######## match_scorer_flat ########
==> match_scorer_flat/density.png <==
Scale: 4 px per µm. 7 x 7 tiles, from white (low) to dark blue (high), 0 to 100% covered.
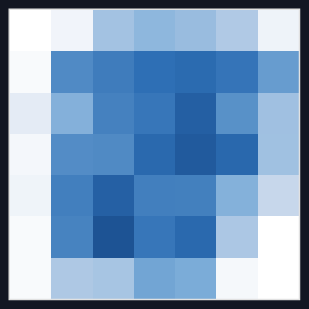

--- src/rtl/scorer_pkg.sv ---
// rtl/scorer_pkg.sv - shared state encoding and widths for the tug-of-war scorer
package scorer_pkg;

    typedef enum logic [1:0] {
        PLAY      = 2'd0,
        GAME_WON  = 2'd1,
        MATCH_WON = 2'd2
    } state_t;

    localparam int WINS_W = 4;

endpackage

--- src/rtl/match_scorer_if.sv ---
// rtl/match_scorer_if.sv - round-result inputs and scoreboard outputs of match_scorer
interface match_scorer_if
    import scorer_pkg::*;
#(
    parameter int NLEDS = 7
);
    logic              winrnd;
    logic              right;
    logic              leds_on;
    logic              tie;
    logic              new_game;
    logic [NLEDS-1:0]  score;
    logic              game_over;
    logic              winner_right;
    logic              match_over;
    logic [WINS_W-1:0] wins_l;
    logic [WINS_W-1:0] wins_r;

    modport master (
        output winrnd, right, leds_on, tie, new_game,
        input  score, game_over, winner_right, match_over, wins_l, wins_r
    );

    modport slave (
        input  winrnd, right, leds_on, tie, new_game,
        output score, game_over, winner_right, match_over, wins_l, wins_r
    );
endinterface

--- src/rtl/flash_timer.sv ---
// rtl/flash_timer.sv - divides clk into a lit/dark phase, held cleared while disabled
module flash_timer #(
    parameter int DIV = 25_000_000
) (
    input  logic clk,
    input  logic rst,
    input  logic en,
    output logic phase
);
    localparam int CW = (DIV > 1) ? $clog2(DIV) : 1;

    logic [CW-1:0] cnt_q, cnt_d;
    logic          phase_q, phase_d;

    always_comb begin
        cnt_d   = cnt_q;
        phase_d = phase_q;
        if (!en) begin
            cnt_d   = '0;
            phase_d = 1'b0;
        end else if (cnt_q == CW'(DIV - 1)) begin
            cnt_d   = '0;
            phase_d = ~phase_q;
        end else begin
            cnt_d = cnt_q + 1'b1;
        end
    end

    always_ff @(posedge clk) begin
        if (rst) begin
            cnt_q   <= '0;
            phase_q <= 1'b0;
        end else begin
            cnt_q   <= cnt_d;
            phase_q <= phase_d;
        end
    end

    // phase 0 = winner's half lit, 1 = dark
    assign phase = phase_q;
endmodule

--- src/rtl/match_scorer.sv ---
// rtl/match_scorer.sv - tug-of-war light position, game/match win tracking and win flash
module match_scorer
    import scorer_pkg::*;
#(
    parameter int NLEDS        = 7,
    parameter int GAMES_TO_WIN = 3,
    parameter int FLASH_DIV    = 25_000_000
) (
    input  logic           clk,
    input  logic           rst,
    match_scorer_if.slave  bus
);
    localparam int PW  = $clog2(NLEDS);
    localparam int CTR = (NLEDS - 1) / 2;
    localparam logic [PW-1:0]    CTR_P      = PW'(CTR);
    localparam logic [PW-1:0]    LEFT_END   = PW'(NLEDS - 1);
    localparam logic [NLEDS-1:0] RIGHT_HALF = {NLEDS{1'b1}} >> (NLEDS - 1 - CTR);
    localparam logic [NLEDS-1:0] LEFT_HALF  = {NLEDS{1'b1}} << CTR;

    state_t            state_q, state_d;
    logic [PW-1:0]     pos_q, pos_d;
    logic [WINS_W-1:0] wins_l_q, wins_l_d;
    logic [WINS_W-1:0] wins_r_q, wins_r_d;
    logic              winr_q, winr_d;
    logic              phase;

    logic          event_w;
    logic          step_down;
    logic [PW-1:0] move_pos;

    flash_timer #(.DIV(FLASH_DIV)) u_flash (
        .clk   (clk),
        .rst   (rst),
        .en    (state_q != PLAY),
        .phase (phase)
    );

    assign event_w   = (state_q == PLAY) && bus.winrnd && !bus.tie;
    // A legal right press and a left false start both pull the light toward bit 0
    assign step_down = (bus.right == bus.leds_on);
    assign move_pos  = step_down ? pos_q - 1'b1 : pos_q + 1'b1;

    always_comb begin
        state_d  = state_q;
        pos_d    = pos_q;
        wins_l_d = wins_l_q;
        wins_r_d = wins_r_q;
        winr_d   = winr_q;
        case (state_q)
            PLAY: begin
                if (event_w) begin
                    pos_d = move_pos;
                    if (move_pos == '0) begin
                        winr_d   = 1'b1;
                        wins_r_d = wins_r_q + 1'b1;
                        state_d  = (wins_r_d == WINS_W'(GAMES_TO_WIN)) ? MATCH_WON : GAME_WON;
                    end else if (move_pos == LEFT_END) begin
                        winr_d   = 1'b0;
                        wins_l_d = wins_l_q + 1'b1;
                        state_d  = (wins_l_d == WINS_W'(GAMES_TO_WIN)) ? MATCH_WON : GAME_WON;
                    end
                end
            end
            GAME_WON: begin
                if (bus.new_game) begin
                    state_d = PLAY;
                    pos_d   = CTR_P;
                end
            end
            default: ;
        endcase
    end

    always_ff @(posedge clk) begin
        if (rst) begin
            state_q  <= PLAY;
            pos_q    <= CTR_P;
            wins_l_q <= '0;
            wins_r_q <= '0;
            winr_q   <= 1'b0;
        end else begin
            state_q  <= state_d;
            pos_q    <= pos_d;
            wins_l_q <= wins_l_d;
            wins_r_q <= wins_r_d;
            winr_q   <= winr_d;
        end
    end

    always_comb begin
        bus.score = '0;
        if (state_q == PLAY) begin
            bus.score = NLEDS'(1) << pos_q;
        end else if (!phase) begin
            bus.score = winr_q ? RIGHT_HALF : LEFT_HALF;
        end
        bus.game_over    = (state_q != PLAY);
        bus.match_over   = (state_q == MATCH_WON);
        bus.winner_right = winr_q;
        bus.wins_l       = wins_l_q;
        bus.wins_r       = wins_r_q;
    end
endmodule

--- src/flat_wrapper.sv ---
// flat-port wrapper written by rule: the top's interface ports become plain ports
module match_scorer_flat import scorer_pkg::*;
#(
    parameter int NLEDS        = 7,
    parameter int GAMES_TO_WIN = 3,
    parameter int FLASH_DIV    = 25_000_000
)
  (clk, rst, bus_winrnd, bus_right, bus_leds_on, bus_tie, bus_new_game, bus_score, bus_game_over, bus_winner_right, bus_match_over, bus_wins_l, bus_wins_r);
  match_scorer_if #(.NLEDS(NLEDS)) bus_i ();
  input  logic clk;
  input  logic rst;
  input wire logic [$bits(bus_i.winrnd)-1:0] bus_winrnd;
  input wire logic [$bits(bus_i.right)-1:0] bus_right;
  input wire logic [$bits(bus_i.leds_on)-1:0] bus_leds_on;
  input wire logic [$bits(bus_i.tie)-1:0] bus_tie;
  input wire logic [$bits(bus_i.new_game)-1:0] bus_new_game;
  output wire logic [$bits(bus_i.score)-1:0] bus_score;
  output wire logic [$bits(bus_i.game_over)-1:0] bus_game_over;
  output wire logic [$bits(bus_i.winner_right)-1:0] bus_winner_right;
  output wire logic [$bits(bus_i.match_over)-1:0] bus_match_over;
  output wire logic [$bits(bus_i.wins_l)-1:0] bus_wins_l;
  output wire logic [$bits(bus_i.wins_r)-1:0] bus_wins_r;
  assign bus_i.winrnd = bus_winrnd;
  assign bus_i.right = bus_right;
  assign bus_i.leds_on = bus_leds_on;
  assign bus_i.tie = bus_tie;
  assign bus_i.new_game = bus_new_game;
  assign bus_score = bus_i.score;
  assign bus_game_over = bus_i.game_over;
  assign bus_winner_right = bus_i.winner_right;
  assign bus_match_over = bus_i.match_over;
  assign bus_wins_l = bus_i.wins_l;
  assign bus_wins_r = bus_i.wins_r;
  match_scorer #(.NLEDS(NLEDS), .GAMES_TO_WIN(GAMES_TO_WIN), .FLASH_DIV(FLASH_DIV)) u_core (.clk(clk), .rst(rst), .bus(bus_i));
endmodule
--- config.mk ---
export PLATFORM = sky130hd
export DESIGN_NAME = match_scorer_flat
export DESIGN_NICKNAME = d
export VERILOG_FILES = /design/src/rtl/scorer_pkg.sv /design/src/rtl/match_scorer_if.sv /design/src/rtl/flash_timer.sv /design/src/rtl/match_scorer.sv /design/src/flat_wrapper.sv
export SDC_FILE = /design/constraint.sdc
export NUM_CORES = 1
export LEC_CHECK = 0
export ABC_CLOCK_PERIOD_IN_PS = 5200
export CAP_MARGIN = 30
export CORE_MARGIN = 2
export CORE_UTILIZATION = 45
export DETAILED_ROUTE_END_ITERATION = 10
export HOLD_SLACK_MARGIN = 0.06
export PLACE_DENSITY = 0.74
export SLEW_MARGIN = 10
export SYNTH_ARGS = -nofsm -noshare
export SYNTH_HDL_FRONTEND = slang
export SYNTH_SLANG_ARGS = --single-unit
--- constraint.sdc ---
create_clock -name clk -period 5.2 [get_ports clk]
set_input_delay 1.04 -clock clk [delete_from_list [all_inputs] [get_ports clk]]
set_output_delay 1.04 -clock clk [all_outputs]
set_load 0.02 [all_outputs]
######## parking_controller ########
[config.mk]
export PLATFORM = sky130hd
export DESIGN_NAME = parking_controller
export DESIGN_NICKNAME = d
export VERILOG_FILES = /design/src/rtl/parking_controller.sv
export SDC_FILE = /design/constraint.sdc
export NUM_CORES = 1
export LEC_CHECK = 0
export CAP_MARGIN = 20
export CORE_ASPECT_RATIO = 1.25
export CORE_MARGIN = 2
export CORE_UTILIZATION = 47
export DETAILED_ROUTE_END_ITERATION = 8
export GPL_ROUTABILITY_DRIVEN = 0
export PLACE_DENSITY_LB_ADDON = 0.05
export SYNTH_ARGS = -nofsm -noshare
export SYNTH_HDL_FRONTEND = slang
export SYNTH_SLANG_ARGS = --single-unit
[constraint.sdc]
create_clock -name clk -period 2.8 [get_ports clk]
set_input_delay 0.28 -clock clk [delete_from_list [all_inputs] [get_ports clk]]
set_output_delay 0.28 -clock clk [all_outputs]
set_load 0.02 [all_outputs]
[src/rtl/parking_controller.sv]
// Sequencing controller for the 3-slot parking entry-time buffer: owns the parking
// clock and occupancy map, serves entry/exit handshakes and computes duration and fee.
module parking_controller #(
  parameter logic [7:0]  RATE    = 8'd2,
  parameter logic [15:0] MIN_FEE = 16'd1
) (
  input  logic        clk,
  input  logic        reset,
  input  logic        tick,
  input  logic        entry_req,
  input  logic        exit_req,
  input  logic [1:0]  exit_id,
  output logic        entry_ack,
  output logic        entry_nack,
  output logic [1:0]  assigned_id,
  output logic        exit_ack,
  output logic        exit_nack,
  output logic [7:0]  duration,
  output logic [15:0] fee,
  output logic        busy,
  output logic        full,
  output logic [1:0]  occupancy,
  output logic [7:0]  time_now,
  output logic        buf_write_enable,
  output logic        buf_read_enable,
  output logic [1:0]  buf_car_id,
  output logic [7:0]  buf_current_time,
  input  logic [7:0]  buf_entry_time
);

  typedef enum logic [2:0] {
    IDLE      = 3'd0,
    ENTRY_WR  = 3'd1,
    EXIT_RD   = 3'd2,
    EXIT_DONE = 3'd3,
    REJECT    = 3'd4
  } state_t;

  // One-hot mask of a slot id; id 3 maps to no slot.
  function automatic logic [2:0] slot_mask(input logic [1:0] id);
    logic [2:0] m;
    case (id)
      2'd0:    m = 3'b001;
      2'd1:    m = 3'b010;
      2'd2:    m = 3'b100;
      default: m = 3'b000;
    endcase
    return m;
  endfunction

  function automatic logic [1:0] lowest_free(input logic [2:0] occ);
    logic [1:0] id;
    if (!occ[0]) begin
      id = 2'd0;
    end else if (!occ[1]) begin
      id = 2'd1;
    end else begin
      id = 2'd2;
    end
    return id;
  endfunction

  function automatic logic [1:0] popcount3(input logic [2:0] occ);
    return {1'b0, occ[0]} + {1'b0, occ[1]} + {1'b0, occ[2]};
  endfunction

  state_t      state_r, state_next_s;
  logic [1:0]  slot_r, slot_next_s;
  logic        rej_exit_r, rej_exit_next_s;
  logic [2:0]  occ_r, occ_next_s;
  logic [7:0]  time_r;
  logic [7:0]  duration_r;
  logic [15:0] fee_r;
  logic        entry_ack_r, entry_nack_r, exit_ack_r, exit_nack_r;
  logic [1:0]  assigned_id_r, buf_car_id_r, occupancy_r;
  logic        busy_r, full_r, buf_we_r, buf_re_r;
  logic        exit_hit_s;
  logic [7:0]  dur_s;
  logic [15:0] prod_s, fee_s;

  assign exit_hit_s = |(occ_r & slot_mask(exit_id));
  assign dur_s      = time_r - buf_entry_time;
  assign prod_s     = {8'd0, dur_s} * {8'd0, RATE};
  assign fee_s      = (prod_s < MIN_FEE) ? MIN_FEE : prod_s;

  // Next-state, latched slot and occupancy update.
  always_comb begin
    state_next_s    = state_r;
    slot_next_s     = slot_r;
    rej_exit_next_s = rej_exit_r;
    occ_next_s      = occ_r;
    case (state_r)
      IDLE: begin
        if (exit_req) begin
          if (exit_hit_s) begin
            state_next_s = EXIT_RD;
            slot_next_s  = exit_id;
          end else begin
            state_next_s    = REJECT;
            rej_exit_next_s = 1'b1;
          end
        end else if (entry_req) begin
          if (!(&occ_r)) begin
            state_next_s = ENTRY_WR;
            slot_next_s  = lowest_free(occ_r);
          end else begin
            state_next_s    = REJECT;
            rej_exit_next_s = 1'b0;
          end
        end else begin
          state_next_s = IDLE;
        end
      end
      ENTRY_WR: begin
        occ_next_s   = occ_r | slot_mask(slot_r);
        state_next_s = IDLE;
      end
      EXIT_RD:   state_next_s = EXIT_DONE;
      EXIT_DONE: begin
        occ_next_s   = occ_r & ~slot_mask(slot_r);
        state_next_s = IDLE;
      end
      REJECT:    state_next_s = IDLE;
      default:   state_next_s = IDLE;
    endcase
  end

  // State, time base and registered outputs; outputs decode the state being entered.
  always_ff @(posedge clk) begin
    if (reset) begin
      state_r       <= IDLE;
      slot_r        <= 2'd0;
      rej_exit_r    <= 1'b0;
      occ_r         <= 3'b000;
      time_r        <= 8'd0;
      duration_r    <= 8'd0;
      fee_r         <= 16'd0;
      entry_ack_r   <= 1'b0;
      entry_nack_r  <= 1'b0;
      exit_ack_r    <= 1'b0;
      exit_nack_r   <= 1'b0;
      assigned_id_r <= 2'd0;
      buf_car_id_r  <= 2'd0;
      buf_we_r      <= 1'b0;
      buf_re_r      <= 1'b0;
      busy_r        <= 1'b0;
      full_r        <= 1'b0;
      occupancy_r   <= 2'd0;
    end else begin
      state_r    <= state_next_s;
      slot_r     <= slot_next_s;
      rej_exit_r <= rej_exit_next_s;
      occ_r      <= occ_next_s;
      if (tick) begin
        time_r <= time_r + 8'd1;
      end
      // time_r here is the pre-increment value even when tick is high.
      if (state_r == EXIT_RD) begin
        duration_r <= dur_s;
        fee_r      <= fee_s;
      end
      entry_ack_r  <= (state_next_s == ENTRY_WR);
      entry_nack_r <= (state_next_s == REJECT) && !rej_exit_next_s;
      exit_ack_r   <= (state_next_s == EXIT_DONE);
      exit_nack_r  <= (state_next_s == REJECT) && rej_exit_next_s;
      buf_we_r     <= (state_next_s == ENTRY_WR);
      buf_re_r     <= (state_next_s == EXIT_RD);
      if (state_next_s == ENTRY_WR) begin
        assigned_id_r <= slot_next_s;
      end
      if ((state_next_s == ENTRY_WR) || (state_next_s == EXIT_RD)) begin
        buf_car_id_r <= slot_next_s;
      end
      busy_r      <= (state_next_s != IDLE);
      full_r      <= &occ_next_s;
      occupancy_r <= popcount3(occ_next_s);
    end
  end

  assign entry_ack        = entry_ack_r;
  assign entry_nack       = entry_nack_r;
  assign assigned_id      = assigned_id_r;
  assign exit_ack         = exit_ack_r;
  assign exit_nack        = exit_nack_r;
  assign duration         = duration_r;
  assign fee              = fee_r;
  assign busy             = busy_r;
  assign full             = full_r;
  assign occupancy        = occupancy_r;
  assign time_now         = time_r;
  assign buf_write_enable = buf_we_r;
  assign buf_read_enable  = buf_re_r;
  assign buf_car_id       = buf_car_id_r;
  assign buf_current_time = time_r;

endmodule

######## serial_add_ctrl ########
### config.mk
export PLATFORM = sky130hd
export DESIGN_NAME = serial_add_ctrl
export DESIGN_NICKNAME = d
export VERILOG_FILES = /design/src/rtl/serial_add_pkg.sv /design/src/rtl/serial_add_ctrl_fa_cell.sv /design/src/rtl/serial_add_ctrl.sv
export SDC_FILE = /design/constraint.sdc
export NUM_CORES = 1
export LEC_CHECK = 0
export ABC_AREA = 1
export CAP_MARGIN = 10
export CORE_MARGIN = 2
export CORE_UTILIZATION = 25
export DETAILED_ROUTE_END_ITERATION = 7
export MAX_ROUTING_LAYER = met4
export SLEW_MARGIN = 20
export SYNTH_ARGS = -nofsm -noshare
export SYNTH_HDL_FRONTEND = slang
export SYNTH_SLANG_ARGS = --single-unit
### constraint.sdc
create_clock -name clk -period 1.6 [get_ports clk]
set_input_delay 0.4 -clock clk [delete_from_list [all_inputs] [get_ports clk]]
set_output_delay 0.4 -clock clk [all_outputs]
set_load 0.02 [all_outputs]
### src/rtl/serial_add_pkg.sv
// Shared definitions for the bit-serial adder controller: FSM encoding and
// the bit-counter width helper.
package serial_add_pkg;

    typedef enum logic [1:0] {
        IDLE = 2'd0,
        RUN  = 2'd1,
        DONE = 2'd2
    } state_t;

    // Width of a counter that must hold 0..w-1; never narrower than one bit.
    function automatic int cnt_width(input int w);
        int r;
        r = $clog2(w);
        if (r < 1) begin
            r = 1;
        end else begin
            r = r;
        end
        return r;
    endfunction

endpackage : serial_add_pkg

### src/rtl/serial_add_ctrl_fa_cell.sv
// Single-bit full adder, purely combinational. The serial controller reuses
// one instance of this cell for every bit position.
module fa_cell (
    input  logic a,
    input  logic b,
    input  logic cin,
    output logic cout,
    output logic s
);

    assign s    = a ^ b ^ cin;
    assign cout = (a & b) | (a & cin) | (b & cin);

endmodule : fa_cell

### src/rtl/serial_add_ctrl.sv
// Bit-serial adder controller. One full-adder cell is stepped over WIDTH
// cycles, LSB first. Operands are captured on an accepted start, so later
// changes on a/b/cin do not disturb an addition in progress. Results stay
// on sum/cout/ovf until the next accepted start begins shifting.
module serial_add_ctrl
    import serial_add_pkg::*;
#(
    parameter int WIDTH = 8
) (
    input  logic             clk,
    input  logic             rst,
    input  logic             start,
    input  logic [WIDTH-1:0] a,
    input  logic [WIDTH-1:0] b,
    input  logic             cin,
    output logic             busy,
    output logic             done,
    output logic [WIDTH-1:0] sum,
    output logic             cout,
    output logic             ovf
);

    localparam int             CW       = cnt_width(WIDTH);
    localparam logic [CW-1:0]  CNT_LAST = CW'(WIDTH - 1);
    localparam logic [CW-1:0]  CNT_ONE  = CW'(1'b1);

    state_t           state_q;
    logic [WIDTH-1:0] a_q;
    logic [WIDTH-1:0] b_q;
    logic [WIDTH-1:0] sum_q;
    logic [CW-1:0]    cnt_q;
    logic             carry_q;
    logic             busy_q;
    logic             done_q;
    logic             cout_q;
    logic             ovf_q;

    logic             cell_sum_s;
    logic             cell_carry_s;

    fa_cell u_fa_cell (
        .a    (a_q[0]),
        .b    (b_q[0]),
        .cin  (carry_q),
        .cout (cell_carry_s),
        .s    (cell_sum_s)
    );

    // Controller FSM: captures operands, steps the cell once per RUN cycle,
    // latches the flags on the last bit and emits the one-cycle done pulse.
    always_ff @(posedge clk) begin
        if (rst) begin
            state_q <= IDLE;
            a_q     <= {WIDTH{1'b0}};
            b_q     <= {WIDTH{1'b0}};
            sum_q   <= {WIDTH{1'b0}};
            cnt_q   <= {CW{1'b0}};
            carry_q <= 1'b0;
            busy_q  <= 1'b0;
            done_q  <= 1'b0;
            cout_q  <= 1'b0;
            ovf_q   <= 1'b0;
        end else begin
            done_q <= 1'b0;
            case (state_q)
                IDLE: begin
                    if (start) begin
                        a_q     <= a;
                        b_q     <= b;
                        carry_q <= cin;
                        cnt_q   <= {CW{1'b0}};
                        busy_q  <= 1'b1;
                        state_q <= RUN;
                    end else begin
                        state_q <= IDLE;
                    end
                end
                RUN: begin
                    a_q     <= {1'b0, a_q[WIDTH-1:1]};
                    b_q     <= {1'b0, b_q[WIDTH-1:1]};
                    sum_q   <= {cell_sum_s, sum_q[WIDTH-1:1]};
                    carry_q <= cell_carry_s;
                    cnt_q   <= cnt_q + CNT_ONE;
                    if (cnt_q == CNT_LAST) begin
                        // carry_q here is the carry into the sign bit
                        cout_q  <= cell_carry_s;
                        ovf_q   <= carry_q ^ cell_carry_s;
                        state_q <= DONE;
                    end else begin
                        state_q <= RUN;
                    end
                end
                DONE: begin
                    busy_q  <= 1'b0;
                    done_q  <= 1'b1;
                    state_q <= IDLE;
                end
                default: begin
                    busy_q  <= 1'b0;
                    state_q <= IDLE;
                end
            endcase
        end
    end

    assign busy = busy_q;
    assign done = done_q;
    assign sum  = sum_q;
    assign cout = cout_q;
    assign ovf  = ovf_q;

endmodule : serial_add_ctrl

######## fcc_neighbor_scan_ctrl ########
File: config.mk
export PLATFORM = sky130hd
export DESIGN_NAME = fcc_neighbor_scan_ctrl
export DESIGN_NICKNAME = d
export VERILOG_FILES = /design/src/rtl/fcc_scan_pkg.sv /design/src/rtl/fcc_nbr_addr_gen.sv /design/src/rtl/fcc_neighbor_scan_ctrl.sv
export SDC_FILE = /design/constraint.sdc
export NUM_CORES = 1
export LEC_CHECK = 0
export ABC_AREA = 1
export CORE_MARGIN = 2
export CORE_UTILIZATION = 47
export DETAILED_ROUTE_END_ITERATION = 12
export PLACE_DENSITY = 0.7
export RECOVER_POWER = 100
export SLEW_MARGIN = 40
export SYNTH_ARGS = -nofsm -noshare
export SYNTH_HDL_FRONTEND = slang
export SYNTH_SLANG_ARGS = --single-unit
export TNS_END_PERCENT = 30
File: constraint.sdc
create_clock -name clk -period 4.3 [get_ports clk]
set_clock_uncertainty 0.1 [all_clocks]
set_input_delay 0.645 -clock clk [delete_from_list [all_inputs] [get_ports clk]]
set_output_delay 0.645 -clock clk [all_outputs]
set_load 0.03 [all_outputs]
File: src/rtl/fcc_scan_pkg.sv
// Shared types and constants for the FCC neighbour scan sequencer.
package fcc_scan_pkg;

    typedef enum logic [1:0] {
        IDLE  = 2'd0,
        SCAN  = 2'd1,
        DRAIN = 2'd2,
        DONE  = 2'd3
    } scan_state_t;

    localparam int SLOT_N      = 9;
    localparam int CENTRE_SLOT = 4;

    localparam logic [3:0] LAST_SLOT   = 4'(SLOT_N - 1);
    localparam logic [3:0] CENTRE_IDX  = 4'(CENTRE_SLOT);

    // Row/column offsets per slot as 2-bit two's complement, slot 0 in the LSBs.
    // Slot order: (-1,-1) (-1,0) (-1,+1) (0,-1) (0,0) (0,+1) (+1,-1) (+1,0) (+1,+1)
    localparam logic [SLOT_N-1:0][1:0] DR_TAB = {
        2'b01, 2'b01, 2'b01, 2'b00, 2'b00, 2'b00, 2'b11, 2'b11, 2'b11
    };
    localparam logic [SLOT_N-1:0][1:0] DC_TAB = {
        2'b01, 2'b00, 2'b11, 2'b01, 2'b00, 2'b11, 2'b01, 2'b00, 2'b11
    };

    // Wide all-ones; users truncate to their label width.
    localparam logic [63:0] LABEL_MAX = '1;

endpackage

File: src/rtl/fcc_nbr_addr_gen.sv
// Combinational neighbour address generator: centre + slot -> address and bounds flag.
// Out-of-bounds slots return the centre address so the memory never sees a wrapped index.
module fcc_nbr_addr_gen
    import fcc_scan_pkg::*;
#(
    parameter int ROWS  = 30,
    parameter int COLS  = 30,
    parameter int COL_W = 5
) (
    input  logic [7:0]       ctr_row,
    input  logic [COL_W-1:0] ctr_col,
    input  logic [3:0]       slot,
    output logic [7:0]       row,
    output logic [COL_W-1:0] col,
    output logic             in_bounds
);

    logic [1:0]     dr;
    logic [1:0]     dc;
    logic [8:0]     row_x;
    logic [COL_W:0] col_x;
    logic           row_ok;
    logic           col_ok;

    // Offset add with one extra sign bit; a set MSB means the result went negative or overflowed.
    always_comb begin
        dr        = DR_TAB[slot];
        dc        = DC_TAB[slot];
        row_x     = {1'b0, ctr_row} + {{7{dr[1]}}, dr};
        col_x     = {1'b0, ctr_col} + {{(COL_W - 1){dc[1]}}, dc};
        row_ok    = !row_x[8] && (row_x[7:0] < 8'(ROWS));
        col_ok    = !col_x[COL_W] && (col_x < (COL_W + 1)'(COLS));
        in_bounds = row_ok && col_ok;
        row       = in_bounds ? row_x[7:0] : ctr_row;
        col       = in_bounds ? col_x[COL_W-1:0] : ctr_col;
    end

endmodule

File: src/rtl/fcc_neighbor_scan_ctrl.sv
// Reads a centre cell and its 8 neighbours from the label memory, one per cycle,
// and reduces them to min neighbour label, qualifying count and centre status.
module fcc_neighbor_scan_ctrl
    import fcc_scan_pkg::*;
#(
    parameter int ROWS    = 30,
    parameter int COLS    = 30,
    parameter int COL_W   = 5,
    parameter int LABEL_W = 16
) (
    input  logic               clk,
    input  logic               rst_n,
    input  logic               req_valid,
    output logic               req_ready,
    input  logic [7:0]         req_row,
    input  logic [COL_W-1:0]   req_col,
    output logic [7:0]         rd_row,
    output logic [COL_W-1:0]   rd_col,
    input  logic [LABEL_W-1:0] rd_label,
    input  logic               rd_is_ground,
    output logic               res_valid,
    input  logic               res_ready,
    output logic [LABEL_W-1:0] res_min_label,
    output logic               res_found,
    output logic [3:0]         res_nbr_cnt,
    output logic [LABEL_W-1:0] res_center_label,
    output logic               res_center_ground,
    output logic               res_err,
    output logic               busy
);

    scan_state_t        state;
    logic [3:0]         slot;
    logic [7:0]         ctr_row;
    logic [COL_W-1:0]   ctr_col;

    // Slot tags travelling with the issued address, then delayed to line up with rd_label.
    logic               p_act, p_vld;
    logic [3:0]         p_slot;
    logic               d_act, d_vld;
    logic [3:0]         d_slot;

    logic [LABEL_W-1:0] acc_min;
    logic [3:0]         acc_cnt;
    logic [LABEL_W-1:0] c_label;
    logic               c_gnd;

    logic [7:0]         g_ctr_row;
    logic [COL_W-1:0]   g_ctr_col;
    logic [3:0]         g_slot;
    logic [7:0]         g_row;
    logic [COL_W-1:0]   g_col;
    logic               g_inb;

    logic               req_oor;
    logic               qual;
    logic [LABEL_W-1:0] nxt_min;
    logic [3:0]         nxt_cnt;

    assign req_ready = (state == IDLE);
    assign busy      = (state != IDLE);
    assign req_oor   = (req_row >= 8'(ROWS)) || ({1'b0, req_col} >= (COL_W + 1)'(COLS));

    // In IDLE the generator prepares slot 0 of the incoming request; in SCAN it looks one slot ahead.
    always_comb begin
        g_ctr_row = ctr_row;
        g_ctr_col = ctr_col;
        g_slot    = 4'd0;
        if (state == IDLE) begin
            g_ctr_row = req_row;
            g_ctr_col = req_col;
        end else if (state == SCAN && slot != LAST_SLOT) begin
            g_slot = slot + 4'd1;
        end
    end

    fcc_nbr_addr_gen #(
        .ROWS (ROWS),
        .COLS (COLS),
        .COL_W(COL_W)
    ) u_addr_gen (
        .ctr_row  (g_ctr_row),
        .ctr_col  (g_ctr_col),
        .slot     (g_slot),
        .row      (g_row),
        .col      (g_col),
        .in_bounds(g_inb)
    );

    // Running reduction including the data arriving this cycle; DRAIN uses it to fold in slot 8.
    always_comb begin
        qual    = d_act && d_vld && (d_slot != CENTRE_IDX) &&
                  (rd_label != '0) && !rd_is_ground;
        nxt_cnt = acc_cnt + {3'd0, qual};
        nxt_min = (qual && rd_label < acc_min) ? rd_label : acc_min;
    end

    // Sequencer FSM, read pipeline and result registers.
    always_ff @(posedge clk or negedge rst_n) begin
        if (!rst_n) begin
            state             <= IDLE;
            slot              <= 4'd0;
            ctr_row           <= '0;
            ctr_col           <= '0;
            rd_row            <= '0;
            rd_col            <= '0;
            p_act             <= 1'b0;
            p_vld             <= 1'b0;
            p_slot            <= 4'd0;
            d_act             <= 1'b0;
            d_vld             <= 1'b0;
            d_slot            <= 4'd0;
            acc_min           <= '0;
            acc_cnt           <= 4'd0;
            c_label           <= '0;
            c_gnd             <= 1'b0;
            res_valid         <= 1'b0;
            res_min_label     <= '0;
            res_found         <= 1'b0;
            res_nbr_cnt       <= 4'd0;
            res_center_label  <= '0;
            res_center_ground <= 1'b0;
            res_err           <= 1'b0;
        end else begin
            p_act  <= 1'b0;
            d_act  <= p_act;
            d_vld  <= p_vld;
            d_slot <= p_slot;

            if (d_act) begin
                acc_cnt <= nxt_cnt;
                acc_min <= nxt_min;
                if (d_slot == CENTRE_IDX) begin
                    c_label <= rd_label;
                    c_gnd   <= rd_is_ground;
                end
            end

            case (state)
                IDLE: begin
                    if (req_valid) begin
                        if (req_oor) begin
                            state     <= DONE;
                            res_valid <= 1'b1;
                            res_err   <= 1'b1;
                        end else begin
                            state   <= SCAN;
                            slot    <= 4'd0;
                            ctr_row <= req_row;
                            ctr_col <= req_col;
                            rd_row  <= g_row;
                            rd_col  <= g_col;
                            p_act   <= 1'b1;
                            p_vld   <= g_inb;
                            p_slot  <= 4'd0;
                            acc_min <= LABEL_W'(LABEL_MAX);
                            acc_cnt <= 4'd0;
                        end
                    end
                end
                SCAN: begin
                    if (slot == LAST_SLOT) begin
                        state <= DRAIN;
                        slot  <= 4'd0;
                    end else begin
                        slot   <= g_slot;
                        rd_row <= g_row;
                        rd_col <= g_col;
                        p_act  <= 1'b1;
                        p_vld  <= g_inb;
                        p_slot <= g_slot;
                    end
                end
                DRAIN: begin
                    state             <= DONE;
                    res_valid         <= 1'b1;
                    res_found         <= (nxt_cnt != 4'd0);
                    res_nbr_cnt       <= nxt_cnt;
                    res_min_label     <= (nxt_cnt != 4'd0) ? nxt_min : '0;
                    res_center_label  <= c_label;
                    res_center_ground <= c_gnd;
                end
                DONE: begin
                    if (res_ready) begin
                        state             <= IDLE;
                        res_valid         <= 1'b0;
                        res_min_label     <= '0;
                        res_found         <= 1'b0;
                        res_nbr_cnt       <= 4'd0;
                        res_center_label  <= '0;
                        res_center_ground <= 1'b0;
                        res_err           <= 1'b0;
                    end
                end
                default: state <= IDLE;
            endcase
        end
    end

endmodule

==> fcc_neighbor_scan_ctrl/met1.png <==
Scale: 2 px per µm. Supply wires on this layer in gray.
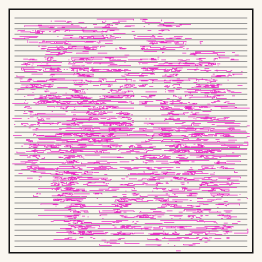
main direction: horizontal
wire length on this layer: 7080 µm
met1 Usage GRT: 29.0%
Total Routed Length: 16600 µm
number of vias after detailed routing: 5655

==> run summary, fcc_neighbor_scan_ctrl <==
Results of the run.

The highest layer used for signal routing is met4. The depth of the worst register-to-register path is 24. The final worst hold slack is between 0.2 and 0.25 ns.

The final count of pins violating max slew is ~170. The number of buffer and inverter instances along the worst setup path is 3. The via count of the first global-routing pass is approximately 5700.

The flow ran to the end, but the final reports show violations. The layout cell share with drive strength beyond 1 is just over 8%. The post-synthesis cell count from yosys is about 790. The logic gate share of total power is a little under three fifths. The flip-flop and latch count after synthesis is roughly 120.

Entering global routing, the biggest net connects 65 pins. Per the post-place timing report, worst setup slack is 0.185 ns. In this run the biggest area consumer among cell types represents a little under half of the synthesized area. The area taken by multi-input combinational cells is reported as 2860 µm². Yosys reports the multiplexer fraction of the synthesized area as 0%. The checks that failed: capacitance limit, slew limit. The die outline area is between 10000 and 15000 µm². Looking at the clock tree report, the maximum root-to-sink buffer count equals 2. For this run, the chip area from Yosys synthesis comes to approximately 6400 µm².

The post-synthesis cell type count is around 42. The critical path capture point is rd_row[1]$_DFFE_PN0P_. The data arrival time reported for the critical path is around 4.2 ns. The total global-route track usage is 24.2%. Max-cap violations in this run came to 3.
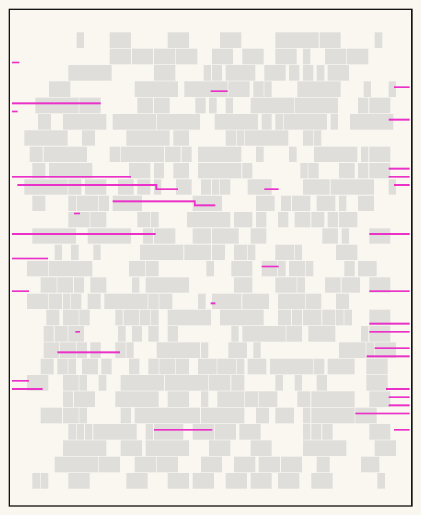
(parking_controller/met3.png)
Scale: 6 px per µm.
share of all routed wire: 4.5%
main direction: horizontal
nets with wire on the layer: 29
longest straight run: 23.7 µm
wire length on this layer: 220 µm
met3 layer usage reported by global route: 4.20%
number of vias after detailed routing: 1999

==> run summary, parking_controller <==
Results of the run.

The run finished with clean final reports. The power dissipated in the clock network is ~500 µW. Wires add up to 4950 µm. The flip-flop count of the largest register after layout is 9.

The non-clock inverters instantiated in the layout total 14. The die is 82.5 µm tall. The buffer_ports step reported a buffer count of approximately 61. Entering global routing, the biggest net connects ~40 pins. The placement-stage cell area is ~2900 µm². The final critical-path setup slack is around 0.57 ns. The total power density per cell area is about 470 nW/µm².

In the final layout, the share of cells above drive strength 1 is 5.30%. The number of clock buffers in the layout is 5. Yosys attributes the largest share of cell area to sky130_fd_sc_hd__dfxtp_1 40%, sky130_fd_sc_hd__buf_4 5.2%, sky130_fd_sc_hd__a21oi_1 5.0%, sky130_fd_sc_hd__ha_1 4.3%, sky130_fd_sc_hd__nand2_1 4.0%. Hold analysis lists the worst path endpoint as duration[7]$_SDFFE_PP0N_.

The final count of pins violating max slew is 0. Registers are responsible for 49.3% of the overall power. The hold-fix buffer count after cts is 0. The timing report shows that the slowest cell on the worst path is sky130_fd_sc_hd__dfxtp_1. Detailed placement finished with a half-perimeter wire length of between 3000 and 4000 µm.

Summing all flip-flop and latch instances after layout gives between 900 and 1000 µm². In this run, the synthesized area fraction spent on adder and majority cells is recorded as ~6.0%. 0 antenna diodes ended up in the layout.

Per report_power, the combinational group accounts for around 15% of the total. In this run the register-to-register setup slack is 0.57 ns. The total global-route track usage is between 10% and 20%.

The number of flops mapped to enable cells by yosys is 0. The area figure in the yosys stat output is 2320 µm².
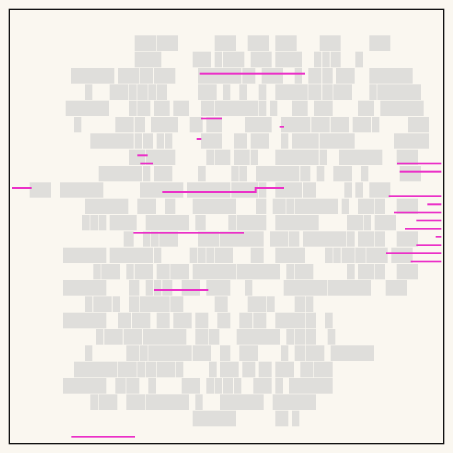
(match_scorer_flat/met3.png)
Scale: 6 px per µm.
nets with wire on the layer: 19
longest straight run: 18.2 µm
wire length on this layer: 145 µm
main direction: horizontal
number of vias after detailed routing: 1691
Total Routed Length: 3930 µm
met3 layer usage reported by global route: 4.58%

## Picture notes: match_scorer_flat/density.png
fullest tile: 86%
tiles over 75% full: 16%
nearly empty tiles: 6.1%
utilization after layout: 55.4%
total core area: 4410 µm²
Initial Util: 47.4%

==> run summary, match_scorer_flat <==
Results of the run.

The sequential share of the synthesized area is 38.3%. During tapcell insertion the tool placed about 52 well taps. The routed design uses ~1800 µm of met2 wire. The power report lists cell-internal power as around 470 µW. The antenna cell count is 0. The power of the combinational group is around 110 µW.

The power dissipated in the clock network is ~210 µW. The cell with the most instances after synthesis is sky130_fd_sc_hd__nor2_1. Walking the critical path from launch to capture passes 5 cell instances. The total tool warning count is 31. In this run, the synthesized area fraction spent on and/or/nand/nor cells is recorded as between 20% and 30%. The post-route netlist has ~4.8% of its cells at a drive strength greater than 1. The number of buffers inserted by post-CTS setup repair is 0. The most used flip-flop cell after synthesis is sky130_fd_sc_hd__dfxtp_1.

The wire length of the first global-routing pass is ~6700 µm. The source of the critical timing path is u_core.state_q[0]$_SDFFE_PP0P_. The flip-flop and latch count after synthesis is around 40. The startpoint of the worst-slack reg-to-reg timing path is u_core.pos_q[0]$_SDFFE_PP1P_. Buffers inserted during clock tree synthesis total 5. The most critical setup path has its endpoint at bus_score[3]. STA puts the critical path data required time at roughly 4.2 ns. For this run, the slowest stage of the critical path takes 0.62 ns.

In this run the critical path is formed by nor2_1, inv_1, or4_1, o21ai_0, clkdlybuf4s50_1. The die outline area is roughly 5200 µm². Summed over all cells, the static leakage comes to between 0.0008 and 0.0009 µW. The buffer count excluding the clock tree in the final layout is 24. The power consumed by sequential cells is between 300 and 400 µW. The net switching power is around 170 µW. The count of inverters not on the clock network in the layout is 12. Row generation in the floorplan step produced 24 rows. The register bank with the most flops is u_core.u_flash.cnt_q. The final weighted congestion in routability-driven placement is roughly 0.84. In the log, the iteration count for the first detailed-route pass is 5.

After clock tree synthesis, the clock-pin slew on the worst setup and hold paths is 0.07 ns. The floorplan step set the die height to between 70 and 80 µm. Setup repair after global routing left no endpoint under its margin.

The async set-reset flop share out of synthesis is 0%. The run finished with clean final reports. Max-cap violations in this run came to 0.

The post-synthesis cell count from yosys is around 250. The sequential cell area is roughly 800 µm². By area the synthesized netlist is led by sky130_fd_sc_hd__dfxtp_1 38%, sky130_fd_sc_hd__xnor2_1 10%, sky130_fd_sc_hd__nor2_1 7.7%, sky130_fd_sc_hd__ha_1 4.8%, sky130_fd_sc_hd__nand2_1 3.8%.

Per the layout area report, the combinational gate area comes to about 1200 µm². Synthesis produced a netlist with a net count of about 270. The element type at the critical path start is a flop.
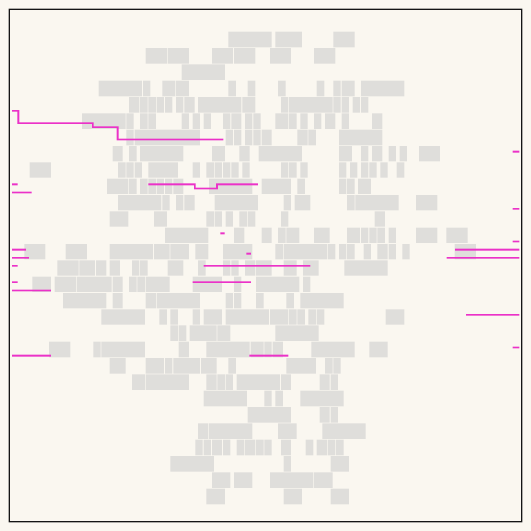
(serial_add_ctrl/met3.png)
Scale: 6 px per µm.
wire length on this layer: 149 µm
nets with wire on the layer: 18
share of all routed wire: 4.4%
main direction: horizontal
Total Routed Length: 3400 µm
number of vias after detailed routing: 1431
met3 layer usage reported by global route: 3.11%

==> run summary, serial_add_ctrl <==
Results of the run.

The run finished with clean final reports. Per the STA report, the cell with the highest stage delay on the worst path is sky130_fd_sc_hd__dfxtp_1. Setup repair after global routing left no endpoint under its margin. The terminus of the critical flop-to-flop path is b_q[5]$_SDFFE_PP0P_. The die height is ~85 µm. The post-synthesis cell count from yosys is ~230.

By instance count after routing, the leading logic cell types are 66 x sky130_fd_sc_hd__nand2_1, 44 x sky130_fd_sc_hd__nor2_1, 34 x sky130_fd_sc_hd__dfxtp_1. Per the final report, the share of cell area in non-clock buffers is 18.9%. Per report_power, the clock group accounts for between 30 and 40% of the total. For this block, the initial DRC count from the detailed router was 79.

The power dissipated in the clock network is slightly below 800 µW. The number of primary I/O pins is 32. The pin closest to its max-slew limit shows a slew of 0.362 ns. The buffer count excluding the clock tree in the final layout is 42. The dominant register cell in the synthesized netlist is sky130_fd_sc_hd__dfxtp_1. The number of synthesis warnings is 0.

The shortest clock period the worst path allows after layout is ~1.4 ns. For the worst setup path, the data required time is ~1.2 ns. Looking at the clock tree report, the maximum root-to-sink buffer count equals 2. The average wire length per cell after detail routing is between 9 and 10 µm.

==> notes/layouts.md <==
Pictures saved along the way, in no particular order.

Clock wires, drivers and flops.
image #1
Scale: 4 px per µm.
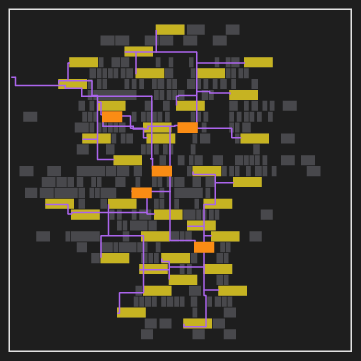
image #2
Scale: 3 px per µm.
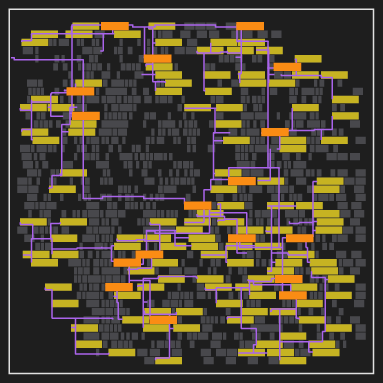
image #3
Scale: 4 px per µm.
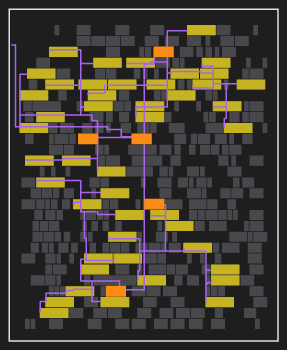
image #4
Scale: 4 px per µm.
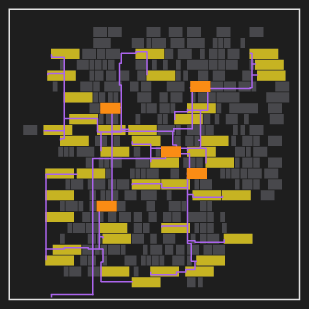
| from | picture |
|---|---|
| parking_controller | image #3 |
| match_scorer_flat | image #4 |
| serial_add_ctrl | image #1 |
| fcc_neighbor_scan_ctrl | image #2 |


######## ahb_req_arbiter ########
--- src/rtl/ahb_arb_pkg.sv ---
// ahb_arb_pkg
//   Shared definitions for the AHB request arbiter slice: FSM state type and
//   encodings, the maximum supported requester count and the grant index width.
//   Imported by ahb_rr_pick and ahb_req_arbiter.
package ahb_arb_pkg;

  localparam int unsigned NUM_REQ_MAX = 4;
  localparam int unsigned IDX_W       = $clog2(NUM_REQ_MAX);

  typedef enum logic [1:0] {
    ST_IDLE  = 2'b00,
    ST_ISSUE = 2'b01,
    ST_WAIT  = 2'b10,
    ST_RESP  = 2'b11
  } arb_state_e;

endpackage

--- src/rtl/ahb_rr_pick.sv ---
// ahb_rr_pick
//   Combinational round-robin pick: starting one past the last granted index
//   (wrapping modulo NUM_REQ), return the first asserted request.
// Ports:
//   req_i   in  NUM_REQ  request vector
//   last_i  in  IDX_W    index granted last time
//   any_o   out 1        at least one request asserted
//   gnt_o   out NUM_REQ  one-hot grant (0 when any_o is low)
//   idx_o   out IDX_W    index of the granted requester
module ahb_rr_pick
  import ahb_arb_pkg::*;
#(
  parameter int unsigned NUM_REQ = 4
) (
  input  logic [NUM_REQ-1:0] req_i,
  input  logic [IDX_W-1:0]   last_i,
  output logic               any_o,
  output logic [NUM_REQ-1:0] gnt_o,
  output logic [IDX_W-1:0]   idx_o
);

  always_comb begin
    any_o = 1'b0;
    gnt_o = '0;
    idx_o = '0;
    // Outer loop walks priority order (nearest after last_i first); the inner
    // loop keeps every bit select at a constant index.
    for (int unsigned off = 1; off <= NUM_REQ; off++) begin
      for (int unsigned i = 0; i < NUM_REQ; i++) begin
        if (!any_o && req_i[i] && (i == (32'(last_i) + off) % NUM_REQ)) begin
          any_o    = 1'b1;
          gnt_o[i] = 1'b1;
          idx_o    = IDX_W'(i);
        end
      end
    end
  end

endmodule

--- src/rtl/ahb_req_arbiter.sv ---
// ahb_req_arbiter
//   Round-robin arbiter putting up to NUM_REQ (2..4) requesters onto a single
//   AHB master request interface, one transfer at a time
//   (IDLE -> ISSUE -> WAIT -> RESP -> IDLE).
// Optional feature: define AHB_ARB_ERR_CNT_EN to add the 8-bit saturating
//   err_count output counting responses that carried m_error_flag.
// Ports:
//   HCLK, HRESETn                       clock, async active-low reset
//   req_valid/req_write [NUM_REQ]       per-requester request and direction
//   req_addr/req_wdata  packed          requester i at slice i
//   req_ready [NUM_REQ]                 one-hot acceptance pulse
//   rsp_valid [NUM_REQ]                 one-hot completion pulse
//   rsp_rdata, rsp_error                shared response, qualified by rsp_valid
//   busy                                high whenever the FSM is not IDLE
//   m_request_write/read                single-cycle strobes to the master
//   m_write_addr/m_read_addr            latched transfer address
//   m_write_data                        latched write data
//   m_read_data, m_error_flag           master read data and error status
//   HREADY                              AHB bus ready
//   err_count [8]                       (AHB_ARB_ERR_CNT_EN only)
module ahb_req_arbiter
  import ahb_arb_pkg::*;
#(
  parameter int unsigned NUM_REQ    = 4,
  parameter int unsigned ADDR_WIDTH = 32,
  parameter int unsigned DATA_WIDTH = 32
) (
  input  logic                            HCLK,
  input  logic                            HRESETn,
  input  logic [NUM_REQ-1:0]              req_valid,
  input  logic [NUM_REQ-1:0]              req_write,
  input  logic [NUM_REQ*ADDR_WIDTH-1:0]   req_addr,
  input  logic [NUM_REQ*DATA_WIDTH-1:0]   req_wdata,
  output logic [NUM_REQ-1:0]              req_ready,
  output logic [NUM_REQ-1:0]              rsp_valid,
  output logic [DATA_WIDTH-1:0]           rsp_rdata,
  output logic                            rsp_error,
  output logic                            busy,
  output logic                            m_request_write,
  output logic                            m_request_read,
  output logic [ADDR_WIDTH-1:0]           m_write_addr,
  output logic [ADDR_WIDTH-1:0]           m_read_addr,
  output logic [DATA_WIDTH-1:0]           m_write_data,
  input  logic [DATA_WIDTH-1:0]           m_read_data,
  input  logic                            m_error_flag,
  input  logic                            HREADY
`ifdef AHB_ARB_ERR_CNT_EN
  ,
  output logic [7:0]                      err_count
`endif
);

  arb_state_e              state_q, state_d;
  logic [IDX_W-1:0]        last_q, last_d;
  logic [NUM_REQ-1:0]      gnt_q, gnt_d;
  logic                    wr_q, wr_d;
  logic [ADDR_WIDTH-1:0]   addr_q, addr_d;
  logic [DATA_WIDTH-1:0]   wdata_q, wdata_d;
  logic [NUM_REQ-1:0]      ready_q, ready_d;
  logic                    mwr_q, mwr_d;
  logic                    mrd_q, mrd_d;
  logic [NUM_REQ-1:0]      smp_vld_q, smp_vld_d;
  logic [DATA_WIDTH-1:0]   smp_rdata_q, smp_rdata_d;
  logic                    smp_err_q, smp_err_d;
  logic [NUM_REQ-1:0]      rsp_vld_q, rsp_vld_d;
  logic [DATA_WIDTH-1:0]   rsp_rdata_q, rsp_rdata_d;
  logic                    rsp_err_q, rsp_err_d;
`ifdef AHB_ARB_ERR_CNT_EN
  logic [7:0]              err_cnt_q, err_cnt_d;
`endif

  logic                    pick_any;
  logic [NUM_REQ-1:0]      pick_gnt;
  logic [IDX_W-1:0]        pick_idx;

  ahb_rr_pick #(
    .NUM_REQ(NUM_REQ)
  ) u_pick (
    .req_i  (req_valid),
    .last_i (last_q),
    .any_o  (pick_any),
    .gnt_o  (pick_gnt),
    .idx_o  (pick_idx)
  );

  always_comb begin
    state_d     = state_q;
    last_d      = last_q;
    gnt_d       = gnt_q;
    wr_d        = wr_q;
    addr_d      = addr_q;
    wdata_d     = wdata_q;
    ready_d     = '0;
    mwr_d       = 1'b0;
    mrd_d       = 1'b0;
    smp_vld_d   = '0;
    smp_rdata_d = '0;
    smp_err_d   = 1'b0;
    // The response is captured in RESP and presented one edge later, so the
    // completion pulse lands four edges after acceptance with HREADY high.
    rsp_vld_d   = smp_vld_q;
    rsp_rdata_d = smp_rdata_q;
    rsp_err_d   = smp_err_q;
`ifdef AHB_ARB_ERR_CNT_EN
    err_cnt_d   = err_cnt_q;
`endif

    case (state_q)
      ST_IDLE: begin
        if (pick_any) begin
          state_d = ST_ISSUE;
          last_d  = pick_idx;
          gnt_d   = pick_gnt;
          ready_d = pick_gnt;
          for (int unsigned i = 0; i < NUM_REQ; i++) begin
            if (pick_gnt[i]) begin
              wr_d    = req_write[i];
              addr_d  = req_addr[i*ADDR_WIDTH +: ADDR_WIDTH];
              wdata_d = req_wdata[i*DATA_WIDTH +: DATA_WIDTH];
            end
          end
          // Strobes are registered on entry so they are high exactly in ISSUE.
          mwr_d = wr_d;
          mrd_d = !wr_d;
        end
      end
      ST_ISSUE: state_d = ST_WAIT;
      ST_WAIT: begin
        if (HREADY) state_d = ST_RESP;
      end
      ST_RESP: begin
        state_d     = ST_IDLE;
        smp_vld_d   = gnt_q;
        smp_rdata_d = wr_q ? '0 : m_read_data;
        smp_err_d   = m_error_flag;
`ifdef AHB_ARB_ERR_CNT_EN
        if (m_error_flag && (err_cnt_q != 8'hFF)) err_cnt_d = err_cnt_q + 8'd1;
`endif
      end
      default: state_d = ST_IDLE;
    endcase
  end

  always_ff @(posedge HCLK or negedge HRESETn) begin
    if (!HRESETn) begin
      state_q     <= ST_IDLE;
      last_q      <= IDX_W'(NUM_REQ - 1);
      gnt_q       <= '0;
      wr_q        <= 1'b0;
      addr_q      <= '0;
      wdata_q     <= '0;
      ready_q     <= '0;
      mwr_q       <= 1'b0;
      mrd_q       <= 1'b0;
      smp_vld_q   <= '0;
      smp_rdata_q <= '0;
      smp_err_q   <= 1'b0;
      rsp_vld_q   <= '0;
      rsp_rdata_q <= '0;
      rsp_err_q   <= 1'b0;
`ifdef AHB_ARB_ERR_CNT_EN
      err_cnt_q   <= '0;
`endif
    end else begin
      state_q     <= state_d;
      last_q      <= last_d;
      gnt_q       <= gnt_d;
      wr_q        <= wr_d;
      addr_q      <= addr_d;
      wdata_q     <= wdata_d;
      ready_q     <= ready_d;
      mwr_q       <= mwr_d;
      mrd_q       <= mrd_d;
      smp_vld_q   <= smp_vld_d;
      smp_rdata_q <= smp_rdata_d;
      smp_err_q   <= smp_err_d;
      rsp_vld_q   <= rsp_vld_d;
      rsp_rdata_q <= rsp_rdata_d;
      rsp_err_q   <= rsp_err_d;
`ifdef AHB_ARB_ERR_CNT_EN
      err_cnt_q   <= err_cnt_d;
`endif
    end
  end

  assign req_ready       = ready_q;
  assign rsp_valid       = rsp_vld_q;
  assign rsp_rdata       = rsp_rdata_q;
  assign rsp_error       = rsp_err_q;
  assign busy            = (state_q != ST_IDLE);
  assign m_request_write = mwr_q;
  assign m_request_read  = mrd_q;
  assign m_write_addr    = addr_q;
  assign m_read_addr     = addr_q;
  assign m_write_data    = wdata_q;
`ifdef AHB_ARB_ERR_CNT_EN
  assign err_count       = err_cnt_q;
`endif

endmodule

--- config.mk ---
export PLATFORM = sky130hd
export DESIGN_NAME = ahb_req_arbiter
export DESIGN_NICKNAME = d
export VERILOG_FILES = /design/src/rtl/ahb_arb_pkg.sv /design/src/rtl/ahb_rr_pick.sv /design/src/rtl/ahb_req_arbiter.sv
export SDC_FILE = /design/constraint.sdc
export NUM_CORES = 1
export LEC_CHECK = 0
export ABC_AREA = 1
export CAP_MARGIN = 30
export CORE_AREA = 2 2 170 172
export DETAILED_ROUTE_END_ITERATION = 8
export DIE_AREA = 0 0 172 174
export GPL_TIMING_DRIVEN = 1
export MAX_ROUTING_LAYER = met4
export PLACE_DENSITY = 0.66
export RECOVER_POWER = 25
export SKIP_CTS_REPAIR_TIMING = 1
export SLEW_MARGIN = 20
export SYNTH_ARGS = -nofsm -noshare
export SYNTH_HDL_FRONTEND = slang
export SYNTH_HIERARCHICAL = 1
export SYNTH_SLANG_ARGS = --single-unit
--- constraint.sdc ---
create_clock -name HCLK -period 2.4 [get_ports HCLK]
set_input_delay 0.24 -clock HCLK [delete_from_list [all_inputs] [get_ports HCLK]]
set_output_delay 0.24 -clock HCLK [all_outputs]
set_load 0.05 [all_outputs]
######## fir_tap_loader ########
**config.mk**
```make
export PLATFORM = sky130hd
export DESIGN_NAME = fir_tap_loader
export DESIGN_NICKNAME = d
export VERILOG_FILES = /design/src/rtl/fir_tap_loader.sv
export SDC_FILE = /design/constraint.sdc
export NUM_CORES = 1
export LEC_CHECK = 0
export CORE_ASPECT_RATIO = 1.4
export CORE_UTILIZATION = 64
export CTS_CLUSTER_DIAMETER = 120
export CTS_CLUSTER_SIZE = 16
export DETAILED_ROUTE_END_ITERATION = 12
export GPL_TIMING_DRIVEN = 0
export HOLD_SLACK_MARGIN = 0.08
export PLACE_DENSITY = 0.95
export SLEW_MARGIN = 5
export SYNTH_ARGS = -nofsm -noshare
export SYNTH_HDL_FRONTEND = slang
export SYNTH_SLANG_ARGS = --single-unit
```
**constraint.sdc**
```tcl
create_clock -name clk -period 6.18 [get_ports clk]
set_input_delay 1.236 -clock clk [delete_from_list [all_inputs] [get_ports clk]]
set_output_delay 1.236 -clock clk [all_outputs]
set_load 0.02 [all_outputs]
```
**src/rtl/fir_tap_loader.sv**
```systemverilog
// Coefficient store plus a streaming loader that feeds an N-tap FIR over a valid/ready link.
// Optional FIR_TAP_LOADER_CHECKSUM_EN adds tap_checksum, the signed sum of the taps sent in the last load.
module fir_tap_loader #(
  parameter int G_TAP_WIDTH     = 16,
  parameter int G_NUM_TAPS_LOG2 = 4
) (
  input  logic                         clk,
  input  logic                         reset,
  input  logic                         enable,
  input  logic [G_NUM_TAPS_LOG2-1:0]   wr_addr,
  input  logic [G_TAP_WIDTH-1:0]       wr_data,
  input  logic                         wr_en,
  output logic                         wr_ready,
  input  logic                         start,
  output logic                         busy,
  output logic                         done,
  output logic [G_TAP_WIDTH-1:0]       tap_dout,
  output logic                         tap_dout_valid,
  input  logic                         tap_dout_ready,
  input  logic                         tap_dout_done,
`ifdef FIR_TAP_LOADER_CHECKSUM_EN
  output logic [G_TAP_WIDTH+G_NUM_TAPS_LOG2-1:0] tap_checksum,
`endif
  output logic [G_NUM_TAPS_LOG2:0]     tap_count
);

  localparam int N = 1 << G_NUM_TAPS_LOG2;
  localparam logic [G_NUM_TAPS_LOG2-1:0] IDX_LAST = '1;

  typedef enum logic [1:0] {
    S_IDLE,
    S_STREAM,
    S_WAIT_DONE,
    S_DONE
  } state_t;

  state_t                       state, state_d;
  logic [G_NUM_TAPS_LOG2-1:0]   idx, idx_d;
  logic [G_NUM_TAPS_LOG2:0]     cnt, cnt_d;
  logic [G_TAP_WIDTH-1:0]       mem [N];
  logic                         xfer;
  logic                         start_acc;

  assign xfer      = tap_dout_valid & tap_dout_ready;
  assign start_acc = enable & start & ((state == S_IDLE) | (state == S_DONE));
  assign tap_dout  = mem[idx];
  assign tap_count = cnt;

  // Array is deliberately left out of reset so taps survive reset and enable=0.
  always_ff @(posedge clk) begin
    if (wr_en && wr_ready)
      mem[wr_addr] <= wr_data;
  end

  always_ff @(posedge clk) begin
    if (reset) begin
      state <= S_IDLE;
      idx   <= '0;
      cnt   <= '0;
    end else begin
      state <= state_d;
      idx   <= idx_d;
      cnt   <= cnt_d;
    end
  end

  always_comb begin
    state_d = state;
    idx_d   = idx;
    cnt_d   = cnt;
    case (state)
      S_IDLE, S_DONE: begin
        if (start) begin
          state_d = S_STREAM;
          idx_d   = '0;
          cnt_d   = '0;
        end
      end
      S_STREAM: begin
        if (tap_dout_ready) begin
          idx_d = idx + 1'b1;
          cnt_d = cnt + 1'b1;
          if (idx == IDX_LAST)
            state_d = S_WAIT_DONE;
        end
      end
      S_WAIT_DONE: begin
        if (tap_dout_done)
          state_d = S_DONE;
      end
      default: state_d = S_IDLE;
    endcase
    if (!enable) begin
      state_d = S_IDLE;
      idx_d   = '0;
      cnt_d   = '0;
    end
  end

  always_comb begin
    wr_ready       = 1'b0;
    busy           = 1'b0;
    done           = 1'b0;
    tap_dout_valid = 1'b0;
    case (state)
      S_IDLE:      wr_ready = 1'b1;
      S_STREAM: begin
        busy           = 1'b1;
        tap_dout_valid = 1'b1;
      end
      S_WAIT_DONE: busy = 1'b1;
      S_DONE: begin
        wr_ready = 1'b1;
        done     = 1'b1;
      end
      default: ;
    endcase
  end

`ifdef FIR_TAP_LOADER_CHECKSUM_EN
  localparam int CW = G_TAP_WIDTH + G_NUM_TAPS_LOG2;
  logic [CW-1:0] csum;

  always_ff @(posedge clk) begin
    if (reset || !enable || start_acc)
      csum <= '0;
    else if (xfer)
      csum <= csum + {{G_NUM_TAPS_LOG2{tap_dout[G_TAP_WIDTH-1]}}, tap_dout};
  end

  assign tap_checksum = csum;
`else
  logic unused_start_acc;
  logic unused_xfer;
  assign unused_start_acc = start_acc;
  assign unused_xfer      = xfer;
`endif

endmodule
```
######## packet_assembler_bch ########
File: config.mk
export PLATFORM = sky130hd
export DESIGN_NAME = packet_assembler_bch
export DESIGN_NICKNAME = d
export VERILOG_FILES = /design/src/rtl/packet_assembler_bch.sv
export SDC_FILE = /design/constraint.sdc
export NUM_CORES = 1
export LEC_CHECK = 0
export CAP_MARGIN = 0
export CORE_ASPECT_RATIO = 0.75
export CORE_MARGIN = 10
export CORE_UTILIZATION = 50
export CTS_CLUSTER_DIAMETER = 120
export DETAILED_ROUTE_END_ITERATION = 10
export PLACE_DENSITY_LB_ADDON = 0.1
export SKIP_CTS_REPAIR_TIMING = 1
export SYNTH_ARGS = -nofsm -noshare
export SYNTH_HDL_FRONTEND = slang
export SYNTH_SLANG_ARGS = --single-unit
File: constraint.sdc
create_clock -name clk_pixel -period 10.65 [get_ports clk_pixel]
set_input_delay 1.065 -clock clk_pixel [delete_from_list [all_inputs] [get_ports clk_pixel]]
set_output_delay 1.065 -clock clk_pixel [all_outputs]
set_load 0.02 [all_outputs]
File: src/rtl/packet_assembler_bch.sv
// HDMI data-island packet assembler: one-deep pending buffer, 32-cycle serialisation of
// header + 4 subpackets, serial BCH parity appended per channel, null fill and abort.

module packet_assembler_bch_lane #(
    parameter bit         ECC_EN   = 1'b1,
    parameter logic [7:0] ECC_POLY = 8'h83
) (
    input  logic        clk_pixel,
    input  logic        rst_n,
    input  logic        run,
    input  logic [4:0]  cnt,
    input  logic [55:0] sub,
    output logic [1:0]  bits
);
    logic [7:0] ecc_q, e_base, e_mid;
    logic       d_even, d_odd;

    function automatic logic [7:0] bch_step(input logic [7:0] e, input logic d);
        return {1'b0, e[7:1]} ^ ((e[0] ^ d) ? ECC_POLY : 8'h00);
    endfunction

    // Shifts past bit 55 (cnt >= 28) yield 0, so no range guard is needed here
    assign d_even = |(sub & (56'd1 << {cnt, 1'b0}));
    assign d_odd  = |(sub & (56'd2 << {cnt, 1'b0}));
    assign e_base = (cnt == 5'd0) ? 8'h00 : ecc_q;
    assign e_mid  = bch_step(e_base, d_even);

    always_comb begin
        bits = {d_odd, d_even};
        if (cnt >= 5'd28) begin
            bits = 2'b00;
            if (ECC_EN)
                bits = {|(ecc_q & (8'd2 << {cnt[1:0], 1'b0})),
                        |(ecc_q & (8'd1 << {cnt[1:0], 1'b0}))};
        end
    end

    always_ff @(posedge clk_pixel) begin
        if (!rst_n || !run)
            ecc_q <= 8'h00;
        else if (cnt < 5'd28)
            ecc_q <= bch_step(e_mid, d_odd);
    end
endmodule

module packet_assembler_bch #(
    parameter bit         ECC_EN   = 1'b1,
    parameter logic [7:0] ECC_POLY = 8'h83,
    parameter int         NUM_SUB  = 4
) (
    input  logic                    clk_pixel,
    input  logic                    rst_n,
    input  logic                    island_active,
    input  logic                    pkt_valid,
    output logic                    pkt_ready,
    input  logic [23:0]             pkt_header,
    input  logic [NUM_SUB-1:0][55:0] pkt_sub,
    output logic                    ch0_hdr_bit,
    output logic                    ch0_not_first,
    output logic [NUM_SUB-1:0]      ch1_data,
    output logic [NUM_SUB-1:0]      ch2_data,
    output logic                    out_valid,
    output logic                    pkt_done,
    output logic                    pkt_abort
);
    localparam int STAGES = 0;

    typedef struct packed {
        logic [23:0]              hdr;
        logic [NUM_SUB-1:0][55:0] sub;
    } pkt_t;

    pkt_t                      pend_q, active_q, cur;
    logic                      pend_full, pend_full_nxt, hs, load, abort_now;
    logic [4:0]                cnt;
    logic [7:0]                hdr_ecc, hdr_e_base;
    logic                      hdr_d, hdr_bit;
    logic [STAGES:0]           vld_pipe;
    logic [NUM_SUB-1:0][1:0]   lane_bits;

    if (NUM_SUB != 4) begin : g_bad_num_sub
        $error("packet_assembler_bch: NUM_SUB must be 4");
    end

    function automatic logic [7:0] bch_step(input logic [7:0] e, input logic d);
        return {1'b0, e[7:1]} ^ ((e[0] ^ d) ? ECC_POLY : 8'h00);
    endfunction

    assign load          = island_active && (cnt == 5'd0);
    assign abort_now     = !island_active && (cnt != 5'd0);
    assign hs            = pkt_valid && pkt_ready;
    assign pend_full_nxt = (pend_full && !load) || hs;
    // At cnt 0 the packet being loaded is already serialised, so bypass active_q
    assign cur           = load ? (pend_full ? pend_q : '0) : active_q;

    assign hdr_e_base = (cnt == 5'd0) ? 8'h00 : hdr_ecc;
    assign hdr_d      = |(cur.hdr & (24'd1 << cnt));
    assign hdr_bit    = (cnt < 5'd24) ? hdr_d
                                      : (ECC_EN && |(hdr_ecc & (8'd1 << cnt[2:0])));
    assign out_valid  = vld_pipe[STAGES];

    for (genvar k = 0; k < NUM_SUB; k++) begin : g_lane
        packet_assembler_bch_lane #(.ECC_EN(ECC_EN), .ECC_POLY(ECC_POLY)) u_lane (
            .clk_pixel (clk_pixel),
            .rst_n     (rst_n),
            .run       (island_active),
            .cnt       (cnt),
            .sub       (cur.sub[k]),
            .bits      (lane_bits[k])
        );
    end

    always_ff @(posedge clk_pixel) begin
        if (!rst_n) begin
            cnt           <= 5'd0;
            pend_q        <= '0;
            pend_full     <= 1'b0;
            pkt_ready     <= 1'b0;
            active_q      <= '0;
            hdr_ecc       <= 8'h00;
            vld_pipe      <= '0;
            ch0_hdr_bit   <= 1'b0;
            ch0_not_first <= 1'b0;
            ch1_data      <= '0;
            ch2_data      <= '0;
            pkt_done      <= 1'b0;
            pkt_abort     <= 1'b0;
        end else begin
            cnt       <= island_active ? cnt + 5'd1 : 5'd0;
            pend_full <= pend_full_nxt;
            pkt_ready <= !pend_full_nxt;
            if (hs) begin
                pend_q.hdr <= pkt_header;
                pend_q.sub <= pkt_sub;
            end
            if (load)
                active_q <= cur;
            else if (abort_now)
                active_q <= '0;
            if (!island_active)
                hdr_ecc <= 8'h00;
            else if (cnt < 5'd24)
                hdr_ecc <= bch_step(hdr_e_base, hdr_d);
            vld_pipe[0]   <= island_active;
            ch0_hdr_bit   <= island_active && hdr_bit;
            ch0_not_first <= island_active && (cnt != 5'd0);
            for (int k = 0; k < NUM_SUB; k++) begin
                ch1_data[k] <= island_active && lane_bits[k][0];
                ch2_data[k] <= island_active && lane_bits[k][1];
            end
            pkt_done  <= island_active && (cnt == 5'd31);
            pkt_abort <= abort_now;
        end
    end
endmodule

######## regfile_mp ########
[config.mk]
export PLATFORM = sky130hd
export DESIGN_NAME = regfile_mp
export DESIGN_NICKNAME = d
export VERILOG_FILES = /design/src/rtl/regfile_mp.sv
export SDC_FILE = /design/constraint.sdc
export NUM_CORES = 2
export LEC_CHECK = 0
export CORE_MARGIN = 1
export CORE_UTILIZATION = 60
export DETAILED_ROUTE_END_ITERATION = 10
export MAX_ROUTING_LAYER = met4
export PLACE_DENSITY = 0.77
export SYNTH_ARGS = -nofsm -noshare
export SYNTH_HDL_FRONTEND = slang
export SYNTH_SLANG_ARGS = --single-unit
[constraint.sdc]
create_clock -name clk -period 6.1 [get_ports clk]
set_input_delay 0.915 -clock clk [delete_from_list [all_inputs] [get_ports clk]]
set_output_delay 0.915 -clock clk [all_outputs]
set_load 0.02 [all_outputs]
[src/rtl/regfile_mp.sv]
// regfile_mp: parametrised register file with two combinational read ports,
// one synchronous write port, per-entry pending (scoreboard) bits and a
// multi-cycle clear engine that zeroes one entry per cycle.
// Optional feature macro: REGFILE_BYPASS_EN (same-cycle write-to-read forwarding).
module regfile_mp #(
   parameter int DATA_W   = 32,
   parameter int DEPTH    = 32,
   parameter bit ZERO_REG = 1'b1,
   localparam int ADDR_W  = $clog2(DEPTH)
) (
   input  logic              clk,
   input  logic              rst_n,
   input  logic [ADDR_W-1:0] rs,
   input  logic [ADDR_W-1:0] rt,
   output logic [DATA_W-1:0] rd1,
   output logic [DATA_W-1:0] rd2,
   output logic              pend1,
   output logic              pend2,
   input  logic              we,
   input  logic [ADDR_W-1:0] wn,
   input  logic [DATA_W-1:0] wd,
   output logic              wr_ready,
   input  logic              iss_valid,
   input  logic [ADDR_W-1:0] iss_reg,
   input  logic              clr_req,
   output logic              clr_busy,
   output logic              clr_done
);

   typedef enum logic [0:0] {
      IDLE_S  = 1'b0,
      SWEEP_S = 1'b1
   } state_e;

   state_e              state_q, state_d;
   logic [ADDR_W-1:0]   cnt_q, cnt_d;
   logic                done_q, done_d;
   logic [DATA_W-1:0]   file_q [DEPTH];
   logic [DATA_W-1:0]   file_d [DEPTH];
   logic [DEPTH-1:0]    pend_q, pend_d;

   logic                wr_en_s;
   logic                iss_en_s;
   logic                byp1_s;
   logic                byp2_s;
   logic                zero1_s;
   logic                zero2_s;

   assign clr_busy = (state_q == SWEEP_S);
   assign clr_done = done_q;
   assign wr_ready = ~clr_busy;

   // Qualify write/issue requests: blocked during the sweep and, with a hardwired zero entry, dropped for entry 0.
   always_comb begin
      wr_en_s  = we & wr_ready & ~(ZERO_REG & (wn == {ADDR_W{1'b0}}));
      iss_en_s = iss_valid & ~clr_busy & ~(ZERO_REG & (iss_reg == {ADDR_W{1'b0}}));
      zero1_s  = ZERO_REG & (rs == {ADDR_W{1'b0}});
      zero2_s  = ZERO_REG & (rt == {ADDR_W{1'b0}});
   end

`ifdef REGFILE_BYPASS_EN
   assign byp1_s = wr_en_s & (wn == rs);
   assign byp2_s = wr_en_s & (wn == rt);
`else
   assign byp1_s = 1'b0;
   assign byp2_s = 1'b0;
`endif

   // Read port 1: hardwired zero first, then optional forwarding, else stored contents.
   always_comb begin
      rd1   = file_q[rs];
      pend1 = pend_q[rs];
      if (zero1_s) begin
         rd1   = {DATA_W{1'b0}};
         pend1 = 1'b0;
      end else if (byp1_s) begin
         rd1   = wd;
         pend1 = 1'b0;
      end else begin
         rd1   = file_q[rs];
         pend1 = pend_q[rs];
      end
   end

   // Read port 2: same selection as port 1, driven by rt.
   always_comb begin
      rd2   = file_q[rt];
      pend2 = pend_q[rt];
      if (zero2_s) begin
         rd2   = {DATA_W{1'b0}};
         pend2 = 1'b0;
      end else if (byp2_s) begin
         rd2   = wd;
         pend2 = 1'b0;
      end else begin
         rd2   = file_q[rt];
         pend2 = pend_q[rt];
      end
   end

   // Next-state for clear FSM, file contents and scoreboard; issue is applied after write so it wins.
   always_comb begin
      state_d = state_q;
      cnt_d   = cnt_q;
      done_d  = 1'b0;
      file_d  = file_q;
      pend_d  = pend_q;
      case (state_q)
         IDLE_S: begin
            if (clr_req) begin
               state_d = SWEEP_S;
               cnt_d   = {ADDR_W{1'b0}};
            end else begin
               state_d = IDLE_S;
            end
         end
         SWEEP_S: begin
            file_d[cnt_q] = {DATA_W{1'b0}};
            pend_d[cnt_q] = 1'b0;
            cnt_d         = cnt_q + ADDR_W'(1);
            if (cnt_q == ADDR_W'(DEPTH - 1)) begin
               state_d = IDLE_S;
               done_d  = 1'b1;
            end else begin
               state_d = SWEEP_S;
            end
         end
         default: begin
            state_d = IDLE_S;
            cnt_d   = {ADDR_W{1'b0}};
         end
      endcase
      if (wr_en_s) begin
         file_d[wn] = wd;
         pend_d[wn] = 1'b0;
      end else begin
         pend_d = pend_d;
      end
      if (iss_en_s) begin
         pend_d[iss_reg] = 1'b1;
      end else begin
         pend_d = pend_d;
      end
   end

   // State register with synchronous active-low reset that overrides every other input.
   always_ff @(posedge clk) begin
      if (!rst_n) begin
         state_q <= IDLE_S;
         cnt_q   <= {ADDR_W{1'b0}};
         done_q  <= 1'b0;
         pend_q  <= {DEPTH{1'b0}};
         for (int i = 0; i < DEPTH; i++) begin
            file_q[i] <= {DATA_W{1'b0}};
         end
      end else begin
         state_q <= state_d;
         cnt_q   <= cnt_d;
         done_q  <= done_d;
         pend_q  <= pend_d;
         file_q  <= file_d;
      end
   end

endmodule
==> fir_tap_loader/final_clocks.png <==
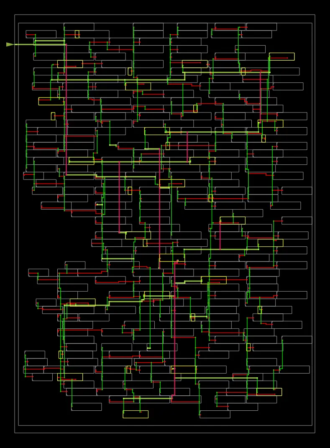
insertion delay to the later sink of the worst-skew pair: 0.50 ns
clock sink count: 271

==> run summary, fir_tap_loader <==
Results of the run.

The flow ran to the end, and the final reports show no timing, DRC or antenna violations. The TritonCTS clock tree is done. The average wire length per cell after detail routing is slightly above 30 µm. The maximum clock insertion buffer count is 3. The worst register-to-register path begins at state[0]$_SDFFE_PP0P_. The critical path capture point is tap_dout[3]. The share of the final layout cell area in sequential cells is between 60% and 70%. Before placement the cells fill 65.9% of the core. The via density per instance is around 7.0. For reference, the clock transition at the flip-flops on the worst setup and hold paths is 0.07 ns. Per the post-route antenna check, the number of violating nets is 0. The highest clock rate is roughly 0.22 GHz. The element type at the critical path start is a flop. The start-to-end type of the worst setup path is reg2out. Summing all placed instances gives a cell area of between 10000 and 15000 µm². In this run the full chip footprint comes out at ~17000 µm².

The flip-flop count of the largest register after layout is approximately 260. The simple logic cell fraction of the synthesized area is ~3.2%. The fraction of final cell area spent on non-clock buffers in this run is slightly above 7%. Data arrives at the worst endpoint at ~3.3 ns. The switching power share of the total is 19.7%. At the pin with the least slew margin, the transition time is approximately 1.1 ns. The power consumption is roughly 3400 µW. The top logic cell family in the synthesized netlist is multiplexers.

The buffer_ports step reported a buffer count of between 50 and 60. The core region is between 15000 and 20000 µm². The global routing's busiest layer is met2.

Along the worst path, the maximum fanout reaches 10. The critical path runs through a total of 6 cells. The number of placed cells counting well taps is ~750. Per the final timing report, the hold violations number 0. The multiplexer fraction of the synthesized cell area is 14.5%. The initial antenna violation count is 0. The die outline width is between 100 and 150 µm. The final timing report lists clock skew as about 0.0062 ns.

After synthesis, flip-flops and latches occupy 77.0% of the total area. Counting flops with a built-in enable in the synthesized netlist gives about 260. Per the layout report, the design carries 89 non-clock buffers.

The register-to-register path setup slack is between 3 and 4 ns. The number of synthesis warnings is 0. Once the clock tree was built, the setup fixing pass inserted 0 buffers.

The final weighted congestion in routability-driven placement is 0.781. Summing over every cut layer, the via total after detailed routing is approximately 5500. Wire segments on met2 add up to around 13000 µm in the final route.

The count of max-cap constraint violations is 0. The post-placement setup slack is 2.42 ns. From bottom edge to top edge, the die measures approximately 150 µm. Measured against its own limit, the worst slew margin works out to approximately 28%. The cell class contributing the biggest share of worst-path delay is buffers and inverters.

The synthesized netlist cell count is a little under 500. The power consumed by sequential cells is 2040 µW. For this run, asynchronously set or reset flops after synthesis account for 0%. The final count of pins violating max slew is 0.

The post-route report lists met1 wire length as approximately 7900 µm. The design internal power is ~2700 µW. The synthesized netlist devotes 0.506% of its cell area to XOR and XNOR gates. The post-synthesis share of cell area spent on full adders, half adders and majority gates is less than 1%. The data required time reported for the critical path is 4.94 ns. The cell sitting at the root of the clock tree is a sky130_fd_sc_hd__clkbuf_16. For this run, the slowest stage of the critical path takes roughly 0.74 ns. The total power density per cell area is roughly 280 nW/µm².
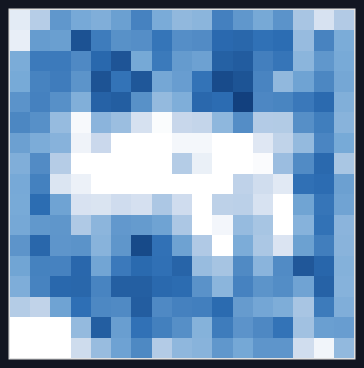
(ahb_req_arbiter/density.png)
Scale: 2 px per µm. 17 x 17 tiles, from white (low) to dark blue (high), 0 to 100% covered.
mean over tiles: 48%
tiles over 75% full: 13%
nearly empty tiles: 10%
fullest tile: 93%
total core area: 28200 µm²
Initial Util: 29.6%
utilization after layout: 52.2%

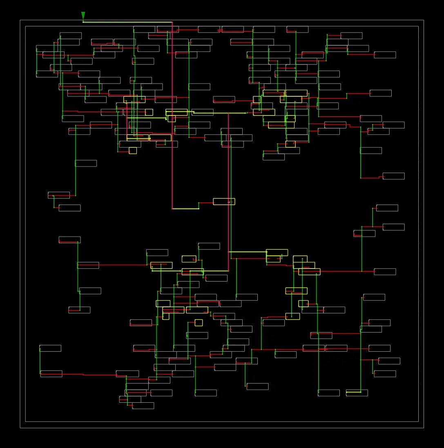
(ahb_req_arbiter/final_clocks.png)
flip-flops: 153
Setup Skew: 0.00955 ns
clock buf count: 17

==> run summary, ahb_req_arbiter <==
Results of the run.

The final timing report derives a shortest allowable period of ~2.7 ns. At the end of the flow, the number of nets in the layout was 1965. Routed signal wires occupy layers up through met4.

Per the layout report, the design carries roughly 190 non-clock inverters. In this run, the synthesized area fraction spent on xor and xnor cells is recorded as 0%. The required time of the critical path is 2.71 ns. The flow ran to the end, but the final reports show violations. The sequential cell area is around 3800 µm².

Counting pins that exceed their max-slew limit in the final report gives 0. The multi-input combinational gate total is just under 800. The worst hold path passes through 3 cells. The terminus of the critical flop-to-flop path is m_read_addr[10]$_DFFE_PN0P_.

The layout report lists the multi-input gate area as around 3500 µm². The number of setup violations in the final report is 68. Per the layout report, the design carries between 2000 and 3000 filler cells. The via count of the first global-routing pass is 8620. On met3, the global router reports a usage of ~4.3%. The tool flagged a number of max-cap violations equal to 0. The depth of the worst register-to-register path is 17. The commonest cells after synthesis are 428 x sky130_fd_sc_hd__nand2_1, 184 x sky130_fd_sc_hd__inv_1, 178 x sky130_fd_sc_hd__nor2_1.

Max fanout on the critical path was recorded as 8. Per Yosys stat, the portion of area used by sequential elements is about 46%. The final-report hold violation count is 0. The highest-count logic cell in the final layout is sky130_fd_sc_hd__clkdlybuf4s50_1. The end point of the most critical hold path is rsp_rdata_d[1]$_DFF_PN0_. The largest stage delay on the critical path is 0.60 ns.

The worst setup path is launched from a flop. For met1 alone, demand over resource in global routing was about a quarter. The logic gate share of total power is between 60% and 70%. In the post-route analysis, the smallest setup slack over all paths is -0.262 ns.

Checking max transition, the worst relative margin is 1.93%. The synthesis stat section lists a flop and latch total of about 150. The placement summary gives the final routability congestion estimate as 0.891. The total power density per cell area is 1490 nW/µm². After synthesis, the largest family of logic cells by area is simple AND/OR/NAND/NOR gates. For this run, the number of Yosys warnings is 6.

In the layout the commonest cells are 438 x sky130_fd_sc_hd__clkdlybuf4s50_1, 405 x sky130_fd_sc_hd__nand2_1, 183 x sky130_fd_sc_hd__inv_1. Power comes to 22000 µW. Per the area breakdown, the dominant cell category is buffers.

For this run the top cell type by instance count after synthesis was sky130_fd_sc_hd__nand2_1. In this run, power in combinational logic comes to approximately 15000 µW. The slew at the pin with the worst max-slew slack is approximately 1.5 ns. The final reports fail on setup timing. The synthesized netlist devotes about 37% of its cell area to simple gates.

The filler-free cell count of the finished design is about 2100. The repair_antennas step left the layout with diodes totalling 0. The cell count along the critical path is 17. The peak supply drop is 637 µV. Measured on the final layout, buffering overhead outside the clock network stands at 37.4%.
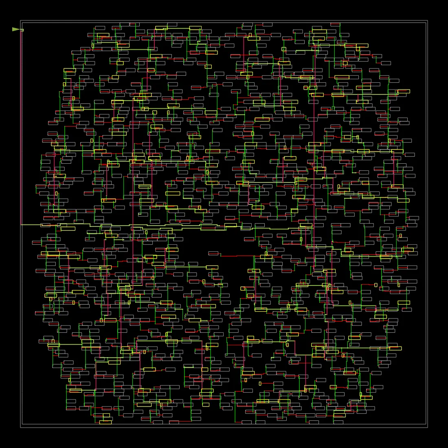
(regfile_mp/final_clocks.png)
insertion delay to the later sink of the worst-skew pair: 0.73 ns
Clock group: 7320 µW
Setup Skew: 0.0219 ns
number of buffers added by the clock tree synthesis step: 113
flip-flops: 1063

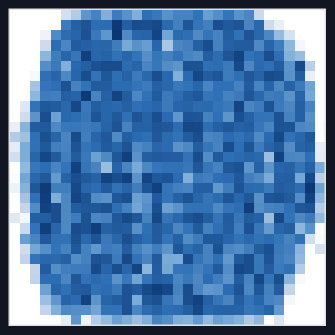
(regfile_mp/density.png)
Scale: 1 px per µm. 31 x 31 tiles, from white (low) to dark blue (high), 0 to 100% covered.
nearly empty tiles: 11%
tiles over 75% full: 42%
fullest tile: 98%
mean over tiles: 63%
Initial Util: 60.6%
utilization after layout: 66.1%
total core area: 96700 µm²

==> run summary, regfile_mp <==
Results of the run.

In the final layout, excluding clock inverters the inverter count is 5. The HPWL reported at the end of detailed placement is around 150000 µm. For this block, wires on met1 add up to 79800 µm. The plain and repair buffers instantiated in the layout total approximately 320.

The via count of the first global-routing pass is roughly 53000. Power attributed to sequential cells is about 7000 µW. The global routing met3 resource utilization is between 20% and 30%. The net switching power is approximately 4100 µW.

Yosys reports that the most numerous cell types are 1063 x sky130_fd_sc_hd__dfxtp_1, 1039 x sky130_fd_sc_hd__nand2_1, 984 x sky130_fd_sc_hd__nand3_1. The smallest clock period supported by the final layout is computed as approximately 5.5 ns. From left edge to right edge, the die measures 315 µm.

Global routing consumed, on the met2 layer, roughly 66% of the routing resources. The flip-flop and latch count after synthesis is 1063. Per the placement report, the placed cell count is about 7000. The layout report lists the non-clock buffer share of cell area as around 4.7%. The final count of pins violating max slew is ~80. The flow ran to the end, but the final reports show violations. In this run the critical path is formed by buf_2, nor2b_2, buf_4, a22oi_1, a311oi_1, clkdlybuf4s50_1.

Global routing consumed, over all layers together, roughly half of the routing resources. The number of fillers in the final layout is ~7500. Per the detail_route report, DRC violations left total 0. The number of cell rows is about 110. The required time of the critical path is just over 5 ns.

The number of sinks driven by the clock tree is approximately 1100. The checks that failed: capacitance limit, slew limit. In this run the maximum-capacitance check reported violations numbering 3. The logic gate share of total power is a little under a tenth. The number of cells reported by Yosys stat comes to about 6200.

sky130_fd_sc_hd__dfxtp_1 takes more of the synthesized area than any other cell. The area used by multi-input combinational logic is 34100 µm². The clock network accounts for between 40% and 50% of the total power.

The post-synth count of flops with an enable pin is 0. The flip-flop count of the largest register after layout is 1024. The source of the critical timing path is rs[3]. Per the timing report, the biggest fanout along the worst path comes to 19.
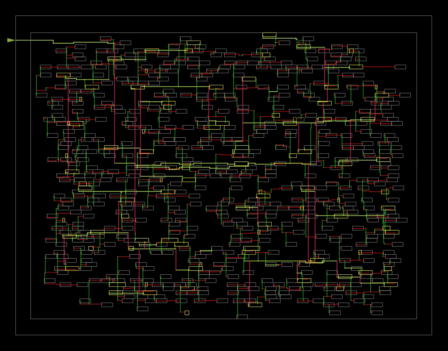
(packet_assembler_bch/final_clocks.png)
clock sink count: 556
number of buffers added by the clock tree synthesis step: 54
Clock group: 1950 µW
clock buf count: 80

==> run summary, packet_assembler_bch <==
Results of the run.

The placement-stage cell area is around 28000 µm². The peak supply drop is about 120 µV. The count of port buffers added during placement is roughly 270.

The highest layer used for signal routing is met4. After the first detailed-routing iteration, the DRC count stood at between 2000 and 3000. The compound-gate portion of the synthesized area is between 20% and 30%. The final weighted congestion in routability-driven placement is 0.857. The run finished with clean final reports.

Summed over all layers, the routed wires come to around 80000 µm. The register-to-register path setup slack is around 5 ns. Counting endpoints that fail hold in the final report gives 0. CTS placed an instance of sky130_fd_sc_hd__clkbuf_16 at the clock tree root. Among all stages on the critical path, the maximum delay recorded is ~0.94 ns. The die outline width is 281 µm. On the final layout, the worst hold slack is around 0.48 ns.

In this run, synthesis produced a sequential element count of about 560. The skew report gives the latency at the later pin of the worst-skew pair as between 0.6 and 0.7 ns. TritonCTS built the clock tree. Ranked by power, first place goes to registers. The number of buffers and inverters on the critical path is 3. The multi-input combinational cells in the finished layout cover a total of 13100 µm². Non-clock buffers make up 9.62% of the layout cell area. The finished layout holds roughly 3800 standard cells, fillers aside. The global routing stage identified its most utilized layer as met2.


## Gallery

Met1 routing.
(a)
Scale: 1 px per µm. Supply wires on this layer in gray.
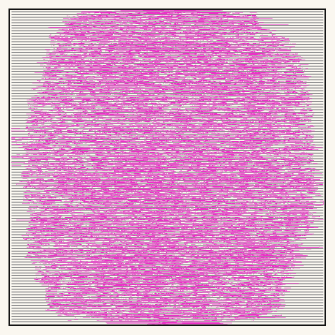
(b)
Scale: 4 px per µm. Supply wires on this layer in gray.
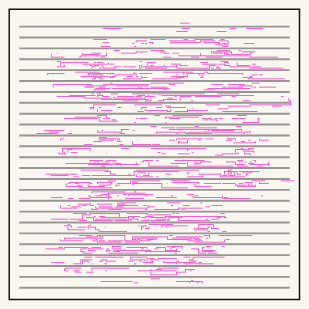
(c)
Scale: 3 px per µm. Supply wires on this layer in gray.
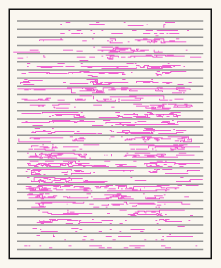
(d)
Scale: 2 px per µm. Supply wires on this layer in gray.
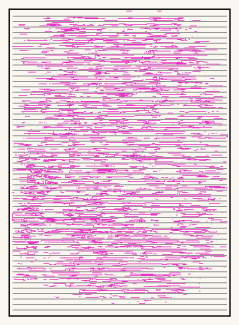
(e)
Scale: 3 px per µm. Supply wires on this layer in gray.
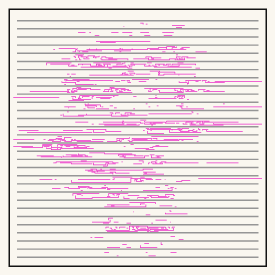
(f)
Scale: 1.5 px per µm. Supply wires on this layer in gray.
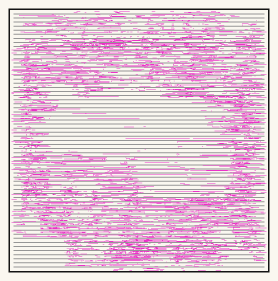
- (f) = ahb_req_arbiter
- (c) = parking_controller
- (a) = regfile_mp
- (d) = fir_tap_loader
- (e) = serial_add_ctrl
- (b) = match_scorer_flat
Of these, largest die: (a)


==> gallery <==
Clock wiring as the flow saved it.
panel A
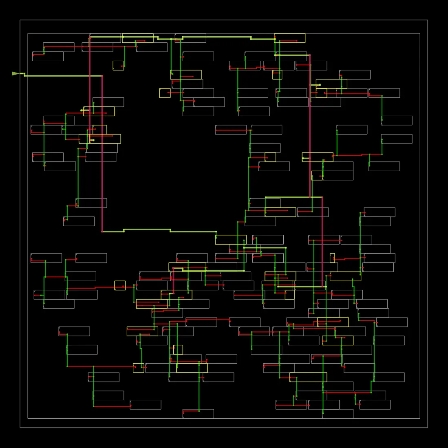
panel B
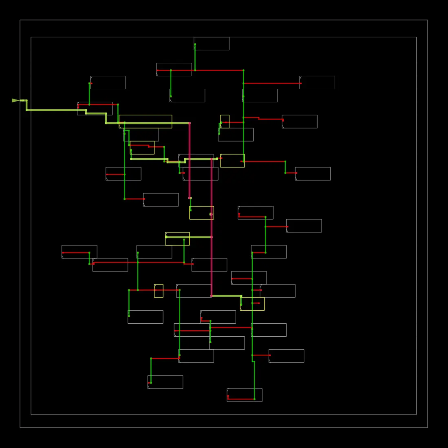
panel C
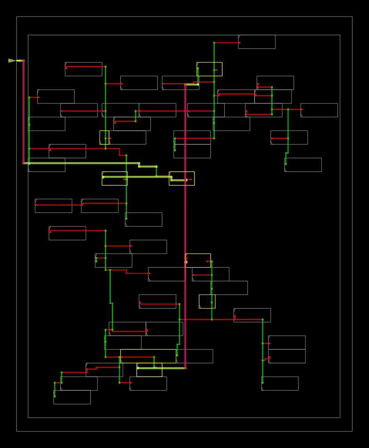
panel D
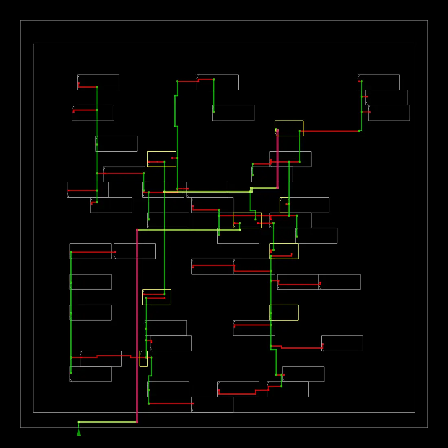
- serial_add_ctrl = panel B
- parking_controller = panel C
- fcc_neighbor_scan_ctrl = panel A
- match_scorer_flat = panel D
- most clock buffers: panel A

No activity file was given, so power comes from the tool's default toggle rates.
